# ---- serial_adder ----
serial_adder/sizes.png
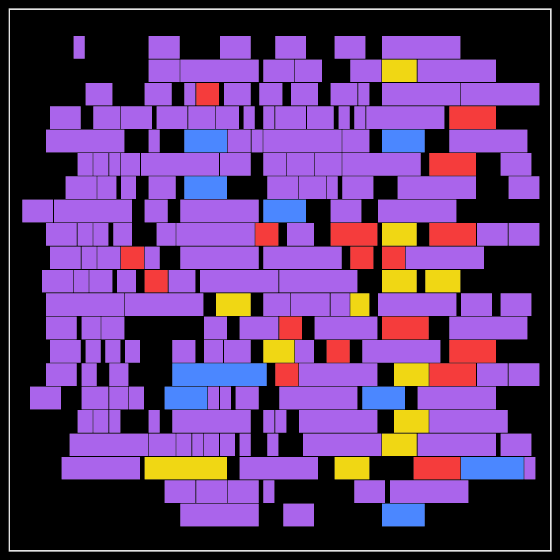

**config.mk**
```make
export PLATFORM = sky130hd
export DESIGN_NAME = serial_adder
export DESIGN_NICKNAME = d
export VERILOG_FILES = /design/src/rtl/serial_adder.sv
export SDC_FILE = /design/constraint.sdc
export NUM_CORES = 1
export LEC_CHECK = 0
export ABC_CLOCK_PERIOD_IN_PS = 2100
export CORE_UTILIZATION = 52
export DETAILED_ROUTE_END_ITERATION = 10
export PLACE_DENSITY = 0.84
export SLEW_MARGIN = 30
export SYNTH_ARGS = -nofsm -noshare
export SYNTH_HDL_FRONTEND = slang
export SYNTH_SLANG_ARGS = --single-unit
```
**constraint.sdc**
```tcl
create_clock -name clk -period 2.1 [get_ports clk]
set_clock_uncertainty 0.15 [all_clocks]
set_input_delay 0.42 -clock clk [delete_from_list [all_inputs] [get_ports clk]]
set_output_delay 0.42 -clock clk [all_outputs]
set_load 0.02 [all_outputs]
```
**src/rtl/serial_adder.sv**
```systemverilog
// Bit-serial add/subtract unit: one full-adder cell and a carry FF, LSB first, valid/ready on both sides.
// Define SERIAL_ADDER_OVERFLOW_EN to build signed-overflow detection; otherwise ovf is tied to 0.
`timescale 1ns/1ps

// state | meaning
// IDLE  | in_ready high, waiting for an operand set
// SHIFT | one operand bit per cycle through the full adder
// DONE  | result valid, waiting for out_ready
module serial_adder #(
    parameter int WIDTH = 8
) (
    input  logic             clk,
    input  logic             rst,
    input  logic             in_valid,
    output logic             in_ready,
    input  logic [WIDTH-1:0] in0,
    input  logic [WIDTH-1:0] in1,
    input  logic             cin,
    input  logic             sub,
    output logic             out_valid,
    input  logic             out_ready,
    output logic [WIDTH-1:0] out,
    output logic             cout,
    output logic             ovf
);

    localparam int CW = (WIDTH > 2) ? $clog2(WIDTH) : 1;

    typedef enum logic [1:0] {
        S_IDLE,
        S_SHIFT,
        S_DONE
    } state_t;

    state_t           r_state;
    logic [WIDTH-1:0] r_sa;
    logic [WIDTH-1:0] r_sb;
    logic [WIDTH-1:0] r_sr;
    logic             r_carry;
    logic [CW-1:0]    r_cnt;
    logic             r_in_ready;
    logic             r_out_valid;
    logic [WIDTH-1:0] r_out;
    logic             r_cout;
`ifdef SERIAL_ADDER_OVERFLOW_EN
    logic             r_ovf;
`endif

    logic             w_sum;
    logic             w_carry_nxt;
    logic             w_last;
    logic [WIDTH-1:0] w_sr_nxt;

    assign w_sum       = r_sa[0] ^ r_sb[0] ^ r_carry;
    assign w_carry_nxt = (r_sa[0] & r_sb[0]) | (r_carry & (r_sa[0] ^ r_sb[0]));
    assign w_last      = (r_cnt == CW'(WIDTH - 1));
    // Sum bits enter at the MSB so that after WIDTH shifts bit 0 lands at SR[0].
    assign w_sr_nxt    = (r_sr >> 1) | {w_sum, {(WIDTH-1){1'b0}}};

    always_ff @(posedge clk or posedge rst) begin
        if (rst) begin
            r_state     <= S_IDLE;
            r_sa        <= '0;
            r_sb        <= '0;
            r_sr        <= '0;
            r_carry     <= 1'b0;
            r_cnt       <= '0;
            r_in_ready  <= 1'b1;
            r_out_valid <= 1'b0;
            r_out       <= '0;
            r_cout      <= 1'b0;
`ifdef SERIAL_ADDER_OVERFLOW_EN
            r_ovf       <= 1'b0;
`endif
        end else begin
            case (r_state)
                S_IDLE: begin
                    if (in_valid) begin
                        r_sa       <= in0;
                        r_sb       <= in1 ^ {WIDTH{sub}};
                        r_carry    <= cin ^ sub;
                        r_cnt      <= '0;
                        r_in_ready <= 1'b0;
                        r_state    <= S_SHIFT;
                    end
                end
                S_SHIFT: begin
                    r_sr    <= w_sr_nxt;
                    r_sa    <= r_sa >> 1;
                    r_sb    <= r_sb >> 1;
                    r_carry <= w_carry_nxt;
                    r_cnt   <= r_cnt + CW'(1);
                    if (w_last) begin
                        r_out       <= w_sr_nxt;
                        r_cout      <= w_carry_nxt;
`ifdef SERIAL_ADDER_OVERFLOW_EN
                        // On the MSB bit, r_carry is the carry into the MSB.
                        r_ovf       <= r_carry ^ w_carry_nxt;
`endif
                        r_out_valid <= 1'b1;
                        r_state     <= S_DONE;
                    end
                end
                S_DONE: begin
                    if (out_ready) begin
                        r_out_valid <= 1'b0;
                        r_in_ready  <= 1'b1;
                        r_state     <= S_IDLE;
                    end
                end
                default: begin
                    r_state     <= S_IDLE;
                    r_in_ready  <= 1'b1;
                    r_out_valid <= 1'b0;
                end
            endcase
        end
    end

    assign in_ready  = r_in_ready;
    assign out_valid = r_out_valid;
    assign out       = r_out;
    assign cout      = r_cout;
`ifdef SERIAL_ADDER_OVERFLOW_EN
    assign ovf       = r_ovf;
`else
    assign ovf       = 1'b0;
`endif

endmodule

```
# ---- rx_fifo_flat ----
[src/rtl/rx_fifo_if.sv]
// Handshake bundle between the ISR/bus side and the receive FIFO.
interface rx_fifo_if #(
  parameter int DEPTH = 4,
  parameter int WIDTH = 32
);
  localparam int LW = $clog2(2 * DEPTH) + 1;

  logic [WIDTH-1:0] in_pushData;
  logic             in_push;
  logic             in_pop;
  logic             in_join;
  logic             in_clearFlags;
  logic [WIDTH-1:0] out_data;
  logic             out_empty;
  logic             out_full;
  logic [LW-1:0]    out_level;
  logic             out_overflow;
  logic             out_underflow;

  modport master (
    output in_pushData, in_push, in_pop, in_join, in_clearFlags,
    input  out_data, out_empty, out_full, out_level, out_overflow, out_underflow
  );

  modport slave (
    input  in_pushData, in_push, in_pop, in_join, in_clearFlags,
    output out_data, out_empty, out_full, out_level, out_overflow, out_underflow
  );
endinterface

[src/rtl/rx_fifo.sv]
// openPIO receive FIFO: FWFT buffer behind the ISR, with sticky error flags and
// a join mode that doubles capacity using the borrowed TX storage.
module rx_fifo #(
  parameter int DEPTH = 4,
  parameter int WIDTH = 32
) (
  input logic     clk,
  input logic     reset,
  rx_fifo_if.slave fifo
);
  localparam int CAP2 = 2 * DEPTH;
  localparam int PW   = $clog2(CAP2);
  localparam int LW   = PW + 1;
  localparam logic [LW-1:0] CAP_NORM = LW'(DEPTH);
  localparam logic [LW-1:0] CAP_JOIN = LW'(CAP2);

  logic [WIDTH-1:0] mem_r [CAP2];
  logic [PW-1:0]    wrPtr_r, rdPtr_r, wrPtrNext_s, rdPtrNext_s;
  logic [LW-1:0]    level_r, levelNext_s, capacity_s, capacityNext_s;
  logic             join_r, empty_r, full_r, overflow_r, underflow_r;
  logic             joinChange_s, pushAcc_s, popAcc_s, overflowEv_s, underflowEv_s;

  function automatic logic [PW-1:0] advance(input logic [PW-1:0] ptr, input logic [LW-1:0] cap);
    if ({1'b0, ptr} == (cap - LW'(1))) begin
      return '0;
    end else begin
      return ptr + PW'(1);
    end
  endfunction

  // Acceptance decisions and next-state for pointers and level
  always_comb begin
    capacity_s     = join_r ? CAP_JOIN : CAP_NORM;
    capacityNext_s = fifo.in_join ? CAP_JOIN : CAP_NORM;
    joinChange_s   = (fifo.in_join != join_r);
    popAcc_s       = fifo.in_pop && (level_r != '0) && !joinChange_s;
    // A pop in the same cycle frees the slot, so a full FIFO still takes the push
    pushAcc_s      = fifo.in_push && !joinChange_s && ((level_r < capacity_s) || popAcc_s);
    overflowEv_s   = fifo.in_push && !joinChange_s && !pushAcc_s;
    underflowEv_s  = fifo.in_pop && !joinChange_s && (level_r == '0);
    wrPtrNext_s    = wrPtr_r;
    rdPtrNext_s    = rdPtr_r;
    levelNext_s    = level_r;
    if (joinChange_s) begin
      wrPtrNext_s = '0;
      rdPtrNext_s = '0;
      levelNext_s = '0;
    end else begin
      if (pushAcc_s) begin
        wrPtrNext_s = advance(wrPtr_r, capacity_s);
      end else begin
        wrPtrNext_s = wrPtr_r;
      end
      if (popAcc_s) begin
        rdPtrNext_s = advance(rdPtr_r, capacity_s);
      end else begin
        rdPtrNext_s = rdPtr_r;
      end
      case ({pushAcc_s, popAcc_s})
        2'b10:   levelNext_s = level_r + LW'(1);
        2'b01:   levelNext_s = level_r - LW'(1);
        default: levelNext_s = level_r;
      endcase
    end
  end

  // Control state, status and sticky flags
  always_ff @(posedge clk or posedge reset) begin
    if (reset) begin
      wrPtr_r     <= '0;
      rdPtr_r     <= '0;
      level_r     <= '0;
      join_r      <= 1'b0;
      empty_r     <= 1'b1;
      full_r      <= 1'b0;
      overflow_r  <= 1'b0;
      underflow_r <= 1'b0;
    end else begin
      wrPtr_r     <= wrPtrNext_s;
      rdPtr_r     <= rdPtrNext_s;
      level_r     <= levelNext_s;
      join_r      <= fifo.in_join;
      empty_r     <= (levelNext_s == '0);
      full_r      <= (levelNext_s == capacityNext_s);
      overflow_r  <= overflowEv_s  ? 1'b1 : (fifo.in_clearFlags ? 1'b0 : overflow_r);
      underflow_r <= underflowEv_s ? 1'b1 : (fifo.in_clearFlags ? 1'b0 : underflow_r);
    end
  end

  // Storage array; contents survive reset, visibility is gated by empty
  always_ff @(posedge clk) begin
    if (pushAcc_s) begin
      mem_r[wrPtr_r] <= fifo.in_pushData;
    end
  end

  assign fifo.out_data      = empty_r ? '0 : mem_r[rdPtr_r];
  assign fifo.out_empty     = empty_r;
  assign fifo.out_full      = full_r;
  assign fifo.out_level     = level_r;
  assign fifo.out_overflow  = overflow_r;
  assign fifo.out_underflow = underflow_r;
endmodule

[src/flat_wrapper.sv]
// flat-port wrapper written by rule: the top's interface ports become plain ports
module rx_fifo_flat 
#(
  parameter int DEPTH = 4,
  parameter int WIDTH = 32
)
  (clk, reset, fifo_in_pushData, fifo_in_push, fifo_in_pop, fifo_in_join, fifo_in_clearFlags, fifo_out_data, fifo_out_empty, fifo_out_full, fifo_out_level, fifo_out_overflow, fifo_out_underflow);
  rx_fifo_if #(.DEPTH(DEPTH), .WIDTH(WIDTH)) fifo_i ();
  input logic clk;
  input logic reset;
  input wire logic [$bits(fifo_i.in_pushData)-1:0] fifo_in_pushData;
  input wire logic [$bits(fifo_i.in_push)-1:0] fifo_in_push;
  input wire logic [$bits(fifo_i.in_pop)-1:0] fifo_in_pop;
  input wire logic [$bits(fifo_i.in_join)-1:0] fifo_in_join;
  input wire logic [$bits(fifo_i.in_clearFlags)-1:0] fifo_in_clearFlags;
  output wire logic [$bits(fifo_i.out_data)-1:0] fifo_out_data;
  output wire logic [$bits(fifo_i.out_empty)-1:0] fifo_out_empty;
  output wire logic [$bits(fifo_i.out_full)-1:0] fifo_out_full;
  output wire logic [$bits(fifo_i.out_level)-1:0] fifo_out_level;
  output wire logic [$bits(fifo_i.out_overflow)-1:0] fifo_out_overflow;
  output wire logic [$bits(fifo_i.out_underflow)-1:0] fifo_out_underflow;
  assign fifo_i.in_pushData = fifo_in_pushData;
  assign fifo_i.in_push = fifo_in_push;
  assign fifo_i.in_pop = fifo_in_pop;
  assign fifo_i.in_join = fifo_in_join;
  assign fifo_i.in_clearFlags = fifo_in_clearFlags;
  assign fifo_out_data = fifo_i.out_data;
  assign fifo_out_empty = fifo_i.out_empty;
  assign fifo_out_full = fifo_i.out_full;
  assign fifo_out_level = fifo_i.out_level;
  assign fifo_out_overflow = fifo_i.out_overflow;
  assign fifo_out_underflow = fifo_i.out_underflow;
  rx_fifo #(.DEPTH(DEPTH), .WIDTH(WIDTH)) u_core (.clk(clk), .reset(reset), .fifo(fifo_i));
endmodule
[config.mk]
export PLATFORM = sky130hd
export DESIGN_NAME = rx_fifo_flat
export DESIGN_NICKNAME = d
export VERILOG_FILES = /design/src/rtl/rx_fifo_if.sv /design/src/rtl/rx_fifo.sv /design/src/flat_wrapper.sv
export SDC_FILE = /design/constraint.sdc
export NUM_CORES = 1
export LEC_CHECK = 0
export CAP_MARGIN = 20
export CORE_MARGIN = 2
export CORE_UTILIZATION = 53
export DETAILED_ROUTE_END_ITERATION = 10
export GPL_TIMING_DRIVEN = 0
export PLACE_DENSITY = 0.76
export SYNTH_ARGS = -nofsm -noshare
export SYNTH_HDL_FRONTEND = slang
export SYNTH_SLANG_ARGS = --single-unit
[constraint.sdc]
create_clock -name clk -period 4.6 [get_ports clk]
set_input_delay 0.92 -clock clk [delete_from_list [all_inputs] [get_ports clk]]
set_output_delay 0.92 -clock clk [all_outputs]
set_load 0.05 [all_outputs]
# ---- id_delay_timer ----
[src/rtl/id_delay_timer.sv]
// id_delay_timer: on each accepted start, asks the ID sequencer to advance,
// captures the pre-advance mod-3 digit and waits (BASE_UNITS + digit) *
// UNIT_TICKS tick periods before pulsing oDone.
// Optional abort input/output enabled by defining ID_DELAY_TIMER_ABORT_EN.
module id_delay_timer #(
    parameter int unsigned UNIT_TICKS = 1000,
    parameter int unsigned BASE_UNITS = 1,
    parameter int unsigned CNT_W      = 12
) (
    input  logic             iClk,
    input  logic             iRst,
    input  logic             iStart,
    input  logic             iTick,
    input  logic [1:0]       iIDmod3,
`ifdef ID_DELAY_TIMER_ABORT_EN
    input  logic             iAbort,
    output logic             oAborted,
`endif
    output logic             oNext,
    output logic             oBusy,
    output logic             oDone,
    output logic [CNT_W-1:0] oRemain,
    output logic [1:0]       oIDLatched
);

    // The longest delay (digit 2, plus headroom for the illegal code) must fit the counter.
    if ((longint'(BASE_UNITS) + 64'd3) * longint'(UNIT_TICKS) >= (64'd1 << CNT_W)) begin : g_cfg_check
        $error("id_delay_timer: CNT_W too narrow for (BASE_UNITS+3)*UNIT_TICKS");
    end

    // Per-digit delay lengths are elaboration constants; no runtime multiplier.
    localparam logic [CNT_W-1:0] Load0 = CNT_W'((BASE_UNITS + 0) * UNIT_TICKS);
    localparam logic [CNT_W-1:0] Load1 = CNT_W'((BASE_UNITS + 1) * UNIT_TICKS);
    localparam logic [CNT_W-1:0] Load2 = CNT_W'((BASE_UNITS + 2) * UNIT_TICKS);

    typedef enum logic [1:0] {StIdle, StReq, StCount, StDone} state_e;

    state_e             state_q, state_d;
    logic               next_q, next_d;
    logic               done_q, done_d;
    logic [CNT_W-1:0]   remain_q, remain_d;
    logic [1:0]         id_q, id_d;
    logic [CNT_W-1:0]   load_val;
`ifdef ID_DELAY_TIMER_ABORT_EN
    logic               aborted_q, aborted_d;
`endif

    // Map the sampled digit to its delay; the illegal code 3 behaves as 0.
    always_comb begin
        load_val = Load0;
        case (iIDmod3)
            2'd1:    load_val = Load1;
            2'd2:    load_val = Load2;
            default: load_val = Load0;
        endcase
    end

    // Next-state and next-output logic.
    always_comb begin
        state_d  = state_q;
        remain_d = remain_q;
        id_d     = id_q;
`ifdef ID_DELAY_TIMER_ABORT_EN
        aborted_d = 1'b0;
`endif
        unique case (state_q)
            StIdle: begin
                if (iStart) state_d = StReq;
            end
            StReq: begin
                // Sequencer advances on this same edge, so this is the pre-advance digit.
                id_d     = iIDmod3;
                remain_d = load_val;
                state_d  = StCount;
            end
            StCount: begin
                if (iTick) begin
                    remain_d = remain_q - CNT_W'(1);
                    if (remain_q == CNT_W'(1)) state_d = StDone;
                end
            end
            StDone: begin
                remain_d = '0;
                state_d  = iStart ? StReq : StIdle;
            end
            default: state_d = StIdle;
        endcase
`ifdef ID_DELAY_TIMER_ABORT_EN
        // Abort only cancels an active delay; the REQ digit is still consumed.
        if (iAbort && (state_q == StReq || state_q == StCount)) begin
            state_d   = StIdle;
            remain_d  = '0;
            aborted_d = 1'b1;
        end
`endif
        // Registered pulses track the state being entered.
        next_d = (state_d == StReq);
        done_d = (state_d == StDone);
    end

    // State and registered outputs, synchronous active-high reset.
    always_ff @(posedge iClk) begin
        if (iRst) begin
            state_q  <= StIdle;
            next_q   <= 1'b0;
            done_q   <= 1'b0;
            remain_q <= '0;
            id_q     <= 2'd0;
`ifdef ID_DELAY_TIMER_ABORT_EN
            aborted_q <= 1'b0;
`endif
        end else begin
            state_q  <= state_d;
            next_q   <= next_d;
            done_q   <= done_d;
            remain_q <= remain_d;
            id_q     <= id_d;
`ifdef ID_DELAY_TIMER_ABORT_EN
            aborted_q <= aborted_d;
`endif
        end
    end

    assign oNext      = next_q;
    assign oBusy      = (state_q == StReq) || (state_q == StCount);
    assign oDone      = done_q;
    assign oRemain    = remain_q;
    assign oIDLatched = id_q;
`ifdef ID_DELAY_TIMER_ABORT_EN
    assign oAborted   = aborted_q;
`endif

endmodule

[config.mk]
export PLATFORM = sky130hd
export DESIGN_NAME = id_delay_timer
export DESIGN_NICKNAME = d
export VERILOG_FILES = /design/src/rtl/id_delay_timer.sv
export SDC_FILE = /design/constraint.sdc
export NUM_CORES = 1
export LEC_CHECK = 0
export CAP_MARGIN = 20
export CORE_MARGIN = 2
export CORE_UTILIZATION = 50
export DETAILED_ROUTE_END_ITERATION = 8
export GPL_ROUTABILITY_DRIVEN = 0
export MAX_ROUTING_LAYER = met4
export PLACE_DENSITY = 0.9
export SLEW_MARGIN = 20
export SYNTH_ARGS = -nofsm -noshare
export SYNTH_HDL_FRONTEND = slang
export SYNTH_SLANG_ARGS = --single-unit
export TNS_END_PERCENT = 10
[constraint.sdc]
create_clock -name iClk -period 2.35 [get_ports iClk]
set_input_delay 0.705 -clock iClk [delete_from_list [all_inputs] [get_ports iClk]]
set_output_delay 0.705 -clock iClk [all_outputs]
set_load 0.02 [all_outputs]
# ---- btn_step_conditioner ----
==> config.mk <==
export PLATFORM = sky130hd
export DESIGN_NAME = btn_step_conditioner
export DESIGN_NICKNAME = d
export VERILOG_FILES = /design/src/rtl/btn_step_conditioner.sv
export SDC_FILE = /design/constraint.sdc
export NUM_CORES = 1
export LEC_CHECK = 0
export ABC_AREA = 1
export CORE_AREA = 5 5 109 70
export DETAILED_ROUTE_END_ITERATION = 8
export DIE_AREA = 0 0 114 75
export PLACE_DENSITY = 0.62
export SLEW_MARGIN = 20
export SYNTH_ARGS = -nofsm -noshare
export SYNTH_HDL_FRONTEND = slang
export SYNTH_SLANG_ARGS = --single-unit
==> constraint.sdc <==
create_clock -name clk -period 3.85 [get_ports clk]
set_clock_uncertainty 0.2 [all_clocks]
set_input_delay 0.9625 -clock clk [delete_from_list [all_inputs] [get_ports clk]]
set_output_delay 0.9625 -clock clk [all_outputs]
set_load 0.02 [all_outputs]
==> src/rtl/btn_step_conditioner.sv <==
// btn_step_conditioner: raw button -> 2-flop synchronizer -> debounce FSM ->
// press-event latch (x_step) held until consumed at the next slow tick, plus
// the tick divider that replaces the old free-running slow clock.
// Optional feature macro: BTN_AUTOREPEAT_EN (auto-repeat while held).
module btn_step_conditioner #(
  parameter int DEBOUNCE_CYCLES = 1000000,
  parameter int TICK_DIV        = 50000000,
  parameter int REPEAT_TICKS    = 4
) (
  input  logic clk,
  input  logic reset,
  input  logic btn_raw,
  output logic x_clean,
  output logic x_step,
  output logic tick,
  output logic press
);

  localparam int CW = $clog2(DEBOUNCE_CYCLES + 1);
  localparam int DW = (TICK_DIV > 1) ? $clog2(TICK_DIV) : 1;

  localparam logic [CW-1:0] CNT_MAX = CW'(DEBOUNCE_CYCLES);
  localparam logic [CW-1:0] CNT_ONE = CW'(1);
  localparam logic [DW-1:0] DIV_MAX = DW'(TICK_DIV - 1);
  localparam logic [DW-1:0] DIV_ONE = DW'(1);

  // Reject nonsensical configurations at elaboration time.
  if (DEBOUNCE_CYCLES < 1 || TICK_DIV < 1 || REPEAT_TICKS < 1) begin : g_bad_param
    $error("btn_step_conditioner: DEBOUNCE_CYCLES, TICK_DIV and REPEAT_TICKS must be >= 1");
  end

  typedef enum logic [1:0] {
    IDLE,
    PRESS_CHK,
    HELD,
    RELEASE_CHK
  } state_t;

  state_t          state_q, state_d;
  logic [CW-1:0]   cnt_q, cnt_d;
  logic [DW-1:0]   div_q, div_d;
  logic            s1_q, s1_d;
  logic            s2_q, s2_d;
  logic            x_clean_q, x_clean_d;
  logic            press_q, press_d;
  logic            x_step_q, x_step_d;
  logic            tick_q, tick_d;
  logic            accept;

  // Synchronizer input stage.
  always_comb begin
    s1_d = btn_raw;
    s2_d = s1_q;
  end

  // Debounce FSM next-state logic; it only ever looks at the synchronized s2.
  always_comb begin
    state_d = state_q;
    cnt_d   = cnt_q;
    case (state_q)
      IDLE: begin
        if (s2_q) begin
          state_d = PRESS_CHK;
          cnt_d   = CNT_ONE;
        end
      end
      PRESS_CHK: begin
        if (!s2_q) begin
          state_d = IDLE;
          cnt_d   = '0;
        end else if (cnt_q == CNT_MAX) begin
          state_d = HELD;
          cnt_d   = '0;
        end else begin
          cnt_d = cnt_q + CNT_ONE;
        end
      end
      HELD: begin
        if (!s2_q) begin
          state_d = RELEASE_CHK;
          cnt_d   = CNT_ONE;
        end
      end
      RELEASE_CHK: begin
        if (s2_q) begin
          state_d = HELD;
          cnt_d   = '0;
        end else if (cnt_q == CNT_MAX) begin
          state_d = IDLE;
          cnt_d   = '0;
        end else begin
          cnt_d = cnt_q + CNT_ONE;
        end
      end
      default: begin
        state_d = IDLE;
        cnt_d   = '0;
      end
    endcase
  end

  // Output register stage: x_clean decodes the settled state, and a press is
  // accepted on the first cycle in HELD before x_clean has followed, so a
  // RELEASE_CHK -> HELD bounce (x_clean already 1) never yields a new press.
  always_comb begin
    x_clean_d = (state_q == HELD) || (state_q == RELEASE_CHK);
    accept    = (state_q == HELD) && !x_clean_q;
  end

  // Tick divider: free-running 0..TICK_DIV-1, registered terminal-count pulse.
  always_comb begin
    div_d  = (div_q == DIV_MAX) ? '0 : div_q + DIV_ONE;
    tick_d = (div_q == DIV_MAX);
  end

`ifdef BTN_AUTOREPEAT_EN
  localparam int RW = (REPEAT_TICKS > 1) ? $clog2(REPEAT_TICKS) : 1;
  localparam logic [RW-1:0] REP_MAX = RW'(REPEAT_TICKS - 1);
  localparam logic [RW-1:0] REP_ONE = RW'(1);

  logic [RW-1:0] rep_q, rep_d;
  logic          rep_fire;

  // Auto-repeat: count ticks spent in HELD, fire a synthetic press every REPEAT_TICKS.
  always_comb begin
    rep_d    = rep_q;
    rep_fire = 1'b0;
    if (state_q != HELD) begin
      rep_d = '0;
    end else if (tick_q) begin
      if (rep_q == REP_MAX) begin
        rep_d    = '0;
        rep_fire = 1'b1;
      end else begin
        rep_d = rep_q + REP_ONE;
      end
    end
  end

  // Auto-repeat tick counter register.
  always_ff @(posedge clk or negedge reset) begin
    if (!reset) begin
      rep_q <= '0;
    end else begin
      rep_q <= rep_d;
    end
  end

  // Press pulse from an accepted press or an auto-repeat event.
  always_comb begin
    press_d = accept || rep_fire;
  end
`else
  // Press pulse from an accepted press only.
  always_comb begin
    press_d = accept;
  end
`endif

  // x_step latch: a press always wins; otherwise a tick seen while set consumes it.
  always_comb begin
    x_step_d = x_step_q;
    if (press_q) begin
      x_step_d = 1'b1;
    end else if (tick_q && x_step_q) begin
      x_step_d = 1'b0;
    end
  end

  // All state registers, cleared asynchronously.
  always_ff @(posedge clk or negedge reset) begin
    if (!reset) begin
      s1_q      <= 1'b0;
      s2_q      <= 1'b0;
      state_q   <= IDLE;
      cnt_q     <= '0;
      div_q     <= '0;
      x_clean_q <= 1'b0;
      press_q   <= 1'b0;
      x_step_q  <= 1'b0;
      tick_q    <= 1'b0;
    end else begin
      s1_q      <= s1_d;
      s2_q      <= s2_d;
      state_q   <= state_d;
      cnt_q     <= cnt_d;
      div_q     <= div_d;
      x_clean_q <= x_clean_d;
      press_q   <= press_d;
      x_step_q  <= x_step_d;
      tick_q    <= tick_d;
    end
  end

  assign x_clean = x_clean_q;
  assign x_step  = x_step_q;
  assign tick    = tick_q;
  assign press   = press_q;

endmodule

serial_adder/layer_met2.png
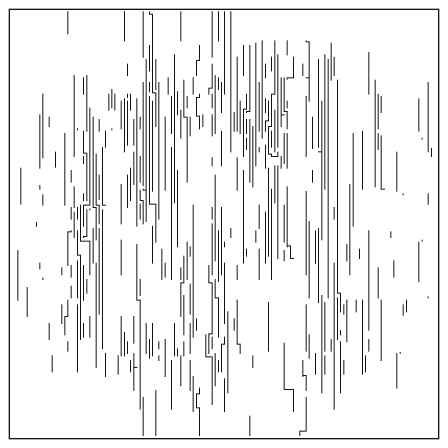
wire length on this layer: 1810 um
share of all routed wire: 50%
nets with wire on the layer: 193
longest straight run: 35.0 um
main direction: vertical

serial_adder/layer_met1.png
Cells faint in the background.
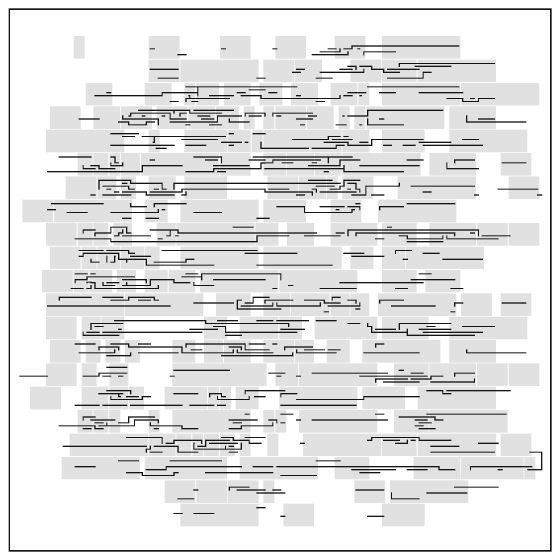
wire length on this layer: 1580 um
main direction: horizontal
nets with wire on the layer: 191
share of all routed wire: 44%

About serial_adder/sizes.png:
[yellow] _2 cells | cells: 12 | share: 6.0% | most used: mux2_2
[purple] _0 and _1 cells | cells: 162 | share: 81% | most used: dfrtp_1
[red] _3 and _4 cells | cells: 17 | share: 8.5% | most used: buf_4
[blue] _6 and larger | cells: 9 | share: 4.5% | most used: clkbuf_8

==> run notes, serial_adder <==
run metrics: fp_density 55.9%, Comb area share 33.5%, routed len/inst 14.7 um, max-slew violations 0, drt total wl approximately 3600 um, final hold slack 0.332 ns, Iteration-0 DRC Markers 87, utilization after layout 70.8%, Cell Type Count 30, flop count 40, Yosys reg bits 40, H-tree depth 2, Overall Global Routing Usage between 20% and 30%, critical-path cell list clkdlybuf4s50_1, Levels on crit path 1, worst setup path endpoint in_ready, fin cells 246, status complete, no violations, Peak supply drop 0.500 mV, met3 Usage GRT 4.56%, CTS sink cnt 40, hold_buf cts 0, met2 Use GR 34.6%, area leader, netlist dfrtp_1, Pint 2.27 mW, r2r startpoint r_cnt[0], Post-layout nets about 220, tool warning count 26, # rows 21, FFs w/ async S/R, synth 100%, RR Endpoint out[6], R2R setup slack 0.38 ns, Die Width 62.8 um, initial antenna violation count 0, Worst setup SP type flop, post-CTS sizing 0, Final Hold Violating Endpoints 0, Worst Setup SP in_ready, min cycle time layout 2.00 ns, Synth Cell Area ~1900 sq um, # setup viols final 0, via count ~1400, Tapcell Cnt 46, Yosys top cell by instances dfrtp_1
==> serial_adder: logic make-up (layout without fill, tap and decap cells) <==
kind of cell | Yosys count | after routing | share of synthesized area, %
compound gates | 45 | 45 | 16.7
xor+xnor | 9 | 9 | 4.10
fa+ha+maj | 3 | 3 | 2.34
buf+inv | 21 | 57 | 5.53
flops | 40 | 40 | 52.1
mux | 17 | 17 | 11.5
other cells | 1 | 1 | 0.195
simple gates | 28 | 28 | 7.54
==> serial_adder: power by group through the flow <==
stage | clock network (mW) | logic, mW | registers, mW
after floorplan | 0 | 0.838 | 1.41
after global placement | 0 | 1.30 | 1.33
after detailed placement | 0 | 1.35 | 1.36
after CTS | 0.689 | 1.35 | 1.35
after global routing | 0.721 | 1.46 | 1.39
final | 0.673 | 1.34 | 1.35
==> serial_adder: cells in the final DEF, fill, tap and decap left out, drive strengths merged <==
cell,count
nor2b,11
dfrtp,39
clkbuf,7
xnor2,8
and3b,1
nand2,11
o21bai,1
a21oi,8
ha,2
clkdlybuf4s50,32
a22oi,8
bufinv,1
inv,7
fa,1
o22a,1
xor2,1
buf,10
o32ai,6
nor2,4
o21ba,1
o211ai,2
o21ai,10
conb,1
a22o,2
dfstp,1
or3b,1
mux2,17
a221o,6
btn_step_conditioner/sizes.png
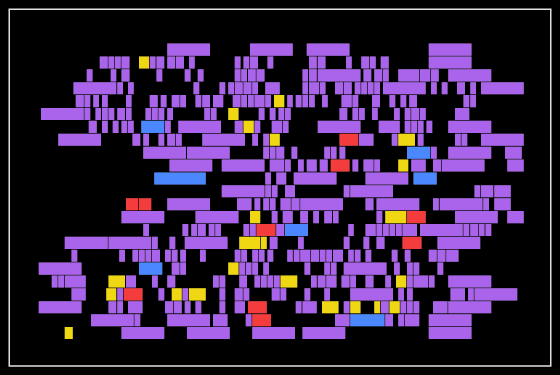
[purple] _0 and _1 cells | cells: 374 | share: 90% | most used: nand2_1
[blue] _6 and larger | cells: 7 | share: 1.7% | most used: clkbuf_8
[red] _3 and _4 cells | cells: 10 | share: 2.4% | most used: nor2_4
[yellow] _2 cells | cells: 23 | share: 5.6% | most used: nor2_2

btn_step_conditioner/layer_met1.png
Cells faint in the background.
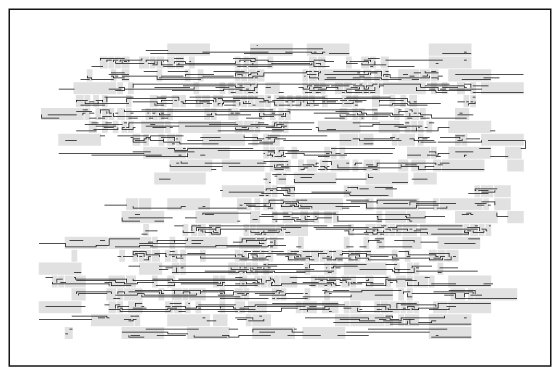
longest straight run: 35.0 um
wire length on this layer: 3900 um
main direction: horizontal

==> run notes, btn_step_conditioner <==
run metrics: fillcell total 635, logic area 1470 sq um, Final Wtd Congestion ~0.88, utilization after layout 51.4%, largest net degree at the start of global routing 33, min cycle time layout 2.45 ns, Yosys warning total 0, flop count 54, tool warning count 27, Crit Path Category reg2out, status complete, no violations, yosys aoi share 7.06%, drt total wl 6990 um, fp_density 47.3%, Multiplexer share 0%, Crit path max-delay family buffers and inverters, Remaining Overflow, GRT 0, FFs w/ async S/R, synth 100%, ant diodes 0, Cell Type Count 28, CTS tree built, worst hold start s1_q, Tcrit/Tclk final between 60% and 70%, Gate power share between 10% and 20%, Comb area share 44.2%
## btn_step_conditioner: cell usage in the layout, fill, tap and decap left out, drive strengths merged, types with 2 or more instances in the layout
cell / n
clkdlybuf4s50: 5
o22ai: 7
xor2: 11
xnor2: 5
inv: 59
nand4: 13
clkbuf: 6
nor2: 65
buf: 2
a21oi: 12
ha: 3
nand3: 26
nor3: 11
dfrtp: 54
o21ai: 21
nand2: 110
## btn_step_conditioner: layer usage
layer  up-vias  part of all wire, %  GRT usage [%]
li1       1295                    -              -
met3         6                  8.4           5.62
met4         0                 0.87           5.14
met1      1183                   56           30.0
met2        67                   35           22.2
met5         -                    0              0
## btn_step_conditioner: power by group through the flow
stage,registers [mW],logic (mW),clock network [mW]
floorplan,0.649,0.148,0
global placement,0.642,0.223,0
detailed placement,0.646,0.227,0
CTS,0.636,0.227,0.400
global route,0.641,0.260,0.422
finish,0.635,0.225,0.391
## btn_step_conditioner: state kept, by name (all words and copies together), names as in the netlist, named ones only
name / cells
div_q: 26
x_step: 1
tick: 1
s1_q: 1
x_clean: 1
state_q: 1
s2_q: 1
press: 1
cnt_q: 20
rx_fifo_flat/layer_met4.png
Cells faint in the background.
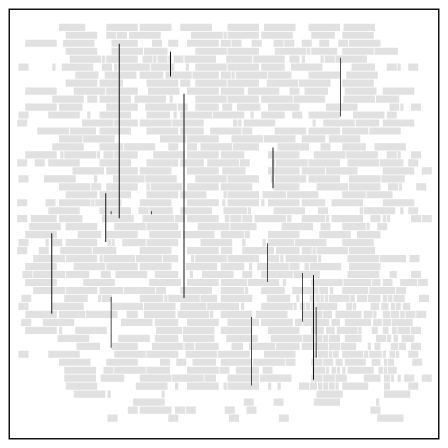
main direction: vertical
wire length on this layer: 337 um
share of all routed wire: 1.5%

rx_fifo_flat/layer_met1.png
Cells faint in the background.
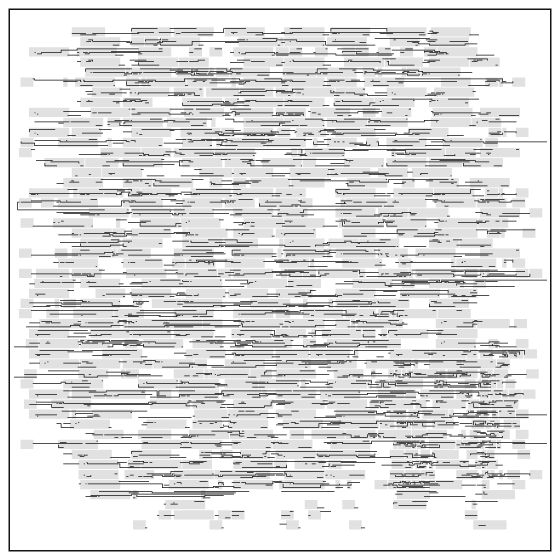
main direction: horizontal
share of all routed wire: 41%
nets with wire on the layer: 630

==> run notes, rx_fifo_flat <==
run metrics: status complete, no violations, FFs w/ async S/R, synth 5.54%, CTS buffer count 26, Comb power 1.61 mW, chip area 21300 sq um, min cycle time layout 4.43 ns, # setup viols final 0, r2r startpoint u_core.join_r, Top cells excl fill/tap edfxtp_1 (256), clkdlybuf4s50_1 (77), mux4_2 (64), Power Density about 500 nW/um^2, number of max-cap violations 0, sequential group share of total power 43.9%, Crit. End Element output port, R2R setup slack 1.14 ns, Levels on crit path 6, Routed Antenna Nets 0, drt total wl 21900 um, yosys synthesis chip area 10700 sq um, slowest stage delay, CP 0.84 ns, FF-to-FF path depth 9, Core Footprint ~20000 sq um, Die Width 146 um, Post-layout nets 679, Final Wtd Congestion just over 0.8, critical-path cell list clkbuf_1 > clkbuf_1 > mux4_2 > mux2i_1 > nor2_1 > clkdlybuf4s50_1
-- rx_fifo_flat: cells by family after synthesis --
| kind of cell | count (synthesis) | synth area share (%) |
|---|---|---|
| mux | 99 | 16.8 |
| buf+inv | 30 | 1.18 |
| compound gates | 26 | 1.77 |
| flops | 271 | 75.5 |
| simple gates | 76 | 3.21 |
| xor+xnor | 9 | 0.808 |
| fa+ha+maj | 6 | 0.773 |
-- rx_fifo_flat: per-stage QoR --
step                utilization, %  setup slack, ns  cells
floorplan                        -           0.0674    517
finish                        65.4            0.168    919
global route                  65.4           0.0335    919
detailed placement            61.2            0.154    871
CTS                           65.4            0.145    918
global placement              60.0            -3.15    859
-- rx_fifo_flat: worst min-delay path, stage by stage (launching register included) --
cell and delay (ns):
dfrtp_1 0.38, inv_1 0.05, o22ai_1 0.06
-- rx_fifo_flat: layer usage --
layer	vias to the layer above	wire, um	GRT usage (%)
li1	2345	-	-
met1	2749	8910	29.1
met2	187	11300	35.9
met3	34	1290	3.82
met4	2	336	5.49
met5	-	13	0
id_delay_timer/sizes.png
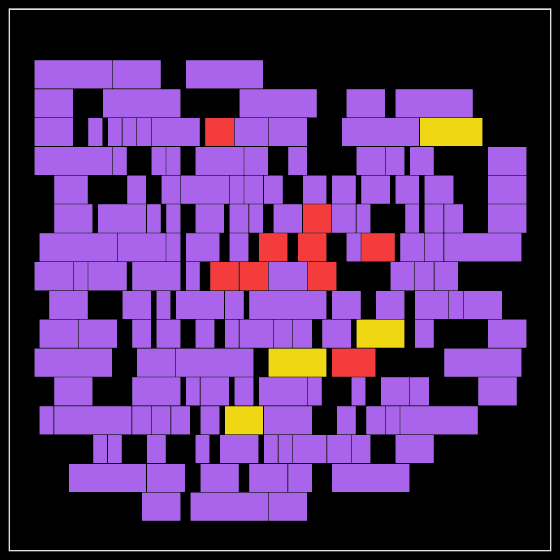
[yellow] _2 cells | cells: 4 | share: 2.6%
[red] _3 and _4 cells | cells: 9 | share: 5.8% | most used: buf_4
[purple] _0 and _1 cells | cells: 142 | share: 92% | most used: clkdlybuf4s50_1

==> run notes, id_delay_timer <==
run metrics: Syn Nets 150, Adders+Majority by Area 12.5%, Crit path max-delay family buffers and inverters, slowest stage delay, CP 0.44 ns, global-route wire length before repair 4390 um, Remaining Overflow, GRT 0, Gate power share 64.4%, fraction of layout cells with a size suffix above 1 about 8.4%, yosys aoi share 23.4%, Hold Path Class reg2reg, Post-layout nets 174, Post-Syn Area per Cell 8.29 sq um, Post-DP Area 1360 sq um, Required @ worst endpoint 1.64 ns, Core Footprint approximately 2000 sq um, status complete, no violations, max-slew violations 0, post-CTS setup buffers 0
==> id_delay_timer: cell type report <==
type	instances	area (sq um)	area share, %
inverters	12	45.0	3.26
multi-input cells	96	671	48.6
repair buffers	26	249	18.0
well taps	27	33.8	2.45
flip-flops and latches	18	360	26.1
clock buffers	3	22.5	1.63
==> id_delay_timer: layer usage <==
layer  global-route usage, %  part of all wire (%)  vias to the layer above
met4                    8.56                   2.0                        0
met3                    3.80                   5.2                       10
met2                    35.7                    45                       46
li1                        -                     -                      532
met1                    28.5                    47                      513
met5                       -                     0                        -
==> id_delay_timer: registers in the layout, indices dropped and copies added, names as in the netlist <==
register and count:
oRemain 12, oIDLatched 2, oNext 1, oDone 1
state_q 2
==> id_delay_timer: cells in the final DEF, fill, tap and decap left out, types with 2 or more instances in the layout <==
cell type	netlist	layout
nand3_1	3	3
nand2_1	5	5
nor3b_1	2	2
nor3_1	7	7
inv_1	12	12
clkbuf_4	0	3
nand4_1	4	4
a31oi_1	4	4
mux2i_1	2	2
clkdlybuf4s50_1	0	21
dfxtp_1	18	18
nor4_1	2	2
a41o_1	2	2
a21oi_1	14	14
buf_4	0	4
a21o_1	3	3
o21ai_0	3	3
ha_1	11	11
nor2_1	13	13
o211ai_1	2	2

==> layout pictures side by side <==
Cell density map.
image #1
Scale bar: 20 um. 6 x 6 tiles, from dark blue (low) to red (high), 0 to 100% covered.
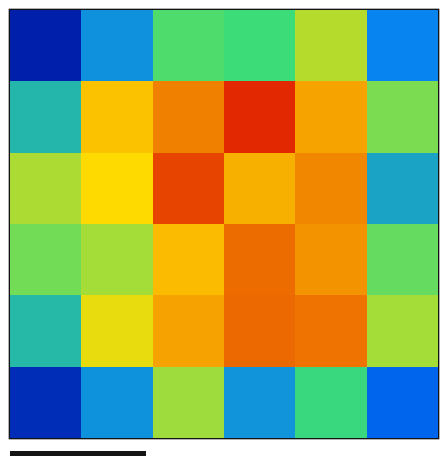
image #2
Scale bar: 20 um. 11 x 8 tiles, from dark blue (low) to red (high), 0 to 100% covered.
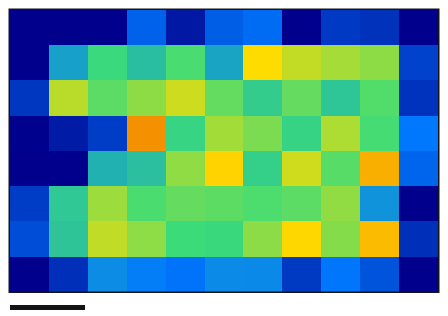
image #3
Scale bar: 50 um. 15 x 15 tiles, from dark blue (low) to red (high), 0 to 100% covered.
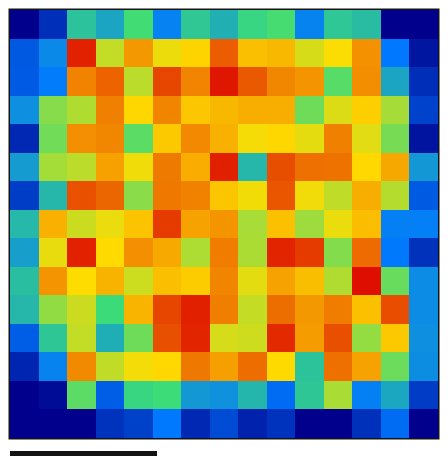
image #4
Scale bar: 20 um. 10 x 10 tiles, from dark blue (low) to red (high), 0 to 100% covered.
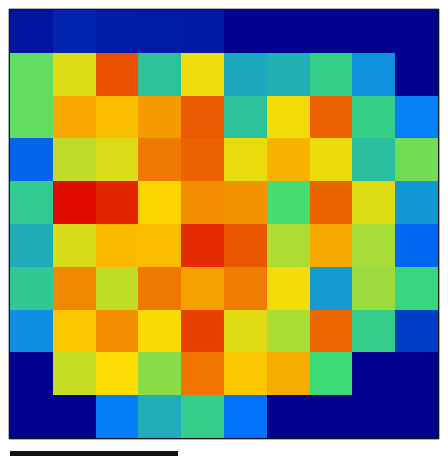
| picture | from |
|---|---|
| image #3 | rx_fifo_flat |
| image #4 | id_delay_timer |
| image #2 | btn_step_conditioner |
| image #1 | serial_adder |
Of these, lowest utilization: image #2

Key to image #2:
fullest tile: 84%
nearly empty tiles: 14%
tiles over 75% full: 5.7%


# ---- dmem_arbiter ----
dmem_arbiter/layer_met4.png
Cells faint in the background.
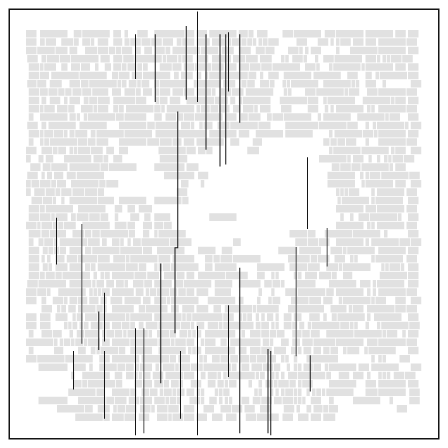

### config.mk
export PLATFORM = sky130hd
export DESIGN_NAME = dmem_arbiter
export DESIGN_NICKNAME = d
export VERILOG_FILES = /design/src/rtl/dmem_arbiter.sv
export SDC_FILE = /design/constraint.sdc
export NUM_CORES = 1
export LEC_CHECK = 0
export ABC_AREA = 1
export CAP_MARGIN = 0
export CORE_MARGIN = 5
export CORE_UTILIZATION = 36
export DETAILED_ROUTE_END_ITERATION = 10
export HOLD_SLACK_MARGIN = 0.12
export PLACE_DENSITY = 0.76
export SLEW_MARGIN = 10
export SYNTH_ARGS = -nofsm -noshare
export SYNTH_HDL_FRONTEND = slang
export SYNTH_SLANG_ARGS = --single-unit
export TNS_END_PERCENT = 30
### constraint.sdc
create_clock -name clk -period 2.2 [get_ports clk]
set_input_delay 0.22 -clock clk [delete_from_list [all_inputs] [get_ports clk]]
set_output_delay 0.22 -clock clk [all_outputs]
set_load 0.01 [all_outputs]
### src/rtl/dmem_arbiter.sv
// Two-master arbiter for the single-port data memory: round-robin grant,
// bounded lock for atomic read-modify-write, 1-cycle registered response.
//
// state  | meaning
// IDLE   | no owner, round-robin between A and B
// LOCK_A | A owns the memory until it drops a_lock or lock_cnt hits LOCK_MAX
// LOCK_B | B owns the memory until it drops b_lock or lock_cnt hits LOCK_MAX
module dmem_arbiter #(
  parameter int DATA_W   = 32,
  parameter int ADDR_W   = 32,
  parameter int MEM      = 64,
  parameter int LOCK_MAX = 16
) (
  input  logic              clk,
  input  logic              reset,
  input  logic              a_valid,
  output logic              a_ready,
  input  logic              a_we,
  input  logic [ADDR_W-1:0] a_addr,
  input  logic [DATA_W-1:0] a_wdata,
  input  logic              a_lock,
  output logic              a_rvalid,
  output logic [DATA_W-1:0] a_rdata,
  output logic              a_err,
  input  logic              b_valid,
  output logic              b_ready,
  input  logic              b_we,
  input  logic [ADDR_W-1:0] b_addr,
  input  logic [DATA_W-1:0] b_wdata,
  input  logic              b_lock,
  output logic              b_rvalid,
  output logic [DATA_W-1:0] b_rdata,
  output logic              b_err,
  output logic [ADDR_W-1:0] mem_addr,
  output logic [DATA_W-1:0] mem_wdata,
  output logic              mem_we,
  input  logic [DATA_W-1:0] mem_rd
);

  localparam int CNT_W = $clog2(LOCK_MAX + 1);
  localparam logic [CNT_W-1:0]  CNT_MAX = CNT_W'(LOCK_MAX);
  localparam logic [CNT_W-1:0]  CNT_ONE = CNT_W'(1);
  localparam logic [ADDR_W-1:0] MEM_LIM = ADDR_W'(MEM);

  typedef enum logic [1:0] {IDLE, LOCK_A, LOCK_B} state_t;

  state_t            state, state_nxt;
  logic              rr_last, rr_nxt;   // 1 = B was granted last
  logic [CNT_W-1:0]  lock_cnt, cnt_nxt;
  logic [ADDR_W-1:0] addr_q, sel_addr;
  logic [DATA_W-1:0] wdata_q, sel_wdata;
  logic              sel_we, sel_oor, grant;

  always_comb begin
    state_nxt = state;
    rr_nxt    = rr_last;
    cnt_nxt   = lock_cnt;
    a_ready   = 1'b0;
    b_ready   = 1'b0;
    // Gating on reset keeps every grant-derived output low during async reset.
    if (reset) begin
      case (state)
        IDLE: begin
          cnt_nxt = '0;
          a_ready = a_valid && (!b_valid || rr_last);
          b_ready = b_valid && (!a_valid || !rr_last);
          if (a_ready) begin
            rr_nxt = 1'b0;
            if (a_lock) begin
              state_nxt = LOCK_A;
              cnt_nxt   = CNT_ONE;
            end
          end else if (b_ready) begin
            rr_nxt = 1'b1;
            if (b_lock) begin
              state_nxt = LOCK_B;
              cnt_nxt   = CNT_ONE;
            end
          end
        end
        LOCK_A: begin
          if (lock_cnt == CNT_MAX) begin
            state_nxt = IDLE;
            rr_nxt    = 1'b0;
            cnt_nxt   = '0;
          end else begin
            a_ready = a_valid;
            cnt_nxt = lock_cnt + CNT_ONE;
            if (a_ready) rr_nxt = 1'b0;
            if (!a_lock) begin
              state_nxt = IDLE;
              cnt_nxt   = '0;
            end
          end
        end
        LOCK_B: begin
          if (lock_cnt == CNT_MAX) begin
            state_nxt = IDLE;
            rr_nxt    = 1'b1;
            cnt_nxt   = '0;
          end else begin
            b_ready = b_valid;
            cnt_nxt = lock_cnt + CNT_ONE;
            if (b_ready) rr_nxt = 1'b1;
            if (!b_lock) begin
              state_nxt = IDLE;
              cnt_nxt   = '0;
            end
          end
        end
        default: begin
          state_nxt = IDLE;
          cnt_nxt   = '0;
        end
      endcase
    end
  end

  always_comb begin
    grant     = a_ready || b_ready;
    sel_addr  = b_ready ? b_addr  : a_addr;
    sel_wdata = b_ready ? b_wdata : a_wdata;
    sel_we    = b_ready ? b_we    : a_we;
    sel_oor   = sel_addr >= MEM_LIM;
    mem_addr  = grant ? sel_addr  : addr_q;
    mem_wdata = grant ? sel_wdata : wdata_q;
    mem_we    = grant && sel_we && !sel_oor;
  end

  always_ff @(posedge clk or negedge reset) begin
    if (!reset) begin
      state    <= IDLE;
      rr_last  <= 1'b1;
      lock_cnt <= '0;
      addr_q   <= '0;
      wdata_q  <= '0;
      a_rvalid <= 1'b0;
      b_rvalid <= 1'b0;
      a_err    <= 1'b0;
      b_err    <= 1'b0;
      a_rdata  <= '0;
      b_rdata  <= '0;
    end else begin
      state    <= state_nxt;
      rr_last  <= rr_nxt;
      lock_cnt <= cnt_nxt;
      if (grant) begin
        addr_q  <= sel_addr;
        wdata_q <= sel_wdata;
      end
      a_rvalid <= a_ready;
      b_rvalid <= b_ready;
      a_err    <= a_ready && sel_oor;
      b_err    <= b_ready && sel_oor;
      a_rdata  <= (a_ready && !sel_we && !sel_oor) ? mem_rd : '0;
      b_rdata  <= (b_ready && !sel_we && !sel_oor) ? mem_rd : '0;
    end
  end

endmodule

# ---- multi_tone_generator_flat ----
### src/rtl/multi_tone_generator_if.sv
// Host write port and wave outputs of the multi-tone generator.
interface multi_tone_generator_if #(
  parameter int NCH = 3
);
  logic [3:0]       d_i;
  logic             a0_i;
  logic             wr_i;
  logic [NCH-1:0]   sout_o;
  logic [4*NCH-1:0] level_o;

  modport master (output d_i, a0_i, wr_i, input sout_o, level_o);
  modport slave  (input d_i, a0_i, wr_i, output sout_o, level_o);
endinterface

### src/rtl/multi_tone_generator.sv
// NCH-channel square/triangle/noise tone generator programmed through a nibble-wide host port.
module multi_tone_generator #(
  parameter int NCH   = 3,
  parameter int DIVW  = 12,
  parameter int PRESC = 4
) (
  input logic                   clk,
  input logic                   rst,
  multi_tone_generator_if.slave host
);
  localparam int         NNIB      = DIVW / 4;
  localparam logic [3:0] LAST_NIB  = 4'(NNIB - 1);
  localparam logic [3:0] NCH_L     = 4'(NCH);
  localparam logic [3:0] ADDR_VOL  = 4'h4;
  localparam logic [3:0] ADDR_MODE = 4'h5;
  localparam logic [3:0] ADDR_CTRL = 4'h6;
  localparam logic [3:0] ADDR_CSEL = 4'hF;

  typedef enum logic [1:0] {
    MODE_SQUARE     = 2'd0,
    MODE_TRIANGLE   = 2'd1,
    MODE_NOISE      = 2'd2,
    MODE_SQUARE_ALT = 2'd3
  } mode_e;

  logic [PRESC-1:0] presc_q, presc_d;
  logic [3:0]       addr_q, addr_d, csel_q, csel_d;
  logic [DIVW-1:0]  period_q [NCH], period_d [NCH];
  logic [DIVW-1:0]  shadow_q [NCH], shadow_d [NCH];
  logic [DIVW-1:0]  count_q  [NCH], count_d  [NCH];
  logic [3:0]       volume_q [NCH], volume_d [NCH];
  mode_e            mode_q [NCH], mode_d [NCH];
  mode_e            waveMode_q [NCH], waveMode_d [NCH];
  logic [4:0]       step_q [NCH], step_d [NCH];
  logic [14:0]      lfsr_q [NCH], lfsr_d [NCH];
  logic [3:0]       level_q [NCH], level_d [NCH];
  logic [NCH-1:0]   enable_q, enable_d, pending_q, pending_d;
  logic [NCH-1:0]   square_q, square_d, changed_q, changed_d;
  logic [NCH-1:0]   soutW, run, expire, phaseRst;
  logic [3:0]       wave4 [NCH];
  logic             tick, chanWrite;

  // Output bit and 4-bit wave follow the mode latched at the last expiry, not the programmed one.
  always_comb begin
    soutW = '0;
    for (int c = 0; c < NCH; c++) begin
      wave4[c] = '0;
      case (waveMode_q[c])
        MODE_TRIANGLE: begin
          soutW[c] = step_q[c][4];
          wave4[c] = step_q[c][4] ? ~step_q[c][3:0] : step_q[c][3:0];
        end
        MODE_NOISE: begin
          soutW[c] = lfsr_q[c][0];
          wave4[c] = {4{lfsr_q[c][0]}};
        end
        default: begin
          soutW[c] = square_q[c];
          wave4[c] = {4{square_q[c]}};
        end
      endcase
    end
  end

  always_comb begin
    presc_d    = presc_q + PRESC'(1);
    addr_d     = addr_q;
    csel_d     = csel_q;
    period_d   = period_q;
    shadow_d   = shadow_q;
    count_d    = count_q;
    volume_d   = volume_q;
    mode_d     = mode_q;
    waveMode_d = waveMode_q;
    step_d     = step_q;
    lfsr_d     = lfsr_q;
    level_d    = level_q;
    enable_d   = enable_q;
    pending_d  = pending_q;
    square_d   = square_q;
    changed_d  = '0;
    run        = '0;
    expire     = '0;
    phaseRst   = '0;
    tick       = &presc_q;
    chanWrite  = host.wr_i && !host.a0_i && (csel_q < NCH_L);

    if (host.wr_i) begin
      if (host.a0_i) begin
        addr_d = host.d_i;
      end else begin
        if (addr_q == ADDR_CSEL) csel_d = host.d_i;
        if (addr_q < LAST_NIB) addr_d = addr_q + 4'd1;
      end
    end

    for (int c = 0; c < NCH; c++) begin
      run[c]       = enable_q[c] && (period_q[c] != '0);
      expire[c]    = run[c] && tick && (count_q[c] + DIVW'(1) == period_q[c]);
      phaseRst[c]  = chanWrite && (csel_q == 4'(c)) && (addr_q == ADDR_CTRL) && host.d_i[1];
      changed_d[c] = expire[c] || phaseRst[c];

      // LEVEL trails the wave state by one cycle and freezes with a stopped channel.
      if (run[c] || changed_q[c])
        level_d[c] = 4'((8'(wave4[c]) * (8'(volume_q[c]) + 8'd1)) >> 4);

      if (run[c] && tick) count_d[c] = expire[c] ? '0 : count_q[c] + DIVW'(1);

      if (expire[c]) begin
        waveMode_d[c] = mode_q[c];
        case (mode_q[c])
          MODE_TRIANGLE: step_d[c] = step_q[c] + 5'd1;
          MODE_NOISE:    lfsr_d[c] = {lfsr_q[c][13:0], lfsr_q[c][14] ^ lfsr_q[c][13]};
          default:       square_d[c] = ~square_q[c];
        endcase
      end

      // The expiry above compared against the old period; the committed one counts from here.
      if (pending_q[c] && (expire[c] || !run[c])) begin
        period_d[c]  = shadow_q[c];
        pending_d[c] = 1'b0;
      end

      if (chanWrite && (csel_q == 4'(c))) begin
        if (addr_q <= LAST_NIB) begin
          shadow_d[c][{addr_q, 2'b00} +: 4] = host.d_i;
          if (addr_q == LAST_NIB) pending_d[c] = 1'b1;
        end else if (addr_q == ADDR_VOL) begin
          volume_d[c] = host.d_i;
        end else if (addr_q == ADDR_MODE) begin
          mode_d[c] = mode_e'(host.d_i[1:0]);
        end else if (addr_q == ADDR_CTRL) begin
          enable_d[c] = host.d_i[0];
        end
      end

      if (phaseRst[c]) begin
        count_d[c]  = '0;
        square_d[c] = 1'b0;
        step_d[c]   = '0;
        lfsr_d[c]   = 15'h0001;
      end
    end
  end

  always_ff @(posedge clk or posedge rst) begin
    if (rst) begin
      presc_q   <= '0;
      addr_q    <= '0;
      csel_q    <= '0;
      enable_q  <= '0;
      pending_q <= '0;
      square_q  <= '0;
      changed_q <= '0;
      for (int c = 0; c < NCH; c++) begin
        period_q[c]   <= '0;
        shadow_q[c]   <= '0;
        count_q[c]    <= '0;
        volume_q[c]   <= '0;
        mode_q[c]     <= MODE_SQUARE;
        waveMode_q[c] <= MODE_SQUARE;
        step_q[c]     <= '0;
        lfsr_q[c]     <= 15'h0001;
        level_q[c]    <= '0;
      end
    end else begin
      presc_q    <= presc_d;
      addr_q     <= addr_d;
      csel_q     <= csel_d;
      enable_q   <= enable_d;
      pending_q  <= pending_d;
      square_q   <= square_d;
      changed_q  <= changed_d;
      period_q   <= period_d;
      shadow_q   <= shadow_d;
      count_q    <= count_d;
      volume_q   <= volume_d;
      mode_q     <= mode_d;
      waveMode_q <= waveMode_d;
      step_q     <= step_d;
      lfsr_q     <= lfsr_d;
      level_q    <= level_d;
    end
  end

  for (genvar c = 0; c < NCH; c++) begin : g_out
    assign host.sout_o[c]          = soutW[c];
    assign host.level_o[4*c +: 4]  = level_q[c];
  end
endmodule
### src/flat_wrapper.sv
// flat-port wrapper written by rule: the top's interface ports become plain ports
module multi_tone_generator_flat 
#(
  parameter int NCH   = 3,
  parameter int DIVW  = 12,
  parameter int PRESC = 4
)
  (clk, rst, host_d_i, host_a0_i, host_wr_i, host_sout_o, host_level_o);
  multi_tone_generator_if #(.NCH(NCH)) host_i ();
  input logic clk;
  input logic rst;
  input wire logic [$bits(host_i.d_i)-1:0] host_d_i;
  input wire logic [$bits(host_i.a0_i)-1:0] host_a0_i;
  input wire logic [$bits(host_i.wr_i)-1:0] host_wr_i;
  output wire logic [$bits(host_i.sout_o)-1:0] host_sout_o;
  output wire logic [$bits(host_i.level_o)-1:0] host_level_o;
  assign host_i.d_i = host_d_i;
  assign host_i.a0_i = host_a0_i;
  assign host_i.wr_i = host_wr_i;
  assign host_sout_o = host_i.sout_o;
  assign host_level_o = host_i.level_o;
  multi_tone_generator #(.NCH(NCH), .DIVW(DIVW), .PRESC(PRESC)) u_core (.clk(clk), .rst(rst), .host(host_i));
endmodule
### config.mk
export PLATFORM = sky130hd
export DESIGN_NAME = multi_tone_generator_flat
export DESIGN_NICKNAME = d
export VERILOG_FILES = /design/src/rtl/multi_tone_generator_if.sv /design/src/rtl/multi_tone_generator.sv /design/src/flat_wrapper.sv
export SDC_FILE = /design/constraint.sdc
export NUM_CORES = 1
export LEC_CHECK = 0
export ABC_AREA = 1
export CORE_MARGIN = 10
export CORE_UTILIZATION = 65
export CTS_CLUSTER_DIAMETER = 150
export DETAILED_ROUTE_END_ITERATION = 8
export PLACE_DENSITY = 0.82
export SLEW_MARGIN = 20
export SYNTH_ARGS = -nofsm -noshare
export SYNTH_HDL_FRONTEND = slang
export SYNTH_SLANG_ARGS = --single-unit
### constraint.sdc
create_clock -name clk -period 27.6 [get_ports clk]
set_clock_uncertainty 0.15 [all_clocks]
set_input_delay 8.28 -clock clk [delete_from_list [all_inputs] [get_ports clk]]
set_output_delay 8.28 -clock clk [all_outputs]
set_load 0.005 [all_outputs]
# ---- bme280_i2c_slave ----
[config.mk]
export PLATFORM = sky130hd
export DESIGN_NAME = bme280_i2c_slave
export DESIGN_NICKNAME = d
export VERILOG_FILES = /design/src/rtl/i2c_defs_pkg.sv /design/src/rtl/i2c_line_sync.sv /design/src/rtl/bme280_i2c_slave.sv
export SDC_FILE = /design/constraint.sdc
export NUM_CORES = 1
export LEC_CHECK = 0
export CAP_MARGIN = 40
export CORE_AREA = 2 2 85 87
export DETAILED_ROUTE_END_ITERATION = 12
export DIE_AREA = 0 0 87 89
export PLACE_DENSITY = 0.57
export SETUP_SLACK_MARGIN = 0.2
export SLEW_MARGIN = 20
export SYNTH_ARGS = -nofsm -noshare
export SYNTH_HDL_FRONTEND = slang
export SYNTH_SLANG_ARGS = --single-unit
[constraint.sdc]
create_clock -name Clk -period 5.4 [get_ports Clk]
set_input_delay 1.35 -clock Clk [delete_from_list [all_inputs] [get_ports Clk]]
set_output_delay 1.35 -clock Clk [all_outputs]
set_load 0.01 [all_outputs]
[src/rtl/i2c_defs_pkg.sv]
// Shared definitions for the BME280 I2C target model.
//   - FSM state encoding
//   - ACK/NACK bus levels
//   - byte and bit-counter sizing
//   - the address-match helper
package i2c_defs;

    localparam int unsigned STATE_W = 3;

    localparam logic [STATE_W-1:0] ST_IDLE     = 3'd0;
    localparam logic [STATE_W-1:0] ST_ADDR     = 3'd1;
    localparam logic [STATE_W-1:0] ST_ADDR_ACK = 3'd2;
    localparam logic [STATE_W-1:0] ST_PTR      = 3'd3;
    localparam logic [STATE_W-1:0] ST_WDATA    = 3'd4;
    localparam logic [STATE_W-1:0] ST_RDATA    = 3'd5;
    localparam logic [STATE_W-1:0] ST_WAIT     = 3'd6;
    localparam logic [STATE_W-1:0] ST_IGNORE   = 3'd7;

    localparam logic I2C_ACK  = 1'b0;
    localparam logic I2C_NACK = 1'b1;

    localparam int unsigned BITS_PER_BYTE = 8;
    localparam int unsigned BIT_CNT_W     = 4;

    // Count value reached on the rise of the last data bit, and the ACK slot value.
    localparam logic [BIT_CNT_W-1:0] BIT_CNT_LAST = BIT_CNT_W'(BITS_PER_BYTE - 1);
    localparam logic [BIT_CNT_W-1:0] BIT_CNT_ACK  = BIT_CNT_W'(BITS_PER_BYTE);

    // True when the upper seven bits of an address byte select this target.
    function automatic logic addrMatch(input logic [7:0] addrByte, input logic [6:0] slaveAddr);
        return addrByte[7:1] == slaveAddr;
    endfunction

endpackage

[src/rtl/i2c_line_sync.sv]
// SCL/SDA synchronizer and bus-condition detector.
// Ports:
//   clk, rst   system clock, synchronous active-high reset
//   sclIn      raw SCL line
//   sdaIn      raw SDA line
//   scl_rise   synchronized SCL low->high
//   scl_fall   synchronized SCL high->low
//   start_det  SDA fall while SCL is high in the current and previous sample
//   stop_det   SDA rise while SCL is high in the current and previous sample
//   sda_s      synchronized SDA level
module i2c_line_sync #(
    parameter int unsigned SYNC_STAGES = 2
) (
    input  logic clk,
    input  logic rst,
    input  logic sclIn,
    input  logic sdaIn,
    output logic scl_rise,
    output logic scl_fall,
    output logic start_det,
    output logic stop_det,
    output logic sda_s
);

    logic [SYNC_STAGES-1:0] sclSync;
    logic [SYNC_STAGES-1:0] sdaSync;
    logic                   sclPrev;
    logic                   sdaPrev;
    logic                   sclS;

    assign sclS  = sclSync[SYNC_STAGES-1];
    assign sda_s = sdaSync[SYNC_STAGES-1];

    // Synchronizer chains plus one previous-sample stage; reset to the idle-bus level.
    always_ff @(posedge clk) begin
        if (rst) begin
            sclSync <= '1;
            sdaSync <= '1;
            sclPrev <= 1'b1;
            sdaPrev <= 1'b1;
        end else begin
            sclSync <= {sclSync[SYNC_STAGES-2:0], sclIn};
            sdaSync <= {sdaSync[SYNC_STAGES-2:0], sdaIn};
            sclPrev <= sclS;
            sdaPrev <= sda_s;
        end
    end

    assign scl_rise  =  sclS & ~sclPrev;
    assign scl_fall  = ~sclS &  sclPrev;
    assign start_det =  sclS &  sclPrev &  sdaPrev & ~sda_s;
    assign stop_det  =  sclS &  sclPrev & ~sdaPrev &  sda_s;

endmodule

[src/rtl/bme280_i2c_slave.sv]
// I2C target emulating the BME280 register interface against an external
// 256x8 register file, with burst write/read and pointer auto-increment.
// Ports:
//   Clk, Rst    system clock (>= 16x SCL), synchronous active-high reset
//   SclPadIn    SCL line (no clock stretching)
//   SdaPadIn    SDA line
//   SdaPadOut   constant 0 (open drain)
//   SdaPadEn    1 = release SDA, 0 = pull low
//   RegAddr     register pointer
//   RegWrData   write byte, valid with RegWr
//   RegWr       1-cycle write strobe
//   RegRd       1-cycle read request; RegRdData captured the cycle after
//   RegRdData   read data from the register file
//   Busy        high from matched-address ACK until STOP / restart
module bme280_i2c_slave
    import i2c_defs::*;
#(
    parameter logic [6:0]  SLAVE_ADDR  = 7'h76,
    parameter int unsigned SYNC_STAGES = 2
) (
    input  logic       Clk,
    input  logic       Rst,
    input  logic       SclPadIn,
    input  logic       SdaPadIn,
    output logic       SdaPadOut,
    output logic       SdaPadEn,
    output logic [7:0] RegAddr,
    output logic [7:0] RegWrData,
    output logic       RegWr,
    output logic       RegRd,
    input  logic [7:0] RegRdData,
    output logic       Busy
);

    logic sclRise;
    logic sclFall;
    logic startDet;
    logic stopDet;
    logic sdaS;

    logic [STATE_W-1:0]   state,    stateNext;
    logic [BIT_CNT_W-1:0] bitCnt,   bitCntNext;
    logic [7:0]           shiftReg, shiftRegNext;
    logic                 ackDrv,   ackDrvNext;
    logic                 rwBit,    rwBitNext;
    logic                 rdLoad,   rdLoadNext;
    logic                 sdaEnNext;
    logic [7:0]           regAddrNext;
    logic [7:0]           regWrDataNext;
    logic                 regWrNext;
    logic                 regRdNext;
    logic                 busyNext;
    logic [7:0]           rxByte;

    assign SdaPadOut = 1'b0;

    i2c_line_sync #(
        .SYNC_STAGES (SYNC_STAGES)
    ) uLineSync (
        .clk       (Clk),
        .rst       (Rst),
        .sclIn     (SclPadIn),
        .sdaIn     (SdaPadIn),
        .scl_rise  (sclRise),
        .scl_fall  (sclFall),
        .start_det (startDet),
        .stop_det  (stopDet),
        .sda_s     (sdaS)
    );

    // State and registered outputs.
    always_ff @(posedge Clk) begin
        if (Rst) begin
            state     <= ST_IDLE;
            bitCnt    <= '0;
            shiftReg  <= 8'h00;
            ackDrv    <= 1'b0;
            rwBit     <= 1'b0;
            rdLoad    <= 1'b0;
            SdaPadEn  <= 1'b1;
            RegAddr   <= 8'h00;
            RegWrData <= 8'h00;
            RegWr     <= 1'b0;
            RegRd     <= 1'b0;
            Busy      <= 1'b0;
        end else begin
            state     <= stateNext;
            bitCnt    <= bitCntNext;
            shiftReg  <= shiftRegNext;
            ackDrv    <= ackDrvNext;
            rwBit     <= rwBitNext;
            rdLoad    <= rdLoadNext;
            SdaPadEn  <= sdaEnNext;
            RegAddr   <= regAddrNext;
            RegWrData <= regWrDataNext;
            RegWr     <= regWrNext;
            RegRd     <= regRdNext;
            Busy      <= busyNext;
        end
    end

    // Next-state and output logic.
    always_comb begin
        stateNext     = state;
        bitCntNext    = bitCnt;
        shiftRegNext  = shiftReg;
        ackDrvNext    = ackDrv;
        rwBitNext     = rwBit;
        rdLoadNext    = RegRd;
        sdaEnNext     = SdaPadEn;
        regAddrNext   = RegAddr;
        regWrDataNext = RegWrData;
        regWrNext     = 1'b0;
        regRdNext     = 1'b0;
        busyNext      = Busy;
        rxByte        = {shiftReg[6:0], sdaS};

        // The file latches the byte at the old pointer on the strobe edge; advance after it.
        if (RegWr) begin
            regAddrNext = RegAddr + 8'd1;
        end

        // Read data requested last cycle is captured here, well before the next SCL fall.
        if (rdLoad) begin
            shiftRegNext = RegRdData;
        end

        if (startDet) begin
            stateNext  = ST_ADDR;
            bitCntNext = '0;
            ackDrvNext = 1'b0;
            sdaEnNext  = 1'b1;
            busyNext   = 1'b0;
        end else if (stopDet) begin
            stateNext  = ST_IDLE;
            bitCntNext = '0;
            ackDrvNext = 1'b0;
            sdaEnNext  = 1'b1;
            busyNext   = 1'b0;
        end else begin
            case (state)
                ST_ADDR, ST_PTR, ST_WDATA: begin
                    if (sclRise && (bitCnt != BIT_CNT_ACK)) begin
                        shiftRegNext = rxByte;
                        bitCntNext   = bitCnt + BIT_CNT_W'(1);
                        if (bitCnt == BIT_CNT_LAST) begin
                            case (state)
                                ST_ADDR: begin
                                    rwBitNext = rxByte[0];
                                    stateNext = addrMatch(rxByte, SLAVE_ADDR) ? ST_ADDR_ACK : ST_IGNORE;
                                end
                                ST_PTR: begin
                                    regAddrNext = rxByte;
                                end
                                default: begin
                                    regWrDataNext = rxByte;
                                    regWrNext     = 1'b1;
                                end
                            endcase
                        end
                    end else if (sclFall && (bitCnt == BIT_CNT_ACK)) begin
                        // First fall after the byte drives ACK, the next one ends the ACK slot.
                        if (!ackDrv) begin
                            sdaEnNext  = I2C_ACK;
                            ackDrvNext = 1'b1;
                        end else begin
                            sdaEnNext  = 1'b1;
                            ackDrvNext = 1'b0;
                            bitCntNext = '0;
                            if (state == ST_PTR) begin
                                stateNext = ST_WDATA;
                            end
                        end
                    end
                end

                ST_ADDR_ACK: begin
                    if (sclFall) begin
                        if (!ackDrv) begin
                            sdaEnNext  = I2C_ACK;
                            ackDrvNext = 1'b1;
                            busyNext   = 1'b1;
                        end else begin
                            ackDrvNext = 1'b0;
                            bitCntNext = '0;
                            if (rwBit) begin
                                stateNext = ST_RDATA;
                                sdaEnNext = shiftReg[7];
                            end else begin
                                stateNext = ST_PTR;
                                sdaEnNext = 1'b1;
                            end
                        end
                    end else if (sclRise && ackDrv && rwBit) begin
                        regRdNext = 1'b1;
                    end
                end

                ST_RDATA: begin
                    if (sclRise) begin
                        if (bitCnt != BIT_CNT_ACK) begin
                            shiftRegNext = {shiftReg[6:0], 1'b0};
                            bitCntNext   = bitCnt + BIT_CNT_W'(1);
                            if (bitCnt == BIT_CNT_LAST) begin
                                regAddrNext = RegAddr + 8'd1;
                            end
                        end else if (sdaS == I2C_NACK) begin
                            stateNext = ST_WAIT;
                        end else begin
                            regRdNext  = 1'b1;
                            bitCntNext = '0;
                        end
                    end else if (sclFall) begin
                        // Master owns SDA during its ACK slot.
                        sdaEnNext = (bitCnt == BIT_CNT_ACK) ? 1'b1 : shiftReg[7];
                    end
                end

                ST_IDLE, ST_WAIT, ST_IGNORE: begin
                    sdaEnNext = 1'b1;
                end

                default: begin
                    stateNext = ST_IDLE;
                    sdaEnNext = 1'b1;
                end
            endcase
        end
    end

endmodule

# ---- gf2m_multi_square ----
$ cat config.mk
export PLATFORM = sky130hd
export DESIGN_NAME = gf2m_multi_square
export DESIGN_NICKNAME = d
export VERILOG_FILES = /design/src/rtl/gf2m_pkg.sv /design/src/rtl/gf2m_sqr_comb.sv /design/src/rtl/gf2m_multi_square.sv
export SDC_FILE = /design/constraint.sdc
export NUM_CORES = 1
export LEC_CHECK = 0
export CAP_MARGIN = 20
export CORE_MARGIN = 2
export CORE_UTILIZATION = 51
export DETAILED_ROUTE_END_ITERATION = 7
export HOLD_SLACK_MARGIN = 0.05
export PLACE_DENSITY = 0.87
export SETUP_SLACK_MARGIN = 0.2
export SLEW_MARGIN = 20
export SYNTH_ARGS = -nofsm -noshare
export SYNTH_HDL_FRONTEND = slang
export SYNTH_SLANG_ARGS = --single-unit
$ cat constraint.sdc
create_clock -name clk -period 3.6 [get_ports clk]
set_clock_uncertainty 0.2 [all_clocks]
set_input_delay 0.72 -clock clk [delete_from_list [all_inputs] [get_ports clk]]
set_output_delay 0.72 -clock clk [all_outputs]
set_load 0.05 [all_outputs]
$ cat src/rtl/gf2m_pkg.sv
`default_nettype none
// ============================================================================
//  Module   : gf2m_pkg
//  Brief    : Shared constants, types and the reference squaring function for
//             the GF(2^M) repeated-squaring unit.
//  Revision : 1.0 - initial release
// ============================================================================
package gf2m_pkg;

  // Default field: sect163, x^163 + x^7 + x^6 + x^3 + 1
  localparam int                M_DEF    = 163;
  localparam logic [M_DEF-1:0]  POLY_DEF = 163'h0C9;

  typedef logic [M_DEF-1:0] gf_elem_t;

  typedef enum logic [1:0] {
    IDLE = 2'd0,
    RUN  = 2'd1,
    DONE = 2'd2
  } fsm_state_e;

  // Squaring in the default-degree field: spread bits to even positions,
  // then fold every coefficient at or above x^M back down using POLY.
  function automatic gf_elem_t gf_sqr(gf_elem_t elem, gf_elem_t poly);
    logic [2*M_DEF-2:0] t;
    t = '0;
    for (int i = 0; i < M_DEF; i++) begin
      t[2*i] = elem[i];
    end
    for (int i = 2*M_DEF-2; i >= M_DEF; i--) begin
      if (t[i]) begin
        t[i]                = 1'b0;
        t[i-M_DEF +: M_DEF] = t[i-M_DEF +: M_DEF] ^ poly;
      end
    end
    return t[M_DEF-1:0];
  endfunction

endpackage
`default_nettype wire

$ cat src/rtl/gf2m_sqr_comb.sv
`default_nettype none
// ============================================================================
//  Module   : gf2m_sqr_comb
//  Brief    : Single combinational GF(2^M) squarer, polynomial basis,
//             reduction modulo x^M + POLY.
//  Revision : 1.0 - initial release
// ============================================================================
module gf2m_sqr_comb
  import gf2m_pkg::*;
#(
  parameter int           M    = M_DEF,
  parameter logic [M-1:0] POLY = POLY_DEF
) (
  input  logic [M-1:0] x_i,
  output logic [M-1:0] y_o
);

  logic [2*M-2:0] w_wide;

  // Spread then reduce from the top down; each fold only touches lower
  // positions, so a single descending pass clears all bits >= M.
  always_comb begin
    w_wide = '0;
    for (int i = 0; i < M; i++) begin
      w_wide[2*i] = x_i[i];
    end
    for (int i = 2*M-2; i >= M; i--) begin
      if (w_wide[i]) begin
        w_wide[i]        = 1'b0;
        w_wide[i-M +: M] = w_wide[i-M +: M] ^ POLY;
      end
    end
    y_o = w_wide[M-1:0];
  end

endmodule
`default_nettype wire

$ cat src/rtl/gf2m_multi_square.sv
`default_nettype none
// ============================================================================
//  Module   : gf2m_multi_square
//  Brief    : Iterative GF(2^M) repeated squarer, B = A^(2^k), U squarings
//             per RUN cycle, start/done handshake with synchronous abort.
//  Revision : 1.0 - initial release
// ============================================================================
module gf2m_multi_square
  import gf2m_pkg::*;
#(
  parameter int           M     = M_DEF,
  parameter logic [M-1:0] POLY  = POLY_DEF,
  parameter int           U     = 1,
  parameter int           CNT_W = 8
) (
  input  logic             clk,
  input  logic             rst_n,
  input  logic             start_i,
  input  logic             abort_i,
  input  logic [M-1:0]     a_i,
  input  logic [CNT_W-1:0] k_i,
  output logic             ready_o,
  output logic             busy_o,
  output logic             done_o,
  output logic [M-1:0]     b_o
);

  localparam logic [CNT_W-1:0] U_CNT = CNT_W'(U);

  fsm_state_e       state_q, state_d;
  logic [M-1:0]     acc_q, acc_d;
  logic [CNT_W-1:0] rem_q, rem_d;

  logic [M-1:0]     w_stage [U+1];
  logic [M-1:0]     w_sel;
  logic [CNT_W-1:0] w_n;
  logic [CNT_W-1:0] w_rem_next;

  // Squarer chain: stage j holds acc^(2^j)
  assign w_stage[0] = acc_q;

  generate
    for (genvar g = 0; g < U; g++) begin : g_stage
      gf2m_sqr_comb #(
        .M    (M),
        .POLY (POLY)
      ) u_sqr (
        .x_i (w_stage[g]),
        .y_o (w_stage[g+1])
      );
    end
  endgenerate

  // Steps this cycle: never more than what remains, so rem cannot underflow
  always_comb begin
    w_n        = (rem_q < U_CNT) ? rem_q : U_CNT;
    w_rem_next = rem_q - w_n;
  end

  // Pick the chain tap matching the step count so a short final step is exact
  always_comb begin
    w_sel = w_stage[0];
    for (int j = 1; j <= U; j++) begin
      if (w_n == CNT_W'(j)) begin
        w_sel = w_stage[j];
      end
    end
  end

  // Next-state logic: accept in IDLE/DONE, iterate in RUN, abort wins over rem update
  always_comb begin
    state_d = state_q;
    acc_d   = acc_q;
    rem_d   = rem_q;
    case (state_q)
      IDLE, DONE: begin
        if (start_i) begin
          acc_d   = a_i;
          rem_d   = k_i;
          state_d = (k_i != '0) ? RUN : DONE;
        end else begin
          state_d = IDLE;
        end
      end
      RUN: begin
        if (abort_i) begin
          rem_d   = '0;
          state_d = IDLE;
        end else begin
          acc_d   = w_sel;
          rem_d   = w_rem_next;
          state_d = (w_rem_next == '0) ? DONE : RUN;
        end
      end
      default: begin
        state_d = IDLE;
      end
    endcase
  end

  // State, accumulator and remaining-count registers
  always_ff @(posedge clk or negedge rst_n) begin
    if (!rst_n) begin
      state_q <= IDLE;
      acc_q   <= '0;
      rem_q   <= '0;
    end else begin
      state_q <= state_d;
      acc_q   <= acc_d;
      rem_q   <= rem_d;
    end
  end

  assign ready_o = (state_q != RUN);
  assign busy_o  = (state_q == RUN);
  assign done_o  = (state_q == DONE);
  assign b_o     = acc_q;

endmodule
`default_nettype wire

==> notes/layouts.md <==
Pictures saved along the way, in no particular order.

Track usage over the die.
panel A
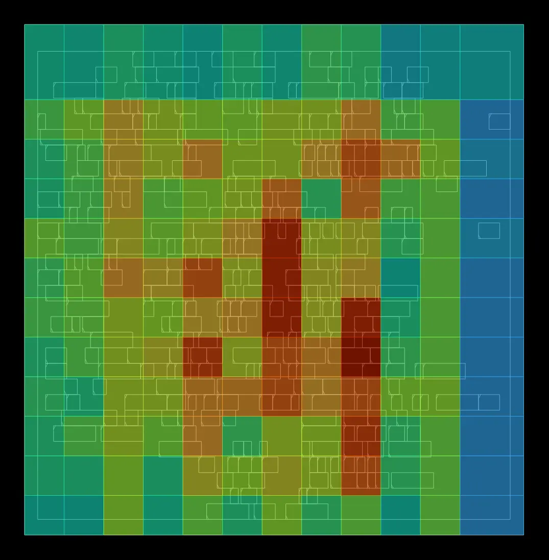
panel B
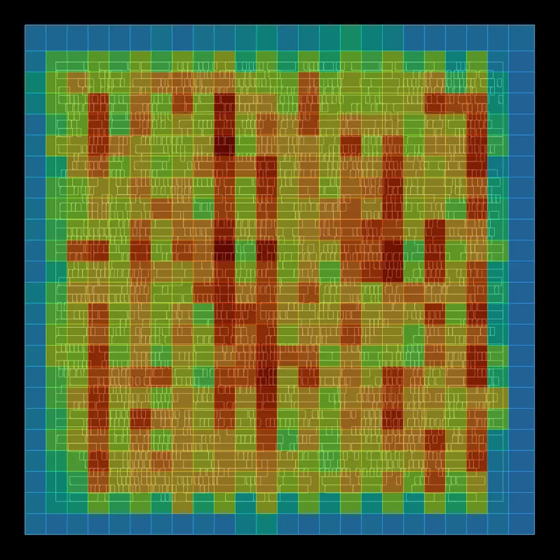
panel C
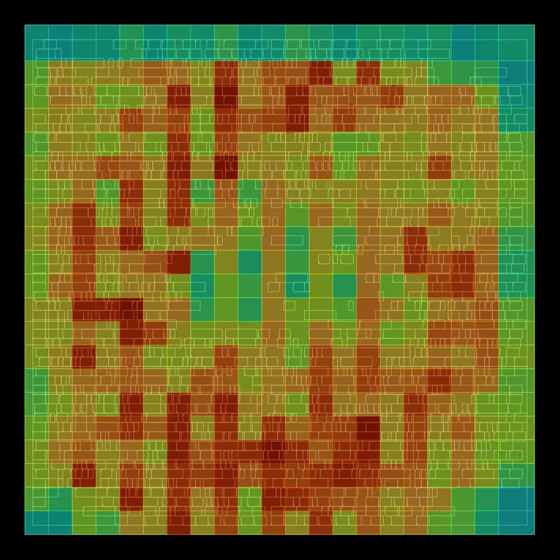
panel D
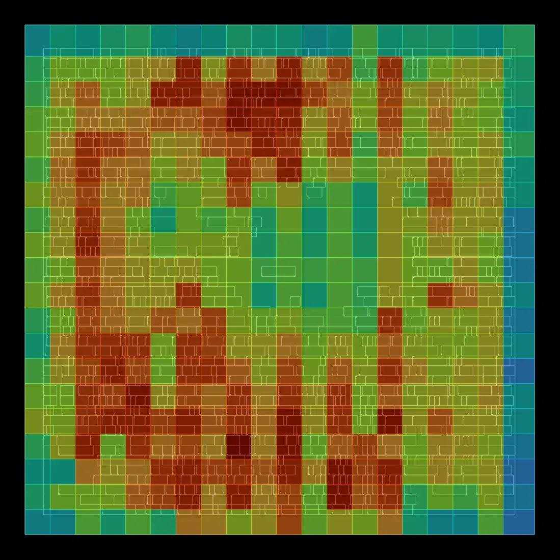
| picture | from |
|---|---|
| panel C | gf2m_multi_square |
| panel B | multi_tone_generator_flat |
| panel D | dmem_arbiter |
| panel A | bme280_i2c_slave |
Of these, highest track usage: panel C
Of these, least wire per cell: panel B

gf2m_multi_square/layer_met4.png
Cells faint in the background.
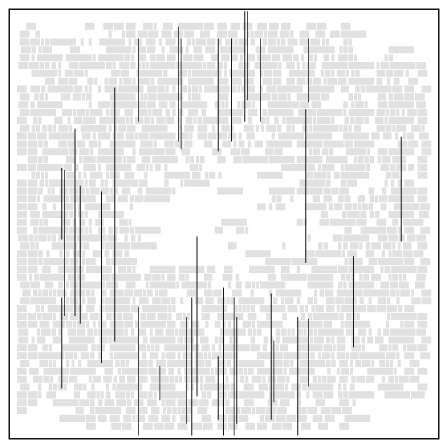
longest straight run: 87.7 um
nets with wire on the layer: 31
wire length on this layer: 1270 um

gf2m_multi_square/layer_met1.png
Cells faint in the background.
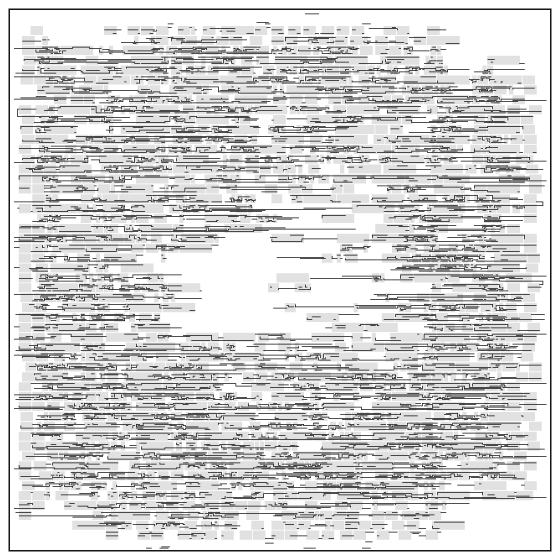
longest straight run: 54.3 um
wire length on this layer: 14200 um
share of all routed wire: 39%

==> run notes, gf2m_multi_square <==
run metrics: Multiplexer share less than 1%, Via density 5.56, Area-dominant class multi-input combinational cells, Non-clock buffer share 24.7%, tool warning count 32, Commonest Layout Cell clkdlybuf4s50_1, drt total wl 36000 um, CP arrival 2.00 ns, FFs w/ async S/R, synth 100%, fp_density roughly 52%, CTS buffer count 17, Tcrit/Tclk final 81.1%, post-CTS setup buffers 0, First-pass DRT Iterations 6, Adders+Majority by Area 0.235%, status complete, no violations, chip area between 20000 and 25000 sq um, Area Growth Syn to Fin 34.8%, unrepaired setup endpoints after global routing false, Yosys top cell by instances nand2_1
## gf2m_multi_square: cell families after synthesis
kind of cell    Yosys count
compound gates          273
xor+xnor                240
fa+ha+maj                 2
buf+inv                 156
flops                   173
mux                       5
simple gates            431
## gf2m_multi_square: per-stage QoR
step           worst slack (ns)  utilization [%]
2_1_floorplan              1.28                -
3_3_place_gp              0.510             67.6
3_5_place_dp              0.421             67.6
4_1_cts                   0.673             70.4
5_1_grt                   0.635             70.4
6_report                  0.680             70.4
## gf2m_multi_square: how the worst max path moves through the flow
| stage | start | end | cells after the start |
|---|---|---|---|
| global route | b_o[126] | b_o[126] | 1 |
| detailed placement | abort_i | b_o[98] | 7 |
| CTS | b_o[126] | b_o[126] | 1 |
| global placement | abort_i | b_o[98] | 7 |
| finish | b_o[126] | b_o[126] | 1 |
| floorplan | state_q[0] | ready_o | 3 |
## gf2m_multi_square: metal layers
layer	share of wire, %	track usage (%)	wire [um]	vias to the layer above
met5	0	0	0	-
met3	9.1	6.72	3270	70
met2	48	53.7	17300	529
met1	39	42.3	14200	4749
li1	-	-	-	4572
met4	3.5	13.3	1270	0
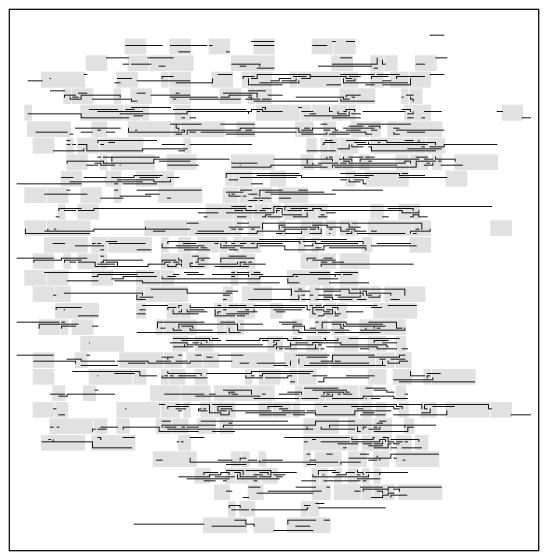
bme280_i2c_slave/layer_met1.png
Cells faint in the background.
wire length on this layer: 3220 um
main direction: horizontal
longest straight run: 35.9 um

==> run notes, bme280_i2c_slave <==
run metrics: status complete, no violations, initial antenna violation count 0, Synth Cell Area approximately 2600 sq um, clk root buf clkbuf_8, Synth area leaders dfxtp_1 (33%), mux2i_1 (6.4%), nor2_1 (4.3%), yosys synthesis chip area 2650 sq um, number of max-cap violations 0, min cycle time layout 2.91 ns, met2 Use GR around a quarter, # setup viols final 0, yosys xor share 2.65%, Required @ worst endpoint 4.05 ns, Area Growth Syn to Fin 14.6%, Iteration-0 DRC Markers roughly 190, fraction of layout cells with a size suffix above 1 9.79%, Remaining Overflow, GRT 0, tool warning count 27, input/output buffers 31, largest net degree at the start of global routing 32, Slew @ Worst Pin 0.858 ns, routed wire length on met3 between 400 and 500 um, final hold slack roughly 0.41 ns, # DRC 0, Die Width slightly below 90 um
[bme280_i2c_slave: placed cells by master (no fill, tap or decap), types with 4 or more instances in the layout]
cell type / instances
or2_2: 6
nor3_1: 12
o21ai_0: 11
clkdlybuf4s50_1: 31
inv_1: 10
nand2b_1: 5
xnor2_1: 4
mux2i_1: 17
clkbuf_8: 5
and3_1: 4
nor2_1: 30
a31oi_1: 5
a211oi_1: 10
xor2_1: 4
and3b_1: 4
dfxtp_1: 44
nand2_1: 17
nor2b_1: 7
nand3_1: 6
nand4_1: 8
a21oi_1: 14
[bme280_i2c_slave: layout make-up]
class                           instances  area [sq um]
Clock buffer                            5          68.8
Clock inverter                          3          23.8
Fill cell                             662          3680
Inverter                               10          37.5
Multi-Input combinational cell        233          1610
Sequential cell                        44           881
Tap cell                               80           100
Timing Repair Buffer                   32           318
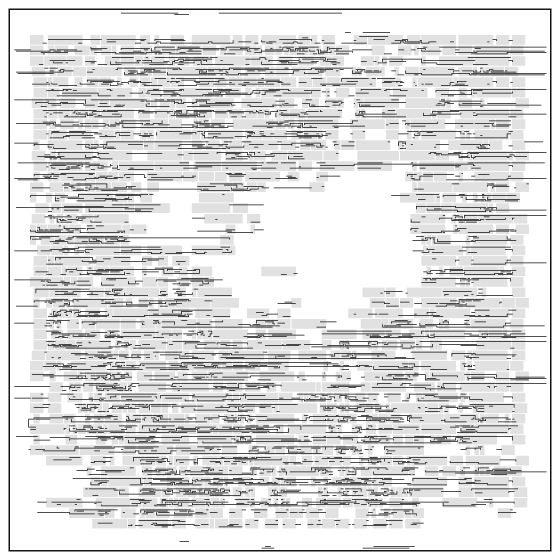
dmem_arbiter/layer_met1.png
Cells faint in the background.
wire length on this layer: 9610 um
nets with wire on the layer: 1161
main direction: horizontal

## Picture notes: dmem_arbiter/layer_met4.png
longest straight run: 53.7 um
nets with wire on the layer: 24

==> run notes, dmem_arbiter <==
run metrics: # setup viols final between 100 and 150, yosys aoi share 9.74%, Yosys reg bits 140, placed cell count approximately 1300, Tapcell Cnt 220, chip area between 15000 and 20000 sq um, post-DP HPWL 15200 um, # rows 47, slack of the critical path -0.570 ns, initial antenna violation count 1, worst setup path endpoint mem_we, multi-input gates between 400 and 500, final hold slack 0.120 ns, Overall Global Routing Usage 23.7%, failing checks negative setup slack, CTS sink cnt 140, status finished with violations, max-slew violations 0
[dmem_arbiter: critical path, delay by kind of cell, from the launching register on]
| kind | cells | cell delay [ns] |
|---|---|---|
| fa+ha+maj | 1 | 0.14 |
| buf+inv | 5 | 0.56 |
| flops | 1 | 0.40 |
| simple gates | 11 | 1.03 |
[dmem_arbiter: sequential cells by signal, summed over array words and instances (netlist names)]
| register | cells |
|---|---|
| a_rvalid | 1 |
| addr_q | 32 |
| b_err | 1 |
| a_rdata | 32 |
| lock_cnt | 5 |
| state | 2 |
| wdata_q | 32 |
| b_rdata | 32 |
| a_err | 1 |
| b_rvalid | 1 |
| rr_last | 1 |
[dmem_arbiter: how the worst min path moves through the flow]
| stage | start | to | slack (ns) | cells past startpoint |
|---|---|---|---|---|
| global placement | reset | addr_q[27] | 0.19 | 2 |
| global route | reset | a_rdata[29] | 0.20 | 3 |
| floorplan | reset | a_err | -0.08 | 0 |
| finish | reset | addr_q[21] | 0.12 | 3 |
| CTS | reset | addr_q[21] | 0.13 | 3 |
| detailed placement | reset | addr_q[23] | 0.19 | 2 |
multi_tone_generator_flat/layer_met2.png
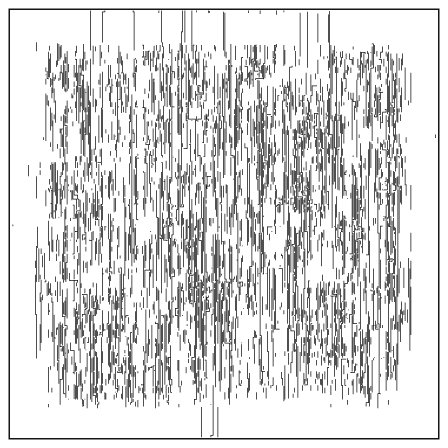
main direction: vertical
longest straight run: 67.0 um

==> run notes, multi_tone_generator_flat <==
run metrics: FFs w/ async S/R, synth 100%, Top logic family simple AND/OR/NAND/NOR gates, fp_density between 60% and 70%, critical path's most frequent cell nand2_1, flop count 228, vias in the first global route 11800, Yosys reg bits 228, Hold Path Class reg2reg, status complete, no violations, Syn Nets 2011, logic area 7130 sq um, Post-layout nets 2019, met2 Use GR 38.9%, H-tree depth 1, slack of the critical path approximately 16 ns
==> multi_tone_generator_flat: state kept, by name (all words and copies together), names as in the netlist, 4 cells and up <==
| register | count |
|---|---|
| u_core.lfsr_q | 45 |
| u_core.count_q | 36 |
| u_core.period_q | 36 |
| u_core.shadow_q | 36 |
| u_core.step_q | 15 |
| u_core.host.level_o | 12 |
| u_core.volume_q | 12 |
| u_core.mode_q | 6 |
| u_core.waveMode_q | 6 |
| u_core.addr_q | 4 |
| u_core.csel_q | 4 |
| u_core.presc_q | 4 |
==> multi_tone_generator_flat: Yosys cell counts (10+ instances only) <==
master / count / area, sq um
fa_1: 15 / 300
ha_1: 53 / 663
a21oi_1: 32 / 160
dfrtp_1: 225 / 5630
clkbuf_1: 14 / 52.6
buf_2: 12 / 60.1
xor2_1: 20 / 175
o21ai_1: 15 / 75.1
inv_1: 259 / 972
nand4_1: 54 / 338
nand3_1: 195 / 976
or2_2: 10 / 62.6
o21ai_0: 108 / 541
nand2_1: 647 / 2430
nor3_1: 17 / 85.1
nand2_2: 12 / 75.1
nor2_1: 134 / 503
o21ai_2: 12 / 105

# ---- dram_wr_rd_sequencer ----
dram_wr_rd_sequencer/layer_met1.png
Cells faint in the background.
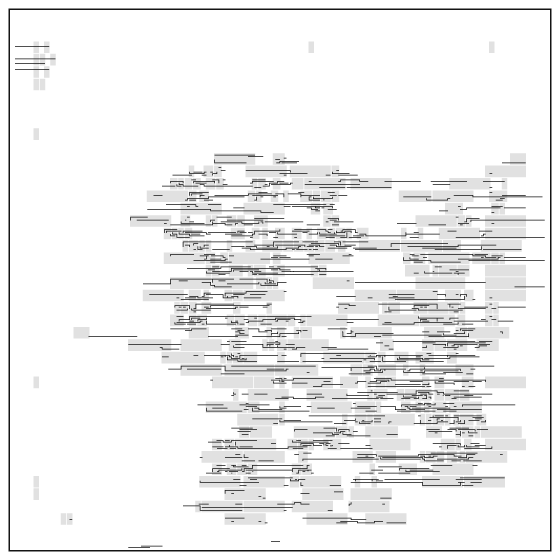

[src/rtl/dram_wr_rd_sequencer.sv]
// Button-started test sequencer: writes {a,~a,a,~a} to all 16 words of a DRAM macro, then reads each back.
// Optional UART_REPORT_EN streams every captured word as two 8N1 bytes (high byte first).
module dram_wr_rd_sequencer #(
  parameter int DEBOUNCE_CYC = 1000000,
  parameter int WR_PULSE_CYC = 4,
  parameter int SENSE_CYC    = 4,
  parameter int BAUD_DIV     = 868
) (
  input  logic        clk,
  input  logic        rst,
  input  logic        IO_EN_button,
  input  logic [15:0] DRAM16_data,
  input  logic        SW2,
  input  logic        SW3,
  input  logic        SW4,
  input  logic        SW5,
  input  logic        SW6,
  input  logic        SW7,
  input  logic        SW8,
  input  logic        SW9,
  input  logic        SW10,
  input  logic        SW11,
  input  logic        SW12,
  output logic        RD_DONE_LED,
  output logic        WT_DONE_LED,
  output logic [2:0]  PC_data,
  output logic [1:0]  PC_D_IN,
  output logic [1:0]  PC_R_AD,
  output logic [1:0]  LIM_SEL,
  output logic        DE_ADD3,
  output logic [15:0] LIM_IN,
  output logic        ADD_IN,
  output logic        ADD_VALID_IN,
  output logic [15:0] D_IN,
  output logic        DATA_VALID_IN,
  output logic        WRI_EN,
  output logic [15:0] R_AD,
  output logic        RD_EN,
  output logic        VSAEN,
  output logic        REF_WWL,
  output logic        clk_out,
  output logic        uart_txd
);
  typedef enum logic [3:0] {
    IDLE, WR_ADDR, WR_DATA, WR_PULSE, WR_GAP,
    RD_SETUP, RD_SENSE, RD_CAPTURE, RD_TX, RD_REF, DONE
  } state_t;

  typedef struct packed {
    logic        add_in;
    logic        add_valid;
    logic        data_valid;
    logic        wri_en;
    logic        rd_en;
    logic        vsaen;
    logic        ref_wwl;
    logic [15:0] r_ad;
  } drv_t;

  localparam int CMAX0 = (WR_PULSE_CYC > SENSE_CYC) ? WR_PULSE_CYC : SENSE_CYC;
  localparam int CMAX  = (CMAX0 > 4) ? CMAX0 : 4;
  localparam int CW    = $clog2(CMAX + 1);
  localparam int DBW   = $clog2(DEBOUNCE_CYC + 1);

  assign LIM_SEL = {SW3, SW2};
  assign PC_data = {SW6, SW5, SW4};
  assign PC_D_IN = {SW8, SW7};
  assign PC_R_AD = {SW10, SW9};
  assign DE_ADD3 = SW11;
  assign LIM_IN  = 16'h0000;

  always_ff @(posedge clk or posedge rst) begin
    if (rst) clk_out <= 1'b0;
    else     clk_out <= ~clk_out;
  end

  // Sync flops reset to "released" so a button held through reset still needs a full low run.
  logic           btn_s1, btn_s2, armed, start_p;
  logic [DBW-1:0] db_cnt;

  always_ff @(posedge clk or posedge rst) begin
    if (rst) begin
      btn_s1  <= 1'b1;
      btn_s2  <= 1'b1;
      armed   <= 1'b1;
      db_cnt  <= '0;
      start_p <= 1'b0;
    end else begin
      btn_s1  <= IO_EN_button;
      btn_s2  <= btn_s1;
      start_p <= 1'b0;
      if (btn_s2) begin
        armed  <= 1'b1;
        db_cnt <= '0;
      end else if (armed) begin
        if (db_cnt == DBW'(DEBOUNCE_CYC - 1)) begin
          start_p <= 1'b1;
          armed   <= 1'b0;
          db_cnt  <= '0;
        end else begin
          db_cnt <= db_cnt + DBW'(1);
        end
      end
    end
  end

  state_t        state, state_n;
  logic [CW-1:0] cnt, cnt_n;
  logic [3:0]    addr, addr_n;
  logic          wt_led, wt_n, rd_led, rd_n;
  logic [15:0]   d_in_q, d_in_n;
  drv_t          drv_q;
  logic          tx_last;

  // Macro strobes are registered from the next state so they are glitch-free and line up with it.
  function automatic drv_t decode(state_t s, logic [1:0] c, logic [3:0] a);
    drv_t d = '0;
    d.add_valid  = (s == WR_ADDR);
    d.add_in     = (s == WR_ADDR) && a[2'd3 - c];
    d.data_valid = (s == WR_DATA);
    d.wri_en     = (s == WR_PULSE);
    d.vsaen      = (s == RD_SENSE);
    d.ref_wwl    = (s == RD_REF);
    d.rd_en      = (s == RD_SETUP) || (s == RD_SENSE) || (s == RD_CAPTURE) || (s == RD_TX);
    d.r_ad       = d.rd_en ? (16'h1 << a) : 16'h0;
    return d;
  endfunction

  always_comb begin
    state_n = state;
    cnt_n   = cnt;
    addr_n  = addr;
    wt_n    = wt_led;
    rd_n    = rd_led;
    d_in_n  = d_in_q;
    case (state)
      IDLE, DONE: if (start_p) begin
        wt_n    = 1'b0;
        rd_n    = 1'b0;
        addr_n  = 4'd0;
        cnt_n   = '0;
        state_n = SW12 ? RD_SETUP : WR_ADDR;
      end
      WR_ADDR: if (cnt == CW'(3)) begin
        cnt_n   = '0;
        d_in_n  = {addr, ~addr, addr, ~addr};
        state_n = WR_DATA;
      end else begin
        cnt_n = cnt + CW'(1);
      end
      WR_DATA: state_n = WR_PULSE;
      WR_PULSE: if (cnt == CW'(WR_PULSE_CYC - 1)) begin
        cnt_n   = '0;
        state_n = WR_GAP;
      end else begin
        cnt_n = cnt + CW'(1);
      end
      WR_GAP: begin
        addr_n  = addr + 4'd1;
        state_n = WR_ADDR;
        if (addr == 4'hF) begin
          wt_n    = 1'b1;
          state_n = RD_SETUP;
        end
      end
      RD_SETUP: state_n = RD_SENSE;
      RD_SENSE: if (cnt == CW'(SENSE_CYC - 1)) begin
        cnt_n   = '0;
        state_n = RD_CAPTURE;
      end else begin
        cnt_n = cnt + CW'(1);
      end
`ifdef UART_REPORT_EN
      RD_CAPTURE: state_n = RD_TX;
      RD_TX:      if (tx_last) state_n = RD_REF;
`else
      RD_CAPTURE: state_n = RD_REF;
`endif
      RD_REF: begin
        addr_n  = addr + 4'd1;
        state_n = RD_SETUP;
        if (addr == 4'hF) begin
          rd_n    = 1'b1;
          state_n = DONE;
        end
      end
      default: state_n = IDLE;
    endcase
  end

  always_ff @(posedge clk or posedge rst) begin
    if (rst) begin
      state  <= IDLE;
      cnt    <= '0;
      addr   <= 4'd0;
      wt_led <= 1'b0;
      rd_led <= 1'b0;
      d_in_q <= 16'h0;
      drv_q  <= '0;
    end else begin
      state  <= state_n;
      cnt    <= cnt_n;
      addr   <= addr_n;
      wt_led <= wt_n;
      rd_led <= rd_n;
      d_in_q <= d_in_n;
      drv_q  <= decode(state_n, cnt_n[1:0], addr_n);
    end
  end

  assign WT_DONE_LED   = wt_led;
  assign RD_DONE_LED   = rd_led;
  assign D_IN          = d_in_q;
  assign ADD_IN        = drv_q.add_in;
  assign ADD_VALID_IN  = drv_q.add_valid;
  assign DATA_VALID_IN = drv_q.data_valid;
  assign WRI_EN        = drv_q.wri_en;
  assign RD_EN         = drv_q.rd_en;
  assign VSAEN         = drv_q.vsaen;
  assign REF_WWL       = drv_q.ref_wwl;
  assign R_AD          = drv_q.r_ad;

`ifdef UART_REPORT_EN
  // The 20-bit shift register doubles as the capture register: two full 8N1 frames, sent from bit 0.
  localparam int BDW = (BAUD_DIV > 1) ? $clog2(BAUD_DIV) : 1;
  logic [BDW-1:0] baud_cnt;
  logic [4:0]     bit_idx;
  logic [19:0]    tx_sh;
  logic           baud_end;

  assign baud_end = (baud_cnt == BDW'(BAUD_DIV - 1));
  assign tx_last  = baud_end && (bit_idx == 5'd19);

  always_ff @(posedge clk or posedge rst) begin
    if (rst) begin
      baud_cnt <= '0;
      bit_idx  <= 5'd0;
      tx_sh    <= '1;
    end else if (state == RD_CAPTURE) begin
      baud_cnt <= '0;
      bit_idx  <= 5'd0;
      tx_sh    <= {1'b1, DRAM16_data[7:0], 1'b0, 1'b1, DRAM16_data[15:8], 1'b0};
    end else if (state == RD_TX) begin
      if (baud_end) begin
        baud_cnt <= '0;
        bit_idx  <= bit_idx + 5'd1;
        tx_sh    <= {1'b1, tx_sh[19:1]};
      end else begin
        baud_cnt <= baud_cnt + BDW'(1);
      end
    end
  end

  assign uart_txd = tx_sh[0];
`else
  // Read data has no consumer without the UART report; sink it explicitly.
  logic unused_rd;
  assign unused_rd = ^{DRAM16_data, 32'(BAUD_DIV)};
  assign tx_last   = 1'b0;
  assign uart_txd  = 1'b1;
`endif

endmodule

[config.mk]
export PLATFORM = sky130hd
export DESIGN_NAME = dram_wr_rd_sequencer
export DESIGN_NICKNAME = d
export VERILOG_FILES = /design/src/rtl/dram_wr_rd_sequencer.sv
export SDC_FILE = /design/constraint.sdc
export NUM_CORES = 1
export LEC_CHECK = 0
export CAP_MARGIN = 20
export CORE_MARGIN = 5
export CORE_UTILIZATION = 30
export DETAILED_ROUTE_END_ITERATION = 10
export DONT_BUFFER_PORTS = 1
export REMOVE_ABC_BUFFERS = 1
export SYNTH_ARGS = -nofsm -noshare
export SYNTH_HDL_FRONTEND = slang
export SYNTH_SLANG_ARGS = --single-unit
[constraint.sdc]
create_clock -name clk -period 2.8 [get_ports clk]
set_input_delay 0.28 -clock clk [delete_from_list [all_inputs] [get_ports clk]]
set_output_delay 0.28 -clock clk [all_outputs]
set_load 0.02 [all_outputs]
# ---- door_plant_1596 ----
`src/rtl/door_plant_1596.sv`:
```
// Purpose : behavioural door plant; integrates motor drive (ml/mr) into a position, decodes end stops, flags abuse.
// Latency : pos/state registered on clk2m; sense_down/sense_up/moving/fault are decodes of that state (no extra delay).
// Backpress: none; the motor inputs are sampled every edge and ignored entirely once in FAULT.
//
// Ports:
//   clk2m       system clock
//   rst         synchronous active-high reset
//   ml          motor left, drives toward closed (pos decrements)
//   mr          motor right, drives toward open (pos increments)
//   sense_down  pos == 0
//   sense_up    pos == TRAVEL_MAX
//   pos         current door position, 0 = closed, TRAVEL_MAX = open
//   moving      door actually travelling this cycle
//   fault       latched mechanical fault, cleared only by rst
//
// RESET_POS must lie in [0, TRAVEL_MAX].
module door_plant_1596 #(
  parameter  int TRAVEL_MAX    = 100,
  parameter  int STEP_DIV      = 2000,
  parameter  int OVERRUN_STEPS = 10,
  parameter  int RESET_POS     = 50,
  localparam int PW            = $clog2(TRAVEL_MAX + 1)
) (
  input  logic          clk2m,
  input  logic          rst,
  input  logic          ml,
  input  logic          mr,
  output logic          sense_down,
  output logic          sense_up,
  output logic [PW-1:0] pos,
  output logic          moving,
  output logic          fault
);

  localparam int SW = $clog2(STEP_DIV + 1);
  localparam int OW = $clog2(OVERRUN_STEPS + 1);

  localparam logic [PW-1:0] POS_MAX    = PW'(TRAVEL_MAX);
  localparam logic [PW-1:0] POS_RST    = PW'(RESET_POS);
  localparam logic [SW-1:0] PRESC_LAST = SW'(STEP_DIV - 1);
  localparam logic [OW-1:0] OVR_LIM    = OW'(OVERRUN_STEPS);

  typedef enum logic [1:0] {
    S_STOPPED,
    S_OPENING,
    S_CLOSING,
    S_FAULT
  } state_t;

  state_t        state;
  logic [SW-1:0] presc;
  logic [OW-1:0] ovr_cnt;

  state_t        tgt_state;
  logic          at_stop;
  logic [OW-1:0] ovr_inc;

  // Direction requested by the single active motor input and whether the
  // door already sits against the end stop in that direction. Only
  // meaningful when exactly one of ml/mr is high.
  always_comb begin
    tgt_state = mr ? S_OPENING : S_CLOSING;
    at_stop   = mr ? (pos == POS_MAX) : (pos == '0);
    ovr_inc   = ovr_cnt + 1'b1;
  end

  always_ff @(posedge clk2m) begin
    if (rst) begin
      state   <= S_STOPPED;
      pos     <= POS_RST;
      presc   <= '0;
      ovr_cnt <= '0;
    end else if (ml && mr) begin
      // Both motors fighting each other: fault from any state.
      state <= S_FAULT;
    end else if (state != S_FAULT) begin
      if (ml || mr) begin
        if (state != tgt_state) begin
          // Entry edge (from STOPPED or a reversal): restart the step
          // period so a partial step in the old direction is discarded.
          state <= tgt_state;
          presc <= '0;
        end else if (presc == PRESC_LAST) begin
          presc <= '0;
          if (!at_stop) begin
            pos     <= mr ? pos + 1'b1 : pos - 1'b1;
            ovr_cnt <= '0;
          end else begin
            // Driving into the stop: pos holds, count the abuse. The
            // counter never passes OVR_LIM because FAULT is terminal.
            ovr_cnt <= ovr_inc;
            if (ovr_inc == OVR_LIM) begin
              state <= S_FAULT;
            end
          end
        end else begin
          presc <= presc + 1'b1;
        end
      end else begin
        state   <= S_STOPPED;
        presc   <= '0;
        ovr_cnt <= '0;
      end
    end
  end

  always_comb begin
    sense_down = (pos == '0);
    sense_up   = (pos == POS_MAX);
    fault      = (state == S_FAULT);
    moving     = ((state == S_OPENING) && (pos != POS_MAX)) ||
                 ((state == S_CLOSING) && (pos != '0));
  end

endmodule

```
`config.mk`:
```
export PLATFORM = sky130hd
export DESIGN_NAME = door_plant_1596
export DESIGN_NICKNAME = d
export VERILOG_FILES = /design/src/rtl/door_plant_1596.sv
export SDC_FILE = /design/constraint.sdc
export NUM_CORES = 1
export LEC_CHECK = 0
export ABC_AREA = 1
export CAP_MARGIN = 20
export CORE_AREA = 2 2 53 67
export DETAILED_ROUTE_END_ITERATION = 16
export DIE_AREA = 0 0 55 69
export PLACE_DENSITY_LB_ADDON = 0.05
export SLEW_MARGIN = 10
export SYNTH_ARGS = -nofsm -noshare
export SYNTH_HDL_FRONTEND = slang
export SYNTH_SLANG_ARGS = --single-unit
```
`constraint.sdc`:
```
create_clock -name clk2m -period 1.9 [get_ports clk2m]
set_input_delay 0.19 -clock clk2m [delete_from_list [all_inputs] [get_ports clk2m]]
set_output_delay 0.19 -clock clk2m [all_outputs]
set_load 0.05 [all_outputs]
```
# ---- rps_stream_classifier_flat ----
===== src/rtl/rps_stream_classifier_if.sv =====
// Row-in / result-out handshake bundle for rps_stream_classifier.
// Slave side is the classifier; master side is the binarizer plus the result consumer.
interface rps_stream_classifier_if #(
    parameter int unsigned LENGTH = 32,
    parameter int unsigned WIDTH  = 32
);
    localparam int unsigned SW = $clog2(LENGTH * WIDTH + 1);
    localparam int unsigned CW = $clog2(WIDTH);
    localparam int unsigned TW = $clog2(LENGTH);

    logic             row_valid;
    logic             row_ready;
    logic [WIDTH-1:0] row_data;
    logic             res_valid;
    logic             res_ready;
    logic [1:0]       res_class;
    logic [SW-1:0]    res_sum;
    logic [SW-1:0]    res_sum_left;
    logic [CW-1:0]    res_leftmost;
    logic [TW-1:0]    res_transitions;
    logic             res_empty;

    modport master (
        output row_valid, row_data, res_ready,
        input  row_ready, res_valid, res_class, res_sum, res_sum_left,
               res_leftmost, res_transitions, res_empty
    );

    modport slave (
        input  row_valid, row_data, res_ready,
        output row_ready, res_valid, res_class, res_sum, res_sum_left,
               res_leftmost, res_transitions, res_empty
    );
endinterface


===== src/rtl/rps_stream_classifier.sv =====
// Streaming rock-paper-scissors classifier: buffers one binary frame, extracts
// pixel/left-region/leftmost features, counts probe-column transitions, then reports a class.
module rps_stream_classifier #(
    parameter int unsigned LENGTH       = 32,
    parameter int unsigned WIDTH        = 32,
    parameter int unsigned LEFT         = 8,
    parameter int unsigned SHIFT        = 4,
    parameter int unsigned TRANS_TARGET = 4,
    parameter int unsigned LEFT_DIV     = 50
) (
    input  logic                         clk,
    input  logic                         rst,
    rps_stream_classifier_if.slave       bus
);
    localparam int unsigned SW     = $clog2(LENGTH * WIDTH + 1);
    localparam int unsigned CW     = $clog2(WIDTH);
    localparam int unsigned TW     = $clog2(LENGTH);
    localparam int unsigned PW     = CW + 1;
    localparam int unsigned THRESH = (LENGTH * WIDTH) / LEFT_DIV;

    typedef enum logic [1:0] {LOAD, SCAN, DONE} state_t;

    state_t           state;
    logic [TW-1:0]    idx;
    logic [SW-1:0]    sum;
    logic [SW-1:0]    sum_left;
    logic [CW-1:0]    leftmost;
    logic [TW-1:0]    trans;
    logic [WIDTH-1:0] buffer [LENGTH];

    logic             row_fire;
    logic [PW-1:0]    probe;
    logic             probe_ok;
    logic             step_hit;
    logic [TW-1:0]    trans_next;
    logic             empty_c;
    logic [1:0]       class_c;

    function automatic logic [SW-1:0] popcount(input logic [WIDTH-1:0] r, input int unsigned n);
        logic [SW-1:0] c;
        c = '0;
        for (int unsigned i = 0; i < WIDTH; i++) begin
            if (i < n) c = c + SW'(r[i]);
        end
        return c;
    endfunction

    function automatic logic [CW-1:0] lowest_bit(input logic [WIDTH-1:0] r);
        logic [CW-1:0] b;
        logic          found;
        b     = '1;
        found = 1'b0;
        for (int unsigned i = 0; i < WIDTH; i++) begin
            if (r[i] && !found) begin
                b     = CW'(i);
                found = 1'b1;
            end
        end
        return b;
    endfunction

    assign bus.row_ready = (state == LOAD);
    assign bus.res_valid = (state == DONE);
    assign row_fire      = bus.row_valid && (state == LOAD);

    // Probe column is computed one bit wider so leftmost+SHIFT can never wrap back into range.
    always_comb begin
        probe      = PW'(leftmost) + PW'(SHIFT);
        empty_c    = (sum == '0);
        probe_ok   = !empty_c && (probe < PW'(WIDTH));
        step_hit   = probe_ok &&
                     (buffer[idx][probe[CW-1:0]] != buffer[idx + TW'(1)][probe[CW-1:0]]);
        trans_next = trans + TW'(step_hit);
        if (empty_c)                              class_c = 2'b11;
        else if (trans_next == TW'(TRANS_TARGET)) class_c = 2'b10;
        else if (sum_left > SW'(THRESH))          class_c = 2'b01;
        else                                      class_c = 2'b00;
    end

    // Frame storage is never reset; it is always fully rewritten before a scan reads it.
    always_ff @(posedge clk) begin
        if (!rst && row_fire) buffer[idx] <= bus.row_data;
    end

    always_ff @(posedge clk) begin
        if (rst) begin
            state               <= LOAD;
            idx                 <= '0;
            sum                 <= '0;
            sum_left            <= '0;
            leftmost            <= '1;
            trans               <= '0;
            bus.res_class       <= '0;
            bus.res_sum         <= '0;
            bus.res_sum_left    <= '0;
            bus.res_leftmost    <= '1;
            bus.res_transitions <= '0;
            bus.res_empty       <= 1'b0;
        end else begin
            case (state)
                LOAD: begin
                    if (bus.row_valid) begin
                        sum      <= sum + popcount(bus.row_data, WIDTH);
                        sum_left <= sum_left + popcount(bus.row_data, LEFT);
                        if ((|bus.row_data) && (lowest_bit(bus.row_data) < leftmost))
                            leftmost <= lowest_bit(bus.row_data);
                        if (idx == TW'(LENGTH - 1)) begin
                            idx   <= '0;
                            state <= SCAN;
                        end else begin
                            idx <= idx + TW'(1);
                        end
                    end
                end
                SCAN: begin
                    trans <= trans_next;
                    if (idx == TW'(LENGTH - 2)) begin
                        idx                 <= '0;
                        state               <= DONE;
                        bus.res_class       <= class_c;
                        bus.res_sum         <= sum;
                        bus.res_sum_left    <= sum_left;
                        bus.res_leftmost    <= leftmost;
                        bus.res_transitions <= trans_next;
                        bus.res_empty       <= empty_c;
                    end else begin
                        idx <= idx + TW'(1);
                    end
                end
                DONE: begin
                    if (bus.res_ready) begin
                        state    <= LOAD;
                        sum      <= '0;
                        sum_left <= '0;
                        leftmost <= '1;
                        trans    <= '0;
                    end
                end
                default: state <= LOAD;
            endcase
        end
    end
endmodule


===== src/flat_wrapper.sv =====
// flat-port wrapper written by rule: the top's interface ports become plain ports
module rps_stream_classifier_flat 
#(
    parameter int unsigned LENGTH       = 32,
    parameter int unsigned WIDTH        = 32,
    parameter int unsigned LEFT         = 8,
    parameter int unsigned SHIFT        = 4,
    parameter int unsigned TRANS_TARGET = 4,
    parameter int unsigned LEFT_DIV     = 50
)
  (clk, rst, bus_row_valid, bus_row_data, bus_res_ready, bus_row_ready, bus_res_valid, bus_res_class, bus_res_sum, bus_res_sum_left, bus_res_leftmost, bus_res_transitions, bus_res_empty);
  rps_stream_classifier_if #(.LENGTH(LENGTH), .WIDTH(WIDTH)) bus_i ();
  input  logic clk;
  input  logic rst;
  input wire logic [$bits(bus_i.row_valid)-1:0] bus_row_valid;
  input wire logic [$bits(bus_i.row_data)-1:0] bus_row_data;
  input wire logic [$bits(bus_i.res_ready)-1:0] bus_res_ready;
  output wire logic [$bits(bus_i.row_ready)-1:0] bus_row_ready;
  output wire logic [$bits(bus_i.res_valid)-1:0] bus_res_valid;
  output wire logic [$bits(bus_i.res_class)-1:0] bus_res_class;
  output wire logic [$bits(bus_i.res_sum)-1:0] bus_res_sum;
  output wire logic [$bits(bus_i.res_sum_left)-1:0] bus_res_sum_left;
  output wire logic [$bits(bus_i.res_leftmost)-1:0] bus_res_leftmost;
  output wire logic [$bits(bus_i.res_transitions)-1:0] bus_res_transitions;
  output wire logic [$bits(bus_i.res_empty)-1:0] bus_res_empty;
  assign bus_i.row_valid = bus_row_valid;
  assign bus_i.row_data = bus_row_data;
  assign bus_i.res_ready = bus_res_ready;
  assign bus_row_ready = bus_i.row_ready;
  assign bus_res_valid = bus_i.res_valid;
  assign bus_res_class = bus_i.res_class;
  assign bus_res_sum = bus_i.res_sum;
  assign bus_res_sum_left = bus_i.res_sum_left;
  assign bus_res_leftmost = bus_i.res_leftmost;
  assign bus_res_transitions = bus_i.res_transitions;
  assign bus_res_empty = bus_i.res_empty;
  rps_stream_classifier #(.LENGTH(LENGTH), .WIDTH(WIDTH), .LEFT(LEFT), .SHIFT(SHIFT), .TRANS_TARGET(TRANS_TARGET), .LEFT_DIV(LEFT_DIV)) u_core (.clk(clk), .rst(rst), .bus(bus_i));
endmodule

===== config.mk =====
export PLATFORM = sky130hd
export DESIGN_NAME = rps_stream_classifier_flat
export DESIGN_NICKNAME = d
export VERILOG_FILES = /design/src/rtl/rps_stream_classifier_if.sv /design/src/rtl/rps_stream_classifier.sv /design/src/flat_wrapper.sv
export SDC_FILE = /design/constraint.sdc
export NUM_CORES = 2
export LEC_CHECK = 0
export ABC_CLOCK_PERIOD_IN_PS = 12200
export CAP_MARGIN = 25
export CORE_UTILIZATION = 45
export DETAILED_ROUTE_END_ITERATION = 10
export SYNTH_ARGS = -nofsm -noshare
export SYNTH_HDL_FRONTEND = slang
export SYNTH_SLANG_ARGS = --single-unit

===== constraint.sdc =====
create_clock -name clk -period 12.2 [get_ports clk]
set_clock_uncertainty 0.2 [all_clocks]
set_input_delay 1.22 -clock clk [delete_from_list [all_inputs] [get_ports clk]]
set_output_delay 1.22 -clock clk [all_outputs]
set_load 0.01 [all_outputs]

door_plant_1596/sizes.png
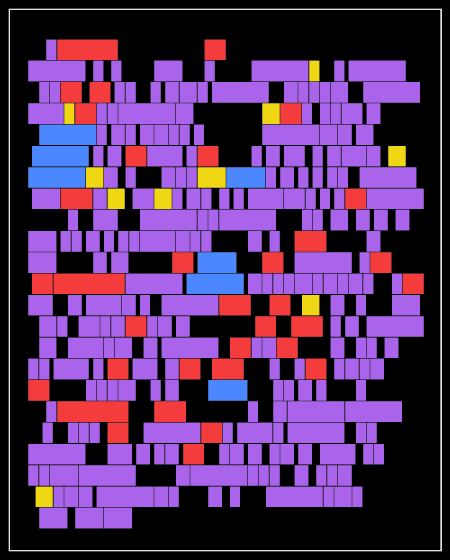
[blue] _6 and larger | cells: 7 | share: 2.4%
[yellow] _2 cells | cells: 10 | share: 3.4% | most used: nand2_2
[red] _3 and _4 cells | cells: 34 | share: 12% | most used: buf_4
[purple] _0 and _1 cells | cells: 239 | share: 82% | most used: nand2_1

==> run notes, door_plant_1596 <==
run metrics: met2 WL 2010 um, routed wire length on met3 125 um, R2R setup slack around 0.3 ns, Syn Nets approximately 270, Worst setup SP type flop, fmax approximately 560 MHz, Crit path max-delay family buffers and inverters, clk root buf clkbuf_8, Tcrit/Tclk final 94.6%, Commonest Layout Cell nand2_1, Synth Seq Share 28.8%, # DRC 0, Place WS -0.0969 ns, status complete, no violations, CTS Buffer Depth 2, Adders+Majority by Area 8.70%, Final Wtd Congestion between 0.8 and 0.9, Iteration-0 DRC Markers approximately 48, CP Max Fanout 6, fp_density 52.7%, main flop type dfxtp_1, Via density roughly 5.4, post-CTS setup buffers 0
==> door_plant_1596: layer usage <==
metal | track usage, % | vias up
met5 | 0 | -
met4 | 6.78 | 0
met3 | 2.81 | 7
met2 | 40.7 | 35
met1 | 26.3 | 813
li1 | - | 909
==> door_plant_1596: final cells by class <==
cell class | count | share of cell area (%)
Sequential cell | 24 | 22.4
Clock buffer | 3 | 1.93
Timing Repair Buffer | 37 | 16.0
Inverter | 32 | 5.78
Multi-Input combinational cell | 194 | 51.7
Tap cell | 37 | 2.16
==> door_plant_1596: path summary, 6_finish.rpt <==
| path | to | cells after the start |
|---|---|---|
| max | pos[0] | 1 |
| max reg2reg | state[0] | 11 |
| min | presc[9] | 2 |
| min reg2reg | presc[9] | 2 |
==> door_plant_1596: flip-flops by register name (all words and copies together) (netlist names) <==
register and flops:
state 2, presc 11, pos 7, ovr_cnt 4
==> door_plant_1596: Yosys cell counts (all sizes together), types with 2 or more instances <==
master / count
nor4: 2
a21oi: 17
nand3: 19
dfxtp: 24
nor2: 41
a31oi: 2
inv: 32
ha: 10
nand4: 8
nor3: 10
nand2: 59
xnor2: 3
o21ai: 12
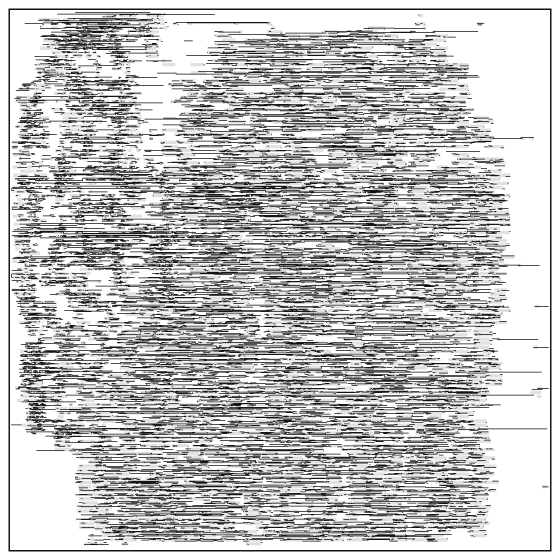
rps_stream_classifier_flat/layer_met1.png
Cells faint in the background.
wire length on this layer: 67.2 mm
share of all routed wire: 39%

==> run notes, rps_stream_classifier_flat <==
run metrics: Reg area 32400 sq um, Final Hold Violating Endpoints 0, fmax 84.8 MHz, met2 WL 82200 um, Non-CTS buffers 426, Post-DP Area about 62000 sq um, routed len/inst between 30 and 40 um, fp_density 45.5%, clock-cell share of area around 5.4%, Yosys top cell by instances edfxtp_1, clock slew at reported path FFs 0.06 ns, max-slew violations 0, DR top layer met5, status complete, no violations, fraction of layout cells with a size suffix above 1 between 30% and 40%
[rps_stream_classifier_flat: cell usage in the layout, fill, tap and decap left out, drive strengths merged, types with 14 or more instances in the layout]
cell type      count
edfxtp          1024
mux4             680
buf              355
nand2            170
nor2             158
clkbuf           145
xnor2            111
ha                95
a21oi             80
dfxtp             79
clkdlybuf4s50     68
xor2              66
o21ai             61
clkinv            46
inv               42
nand3             36
nor3              34
mux2i             29
xnor3             24
nor2b             21
nand2b            19
a22oi             19
and2              18
nand3b            14
and3              14
[rps_stream_classifier_flat: timing repair]
action / 4_1_cts / 5_1_grt
cloned: 0 / 0
endpoints found under the hold margin: 0 / 0
endpoints found under the setup margin: 8 / 6
pin swaps: 11 / 24
gates resized: 19 / 33
hold buffers: 0 / 0
setup buffers: 5 / 5
[rps_stream_classifier_flat: final timing paths]
path,endpoint,slack (ns),depth (start not counted)
max,u_core.sum[10],0.40,50
min,u_core.bus.res_sum[1],0.25,2
max reg2reg,u_core.bus.res_class[0],4.27,19
min reg2reg,u_core.bus.res_sum[1],0.25,2
dram_wr_rd_sequencer/congestion.png
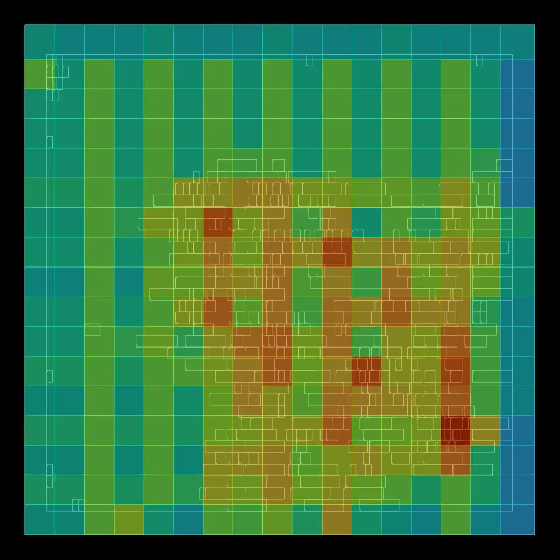
met2 Use GR: 15.5%
routed len/inst: 14.4 um

Notes on dram_wr_rd_sequencer/layer_met1.png above:
longest straight run: 28.5 um
share of all routed wire: 45%
nets with wire on the layer: 308
main direction: horizontal
wire length on this layer: 3150 um

==> run notes, dram_wr_rd_sequencer <==
run metrics: main flop type dfrtp_1, Die Width ~120 um, max-slew violations 0, Multiplexer share 1.92%, Slew @ Worst Pin ~0.72 ns, Via density 5.08, via count 2462, most frequent cells after synthesis dfrtp_1 (66), buf_4 (37), nand2_1 (31), yosys aoi share 14.8%, most used routing layer met2, Remaining Overflow, GRT 0, Area Growth Syn to Fin 8.67%, post-CTS setup buffers 0, yosys xor share less than 1%, Biggest register db_cnt, Crit. End Element flop, number of max-cap violations 0, area fraction in and, or, nand and nor cells 21.3%, Setup TNS 0 ns, min cycle time layout between 2 and 2.5 ns, Yosys top cell by instances dfrtp_1, clk root buf clkbuf_16, flip-flops with a built-in enable 0, Adders+Majority by Area under 10%, max FFs per register 20, Crit Path Category reg2reg, Mapped Cells 351, global-route wire length before repair 11800 um, CP arrival 2.64 ns, Synth area leaders dfrtp_1 (47%), buf_4 (7.9%), o21ai_0 (3.4%), Final Wtd Congestion 0.812, die y size roughly 120 um, Top logic family simple AND/OR/NAND/NOR gates, status complete, no violations, post-DP HPWL 4890 um, Tcrit/Tclk final between 80 and 90%, clock slew at reported path FFs 0.06 ns, chip area about 14000 sq um
[dram_wr_rd_sequencer: final timing paths]
check                           startpoint        to  slack (ns)  depth (start not counted)
worst max-delay path                cnt[0]   R_AD[9]        0.42                          7
worst min-delay path                  SW12  state[2]        0.11                          2
worst max register to register      cnt[0]   R_AD[9]        0.42                          7
worst min register to register      btn_s1    btn_s2        0.35                          0
max in group asynchronous              rst    btn_s1        1.58                          3
min in group asynchronous              rst  D_IN[10]        0.52                          2
[dram_wr_rd_sequencer: cell type report]
| type | instances | share of cell area (%) |
|---|---|---|
| clock buffer | 11 | 6.35 |
| clock inverter | 5 | 2.19 |
| inverter | 13 | 1.28 |
| multi-input combinational | 236 | 38.2 |
| sequential | 69 | 45.2 |
| tap | 143 | 4.68 |
| timing repair buffer | 8 | 2.03 |
[dram_wr_rd_sequencer: critical path: cells and delay by family, from the launching register on]
family          cells  cell delay, ns
compound gates      3            0.94
simple gates        3            0.82
flops               1            0.36
fa+ha+maj           1            0.19
[dram_wr_rd_sequencer: routing by layer]
layer / vias to the layer above / share of wire [%]
met5: - / 0
li1: 1159 / -
met1: 1194 / 45
met4: 0 / 1.8
met3: 13 / 7.3
met2: 96 / 46


## Gallery

M4 wires.
Cells faint in the background.
shot_01.png
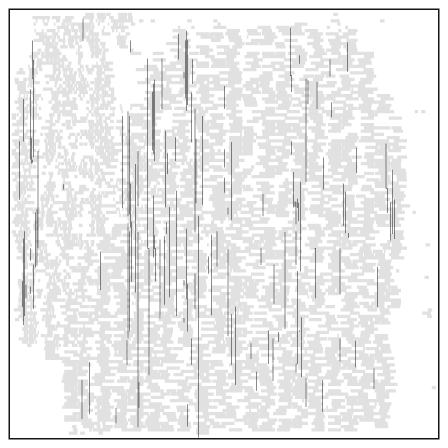
shot_02.png
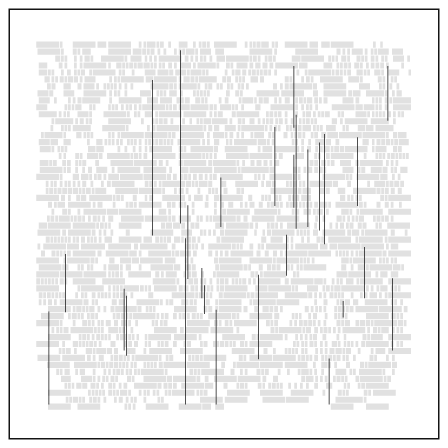
shot_03.png
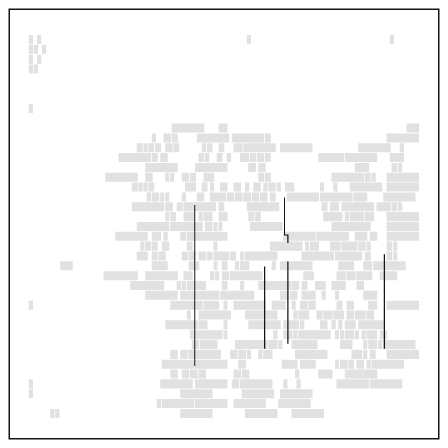
shot_01.png: rps_stream_classifier_flat
shot_02.png: multi_tone_generator_flat
shot_03.png: dram_wr_rd_sequencer

Key to shot_01.png:
longest straight run: 186 um
nets with wire on the layer: 74
wire length on this layer: 5280 um
share of all routed wire: 3.1%
main direction: vertical


## Gallery

Track usage over the die.
(a)
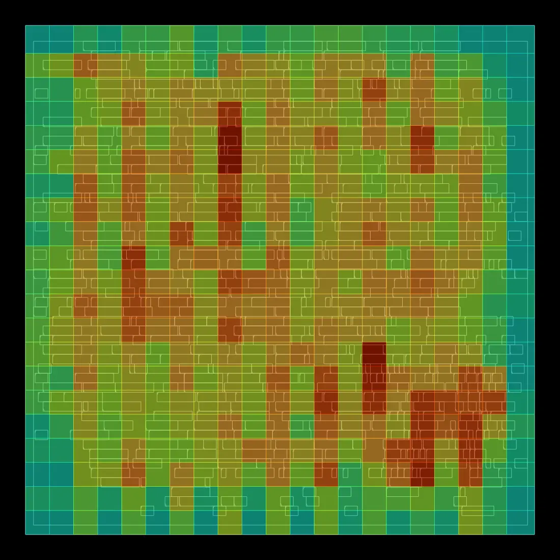
(b)
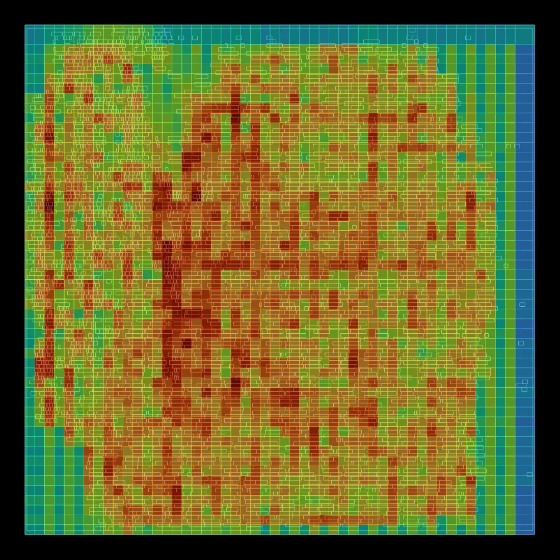
(c)
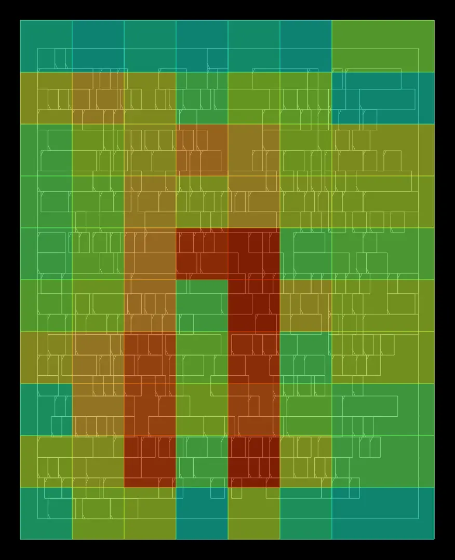
(d)
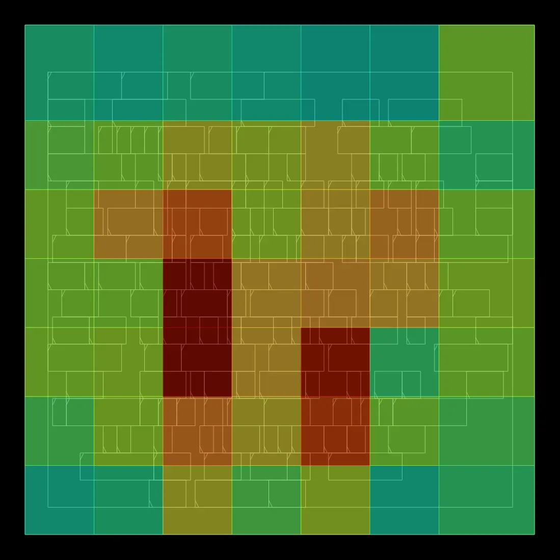
(e)
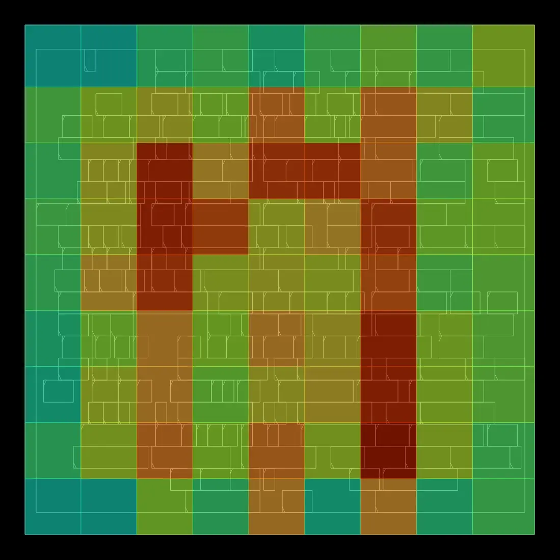
Of these, least wire per cell: (c)
For serial_adder, see (e).
For rps_stream_classifier_flat, see (b).
For rx_fifo_flat, see (a).
For id_delay_timer, see (d).
For door_plant_1596, see (c).

Power and IR drop assume default switching activity.
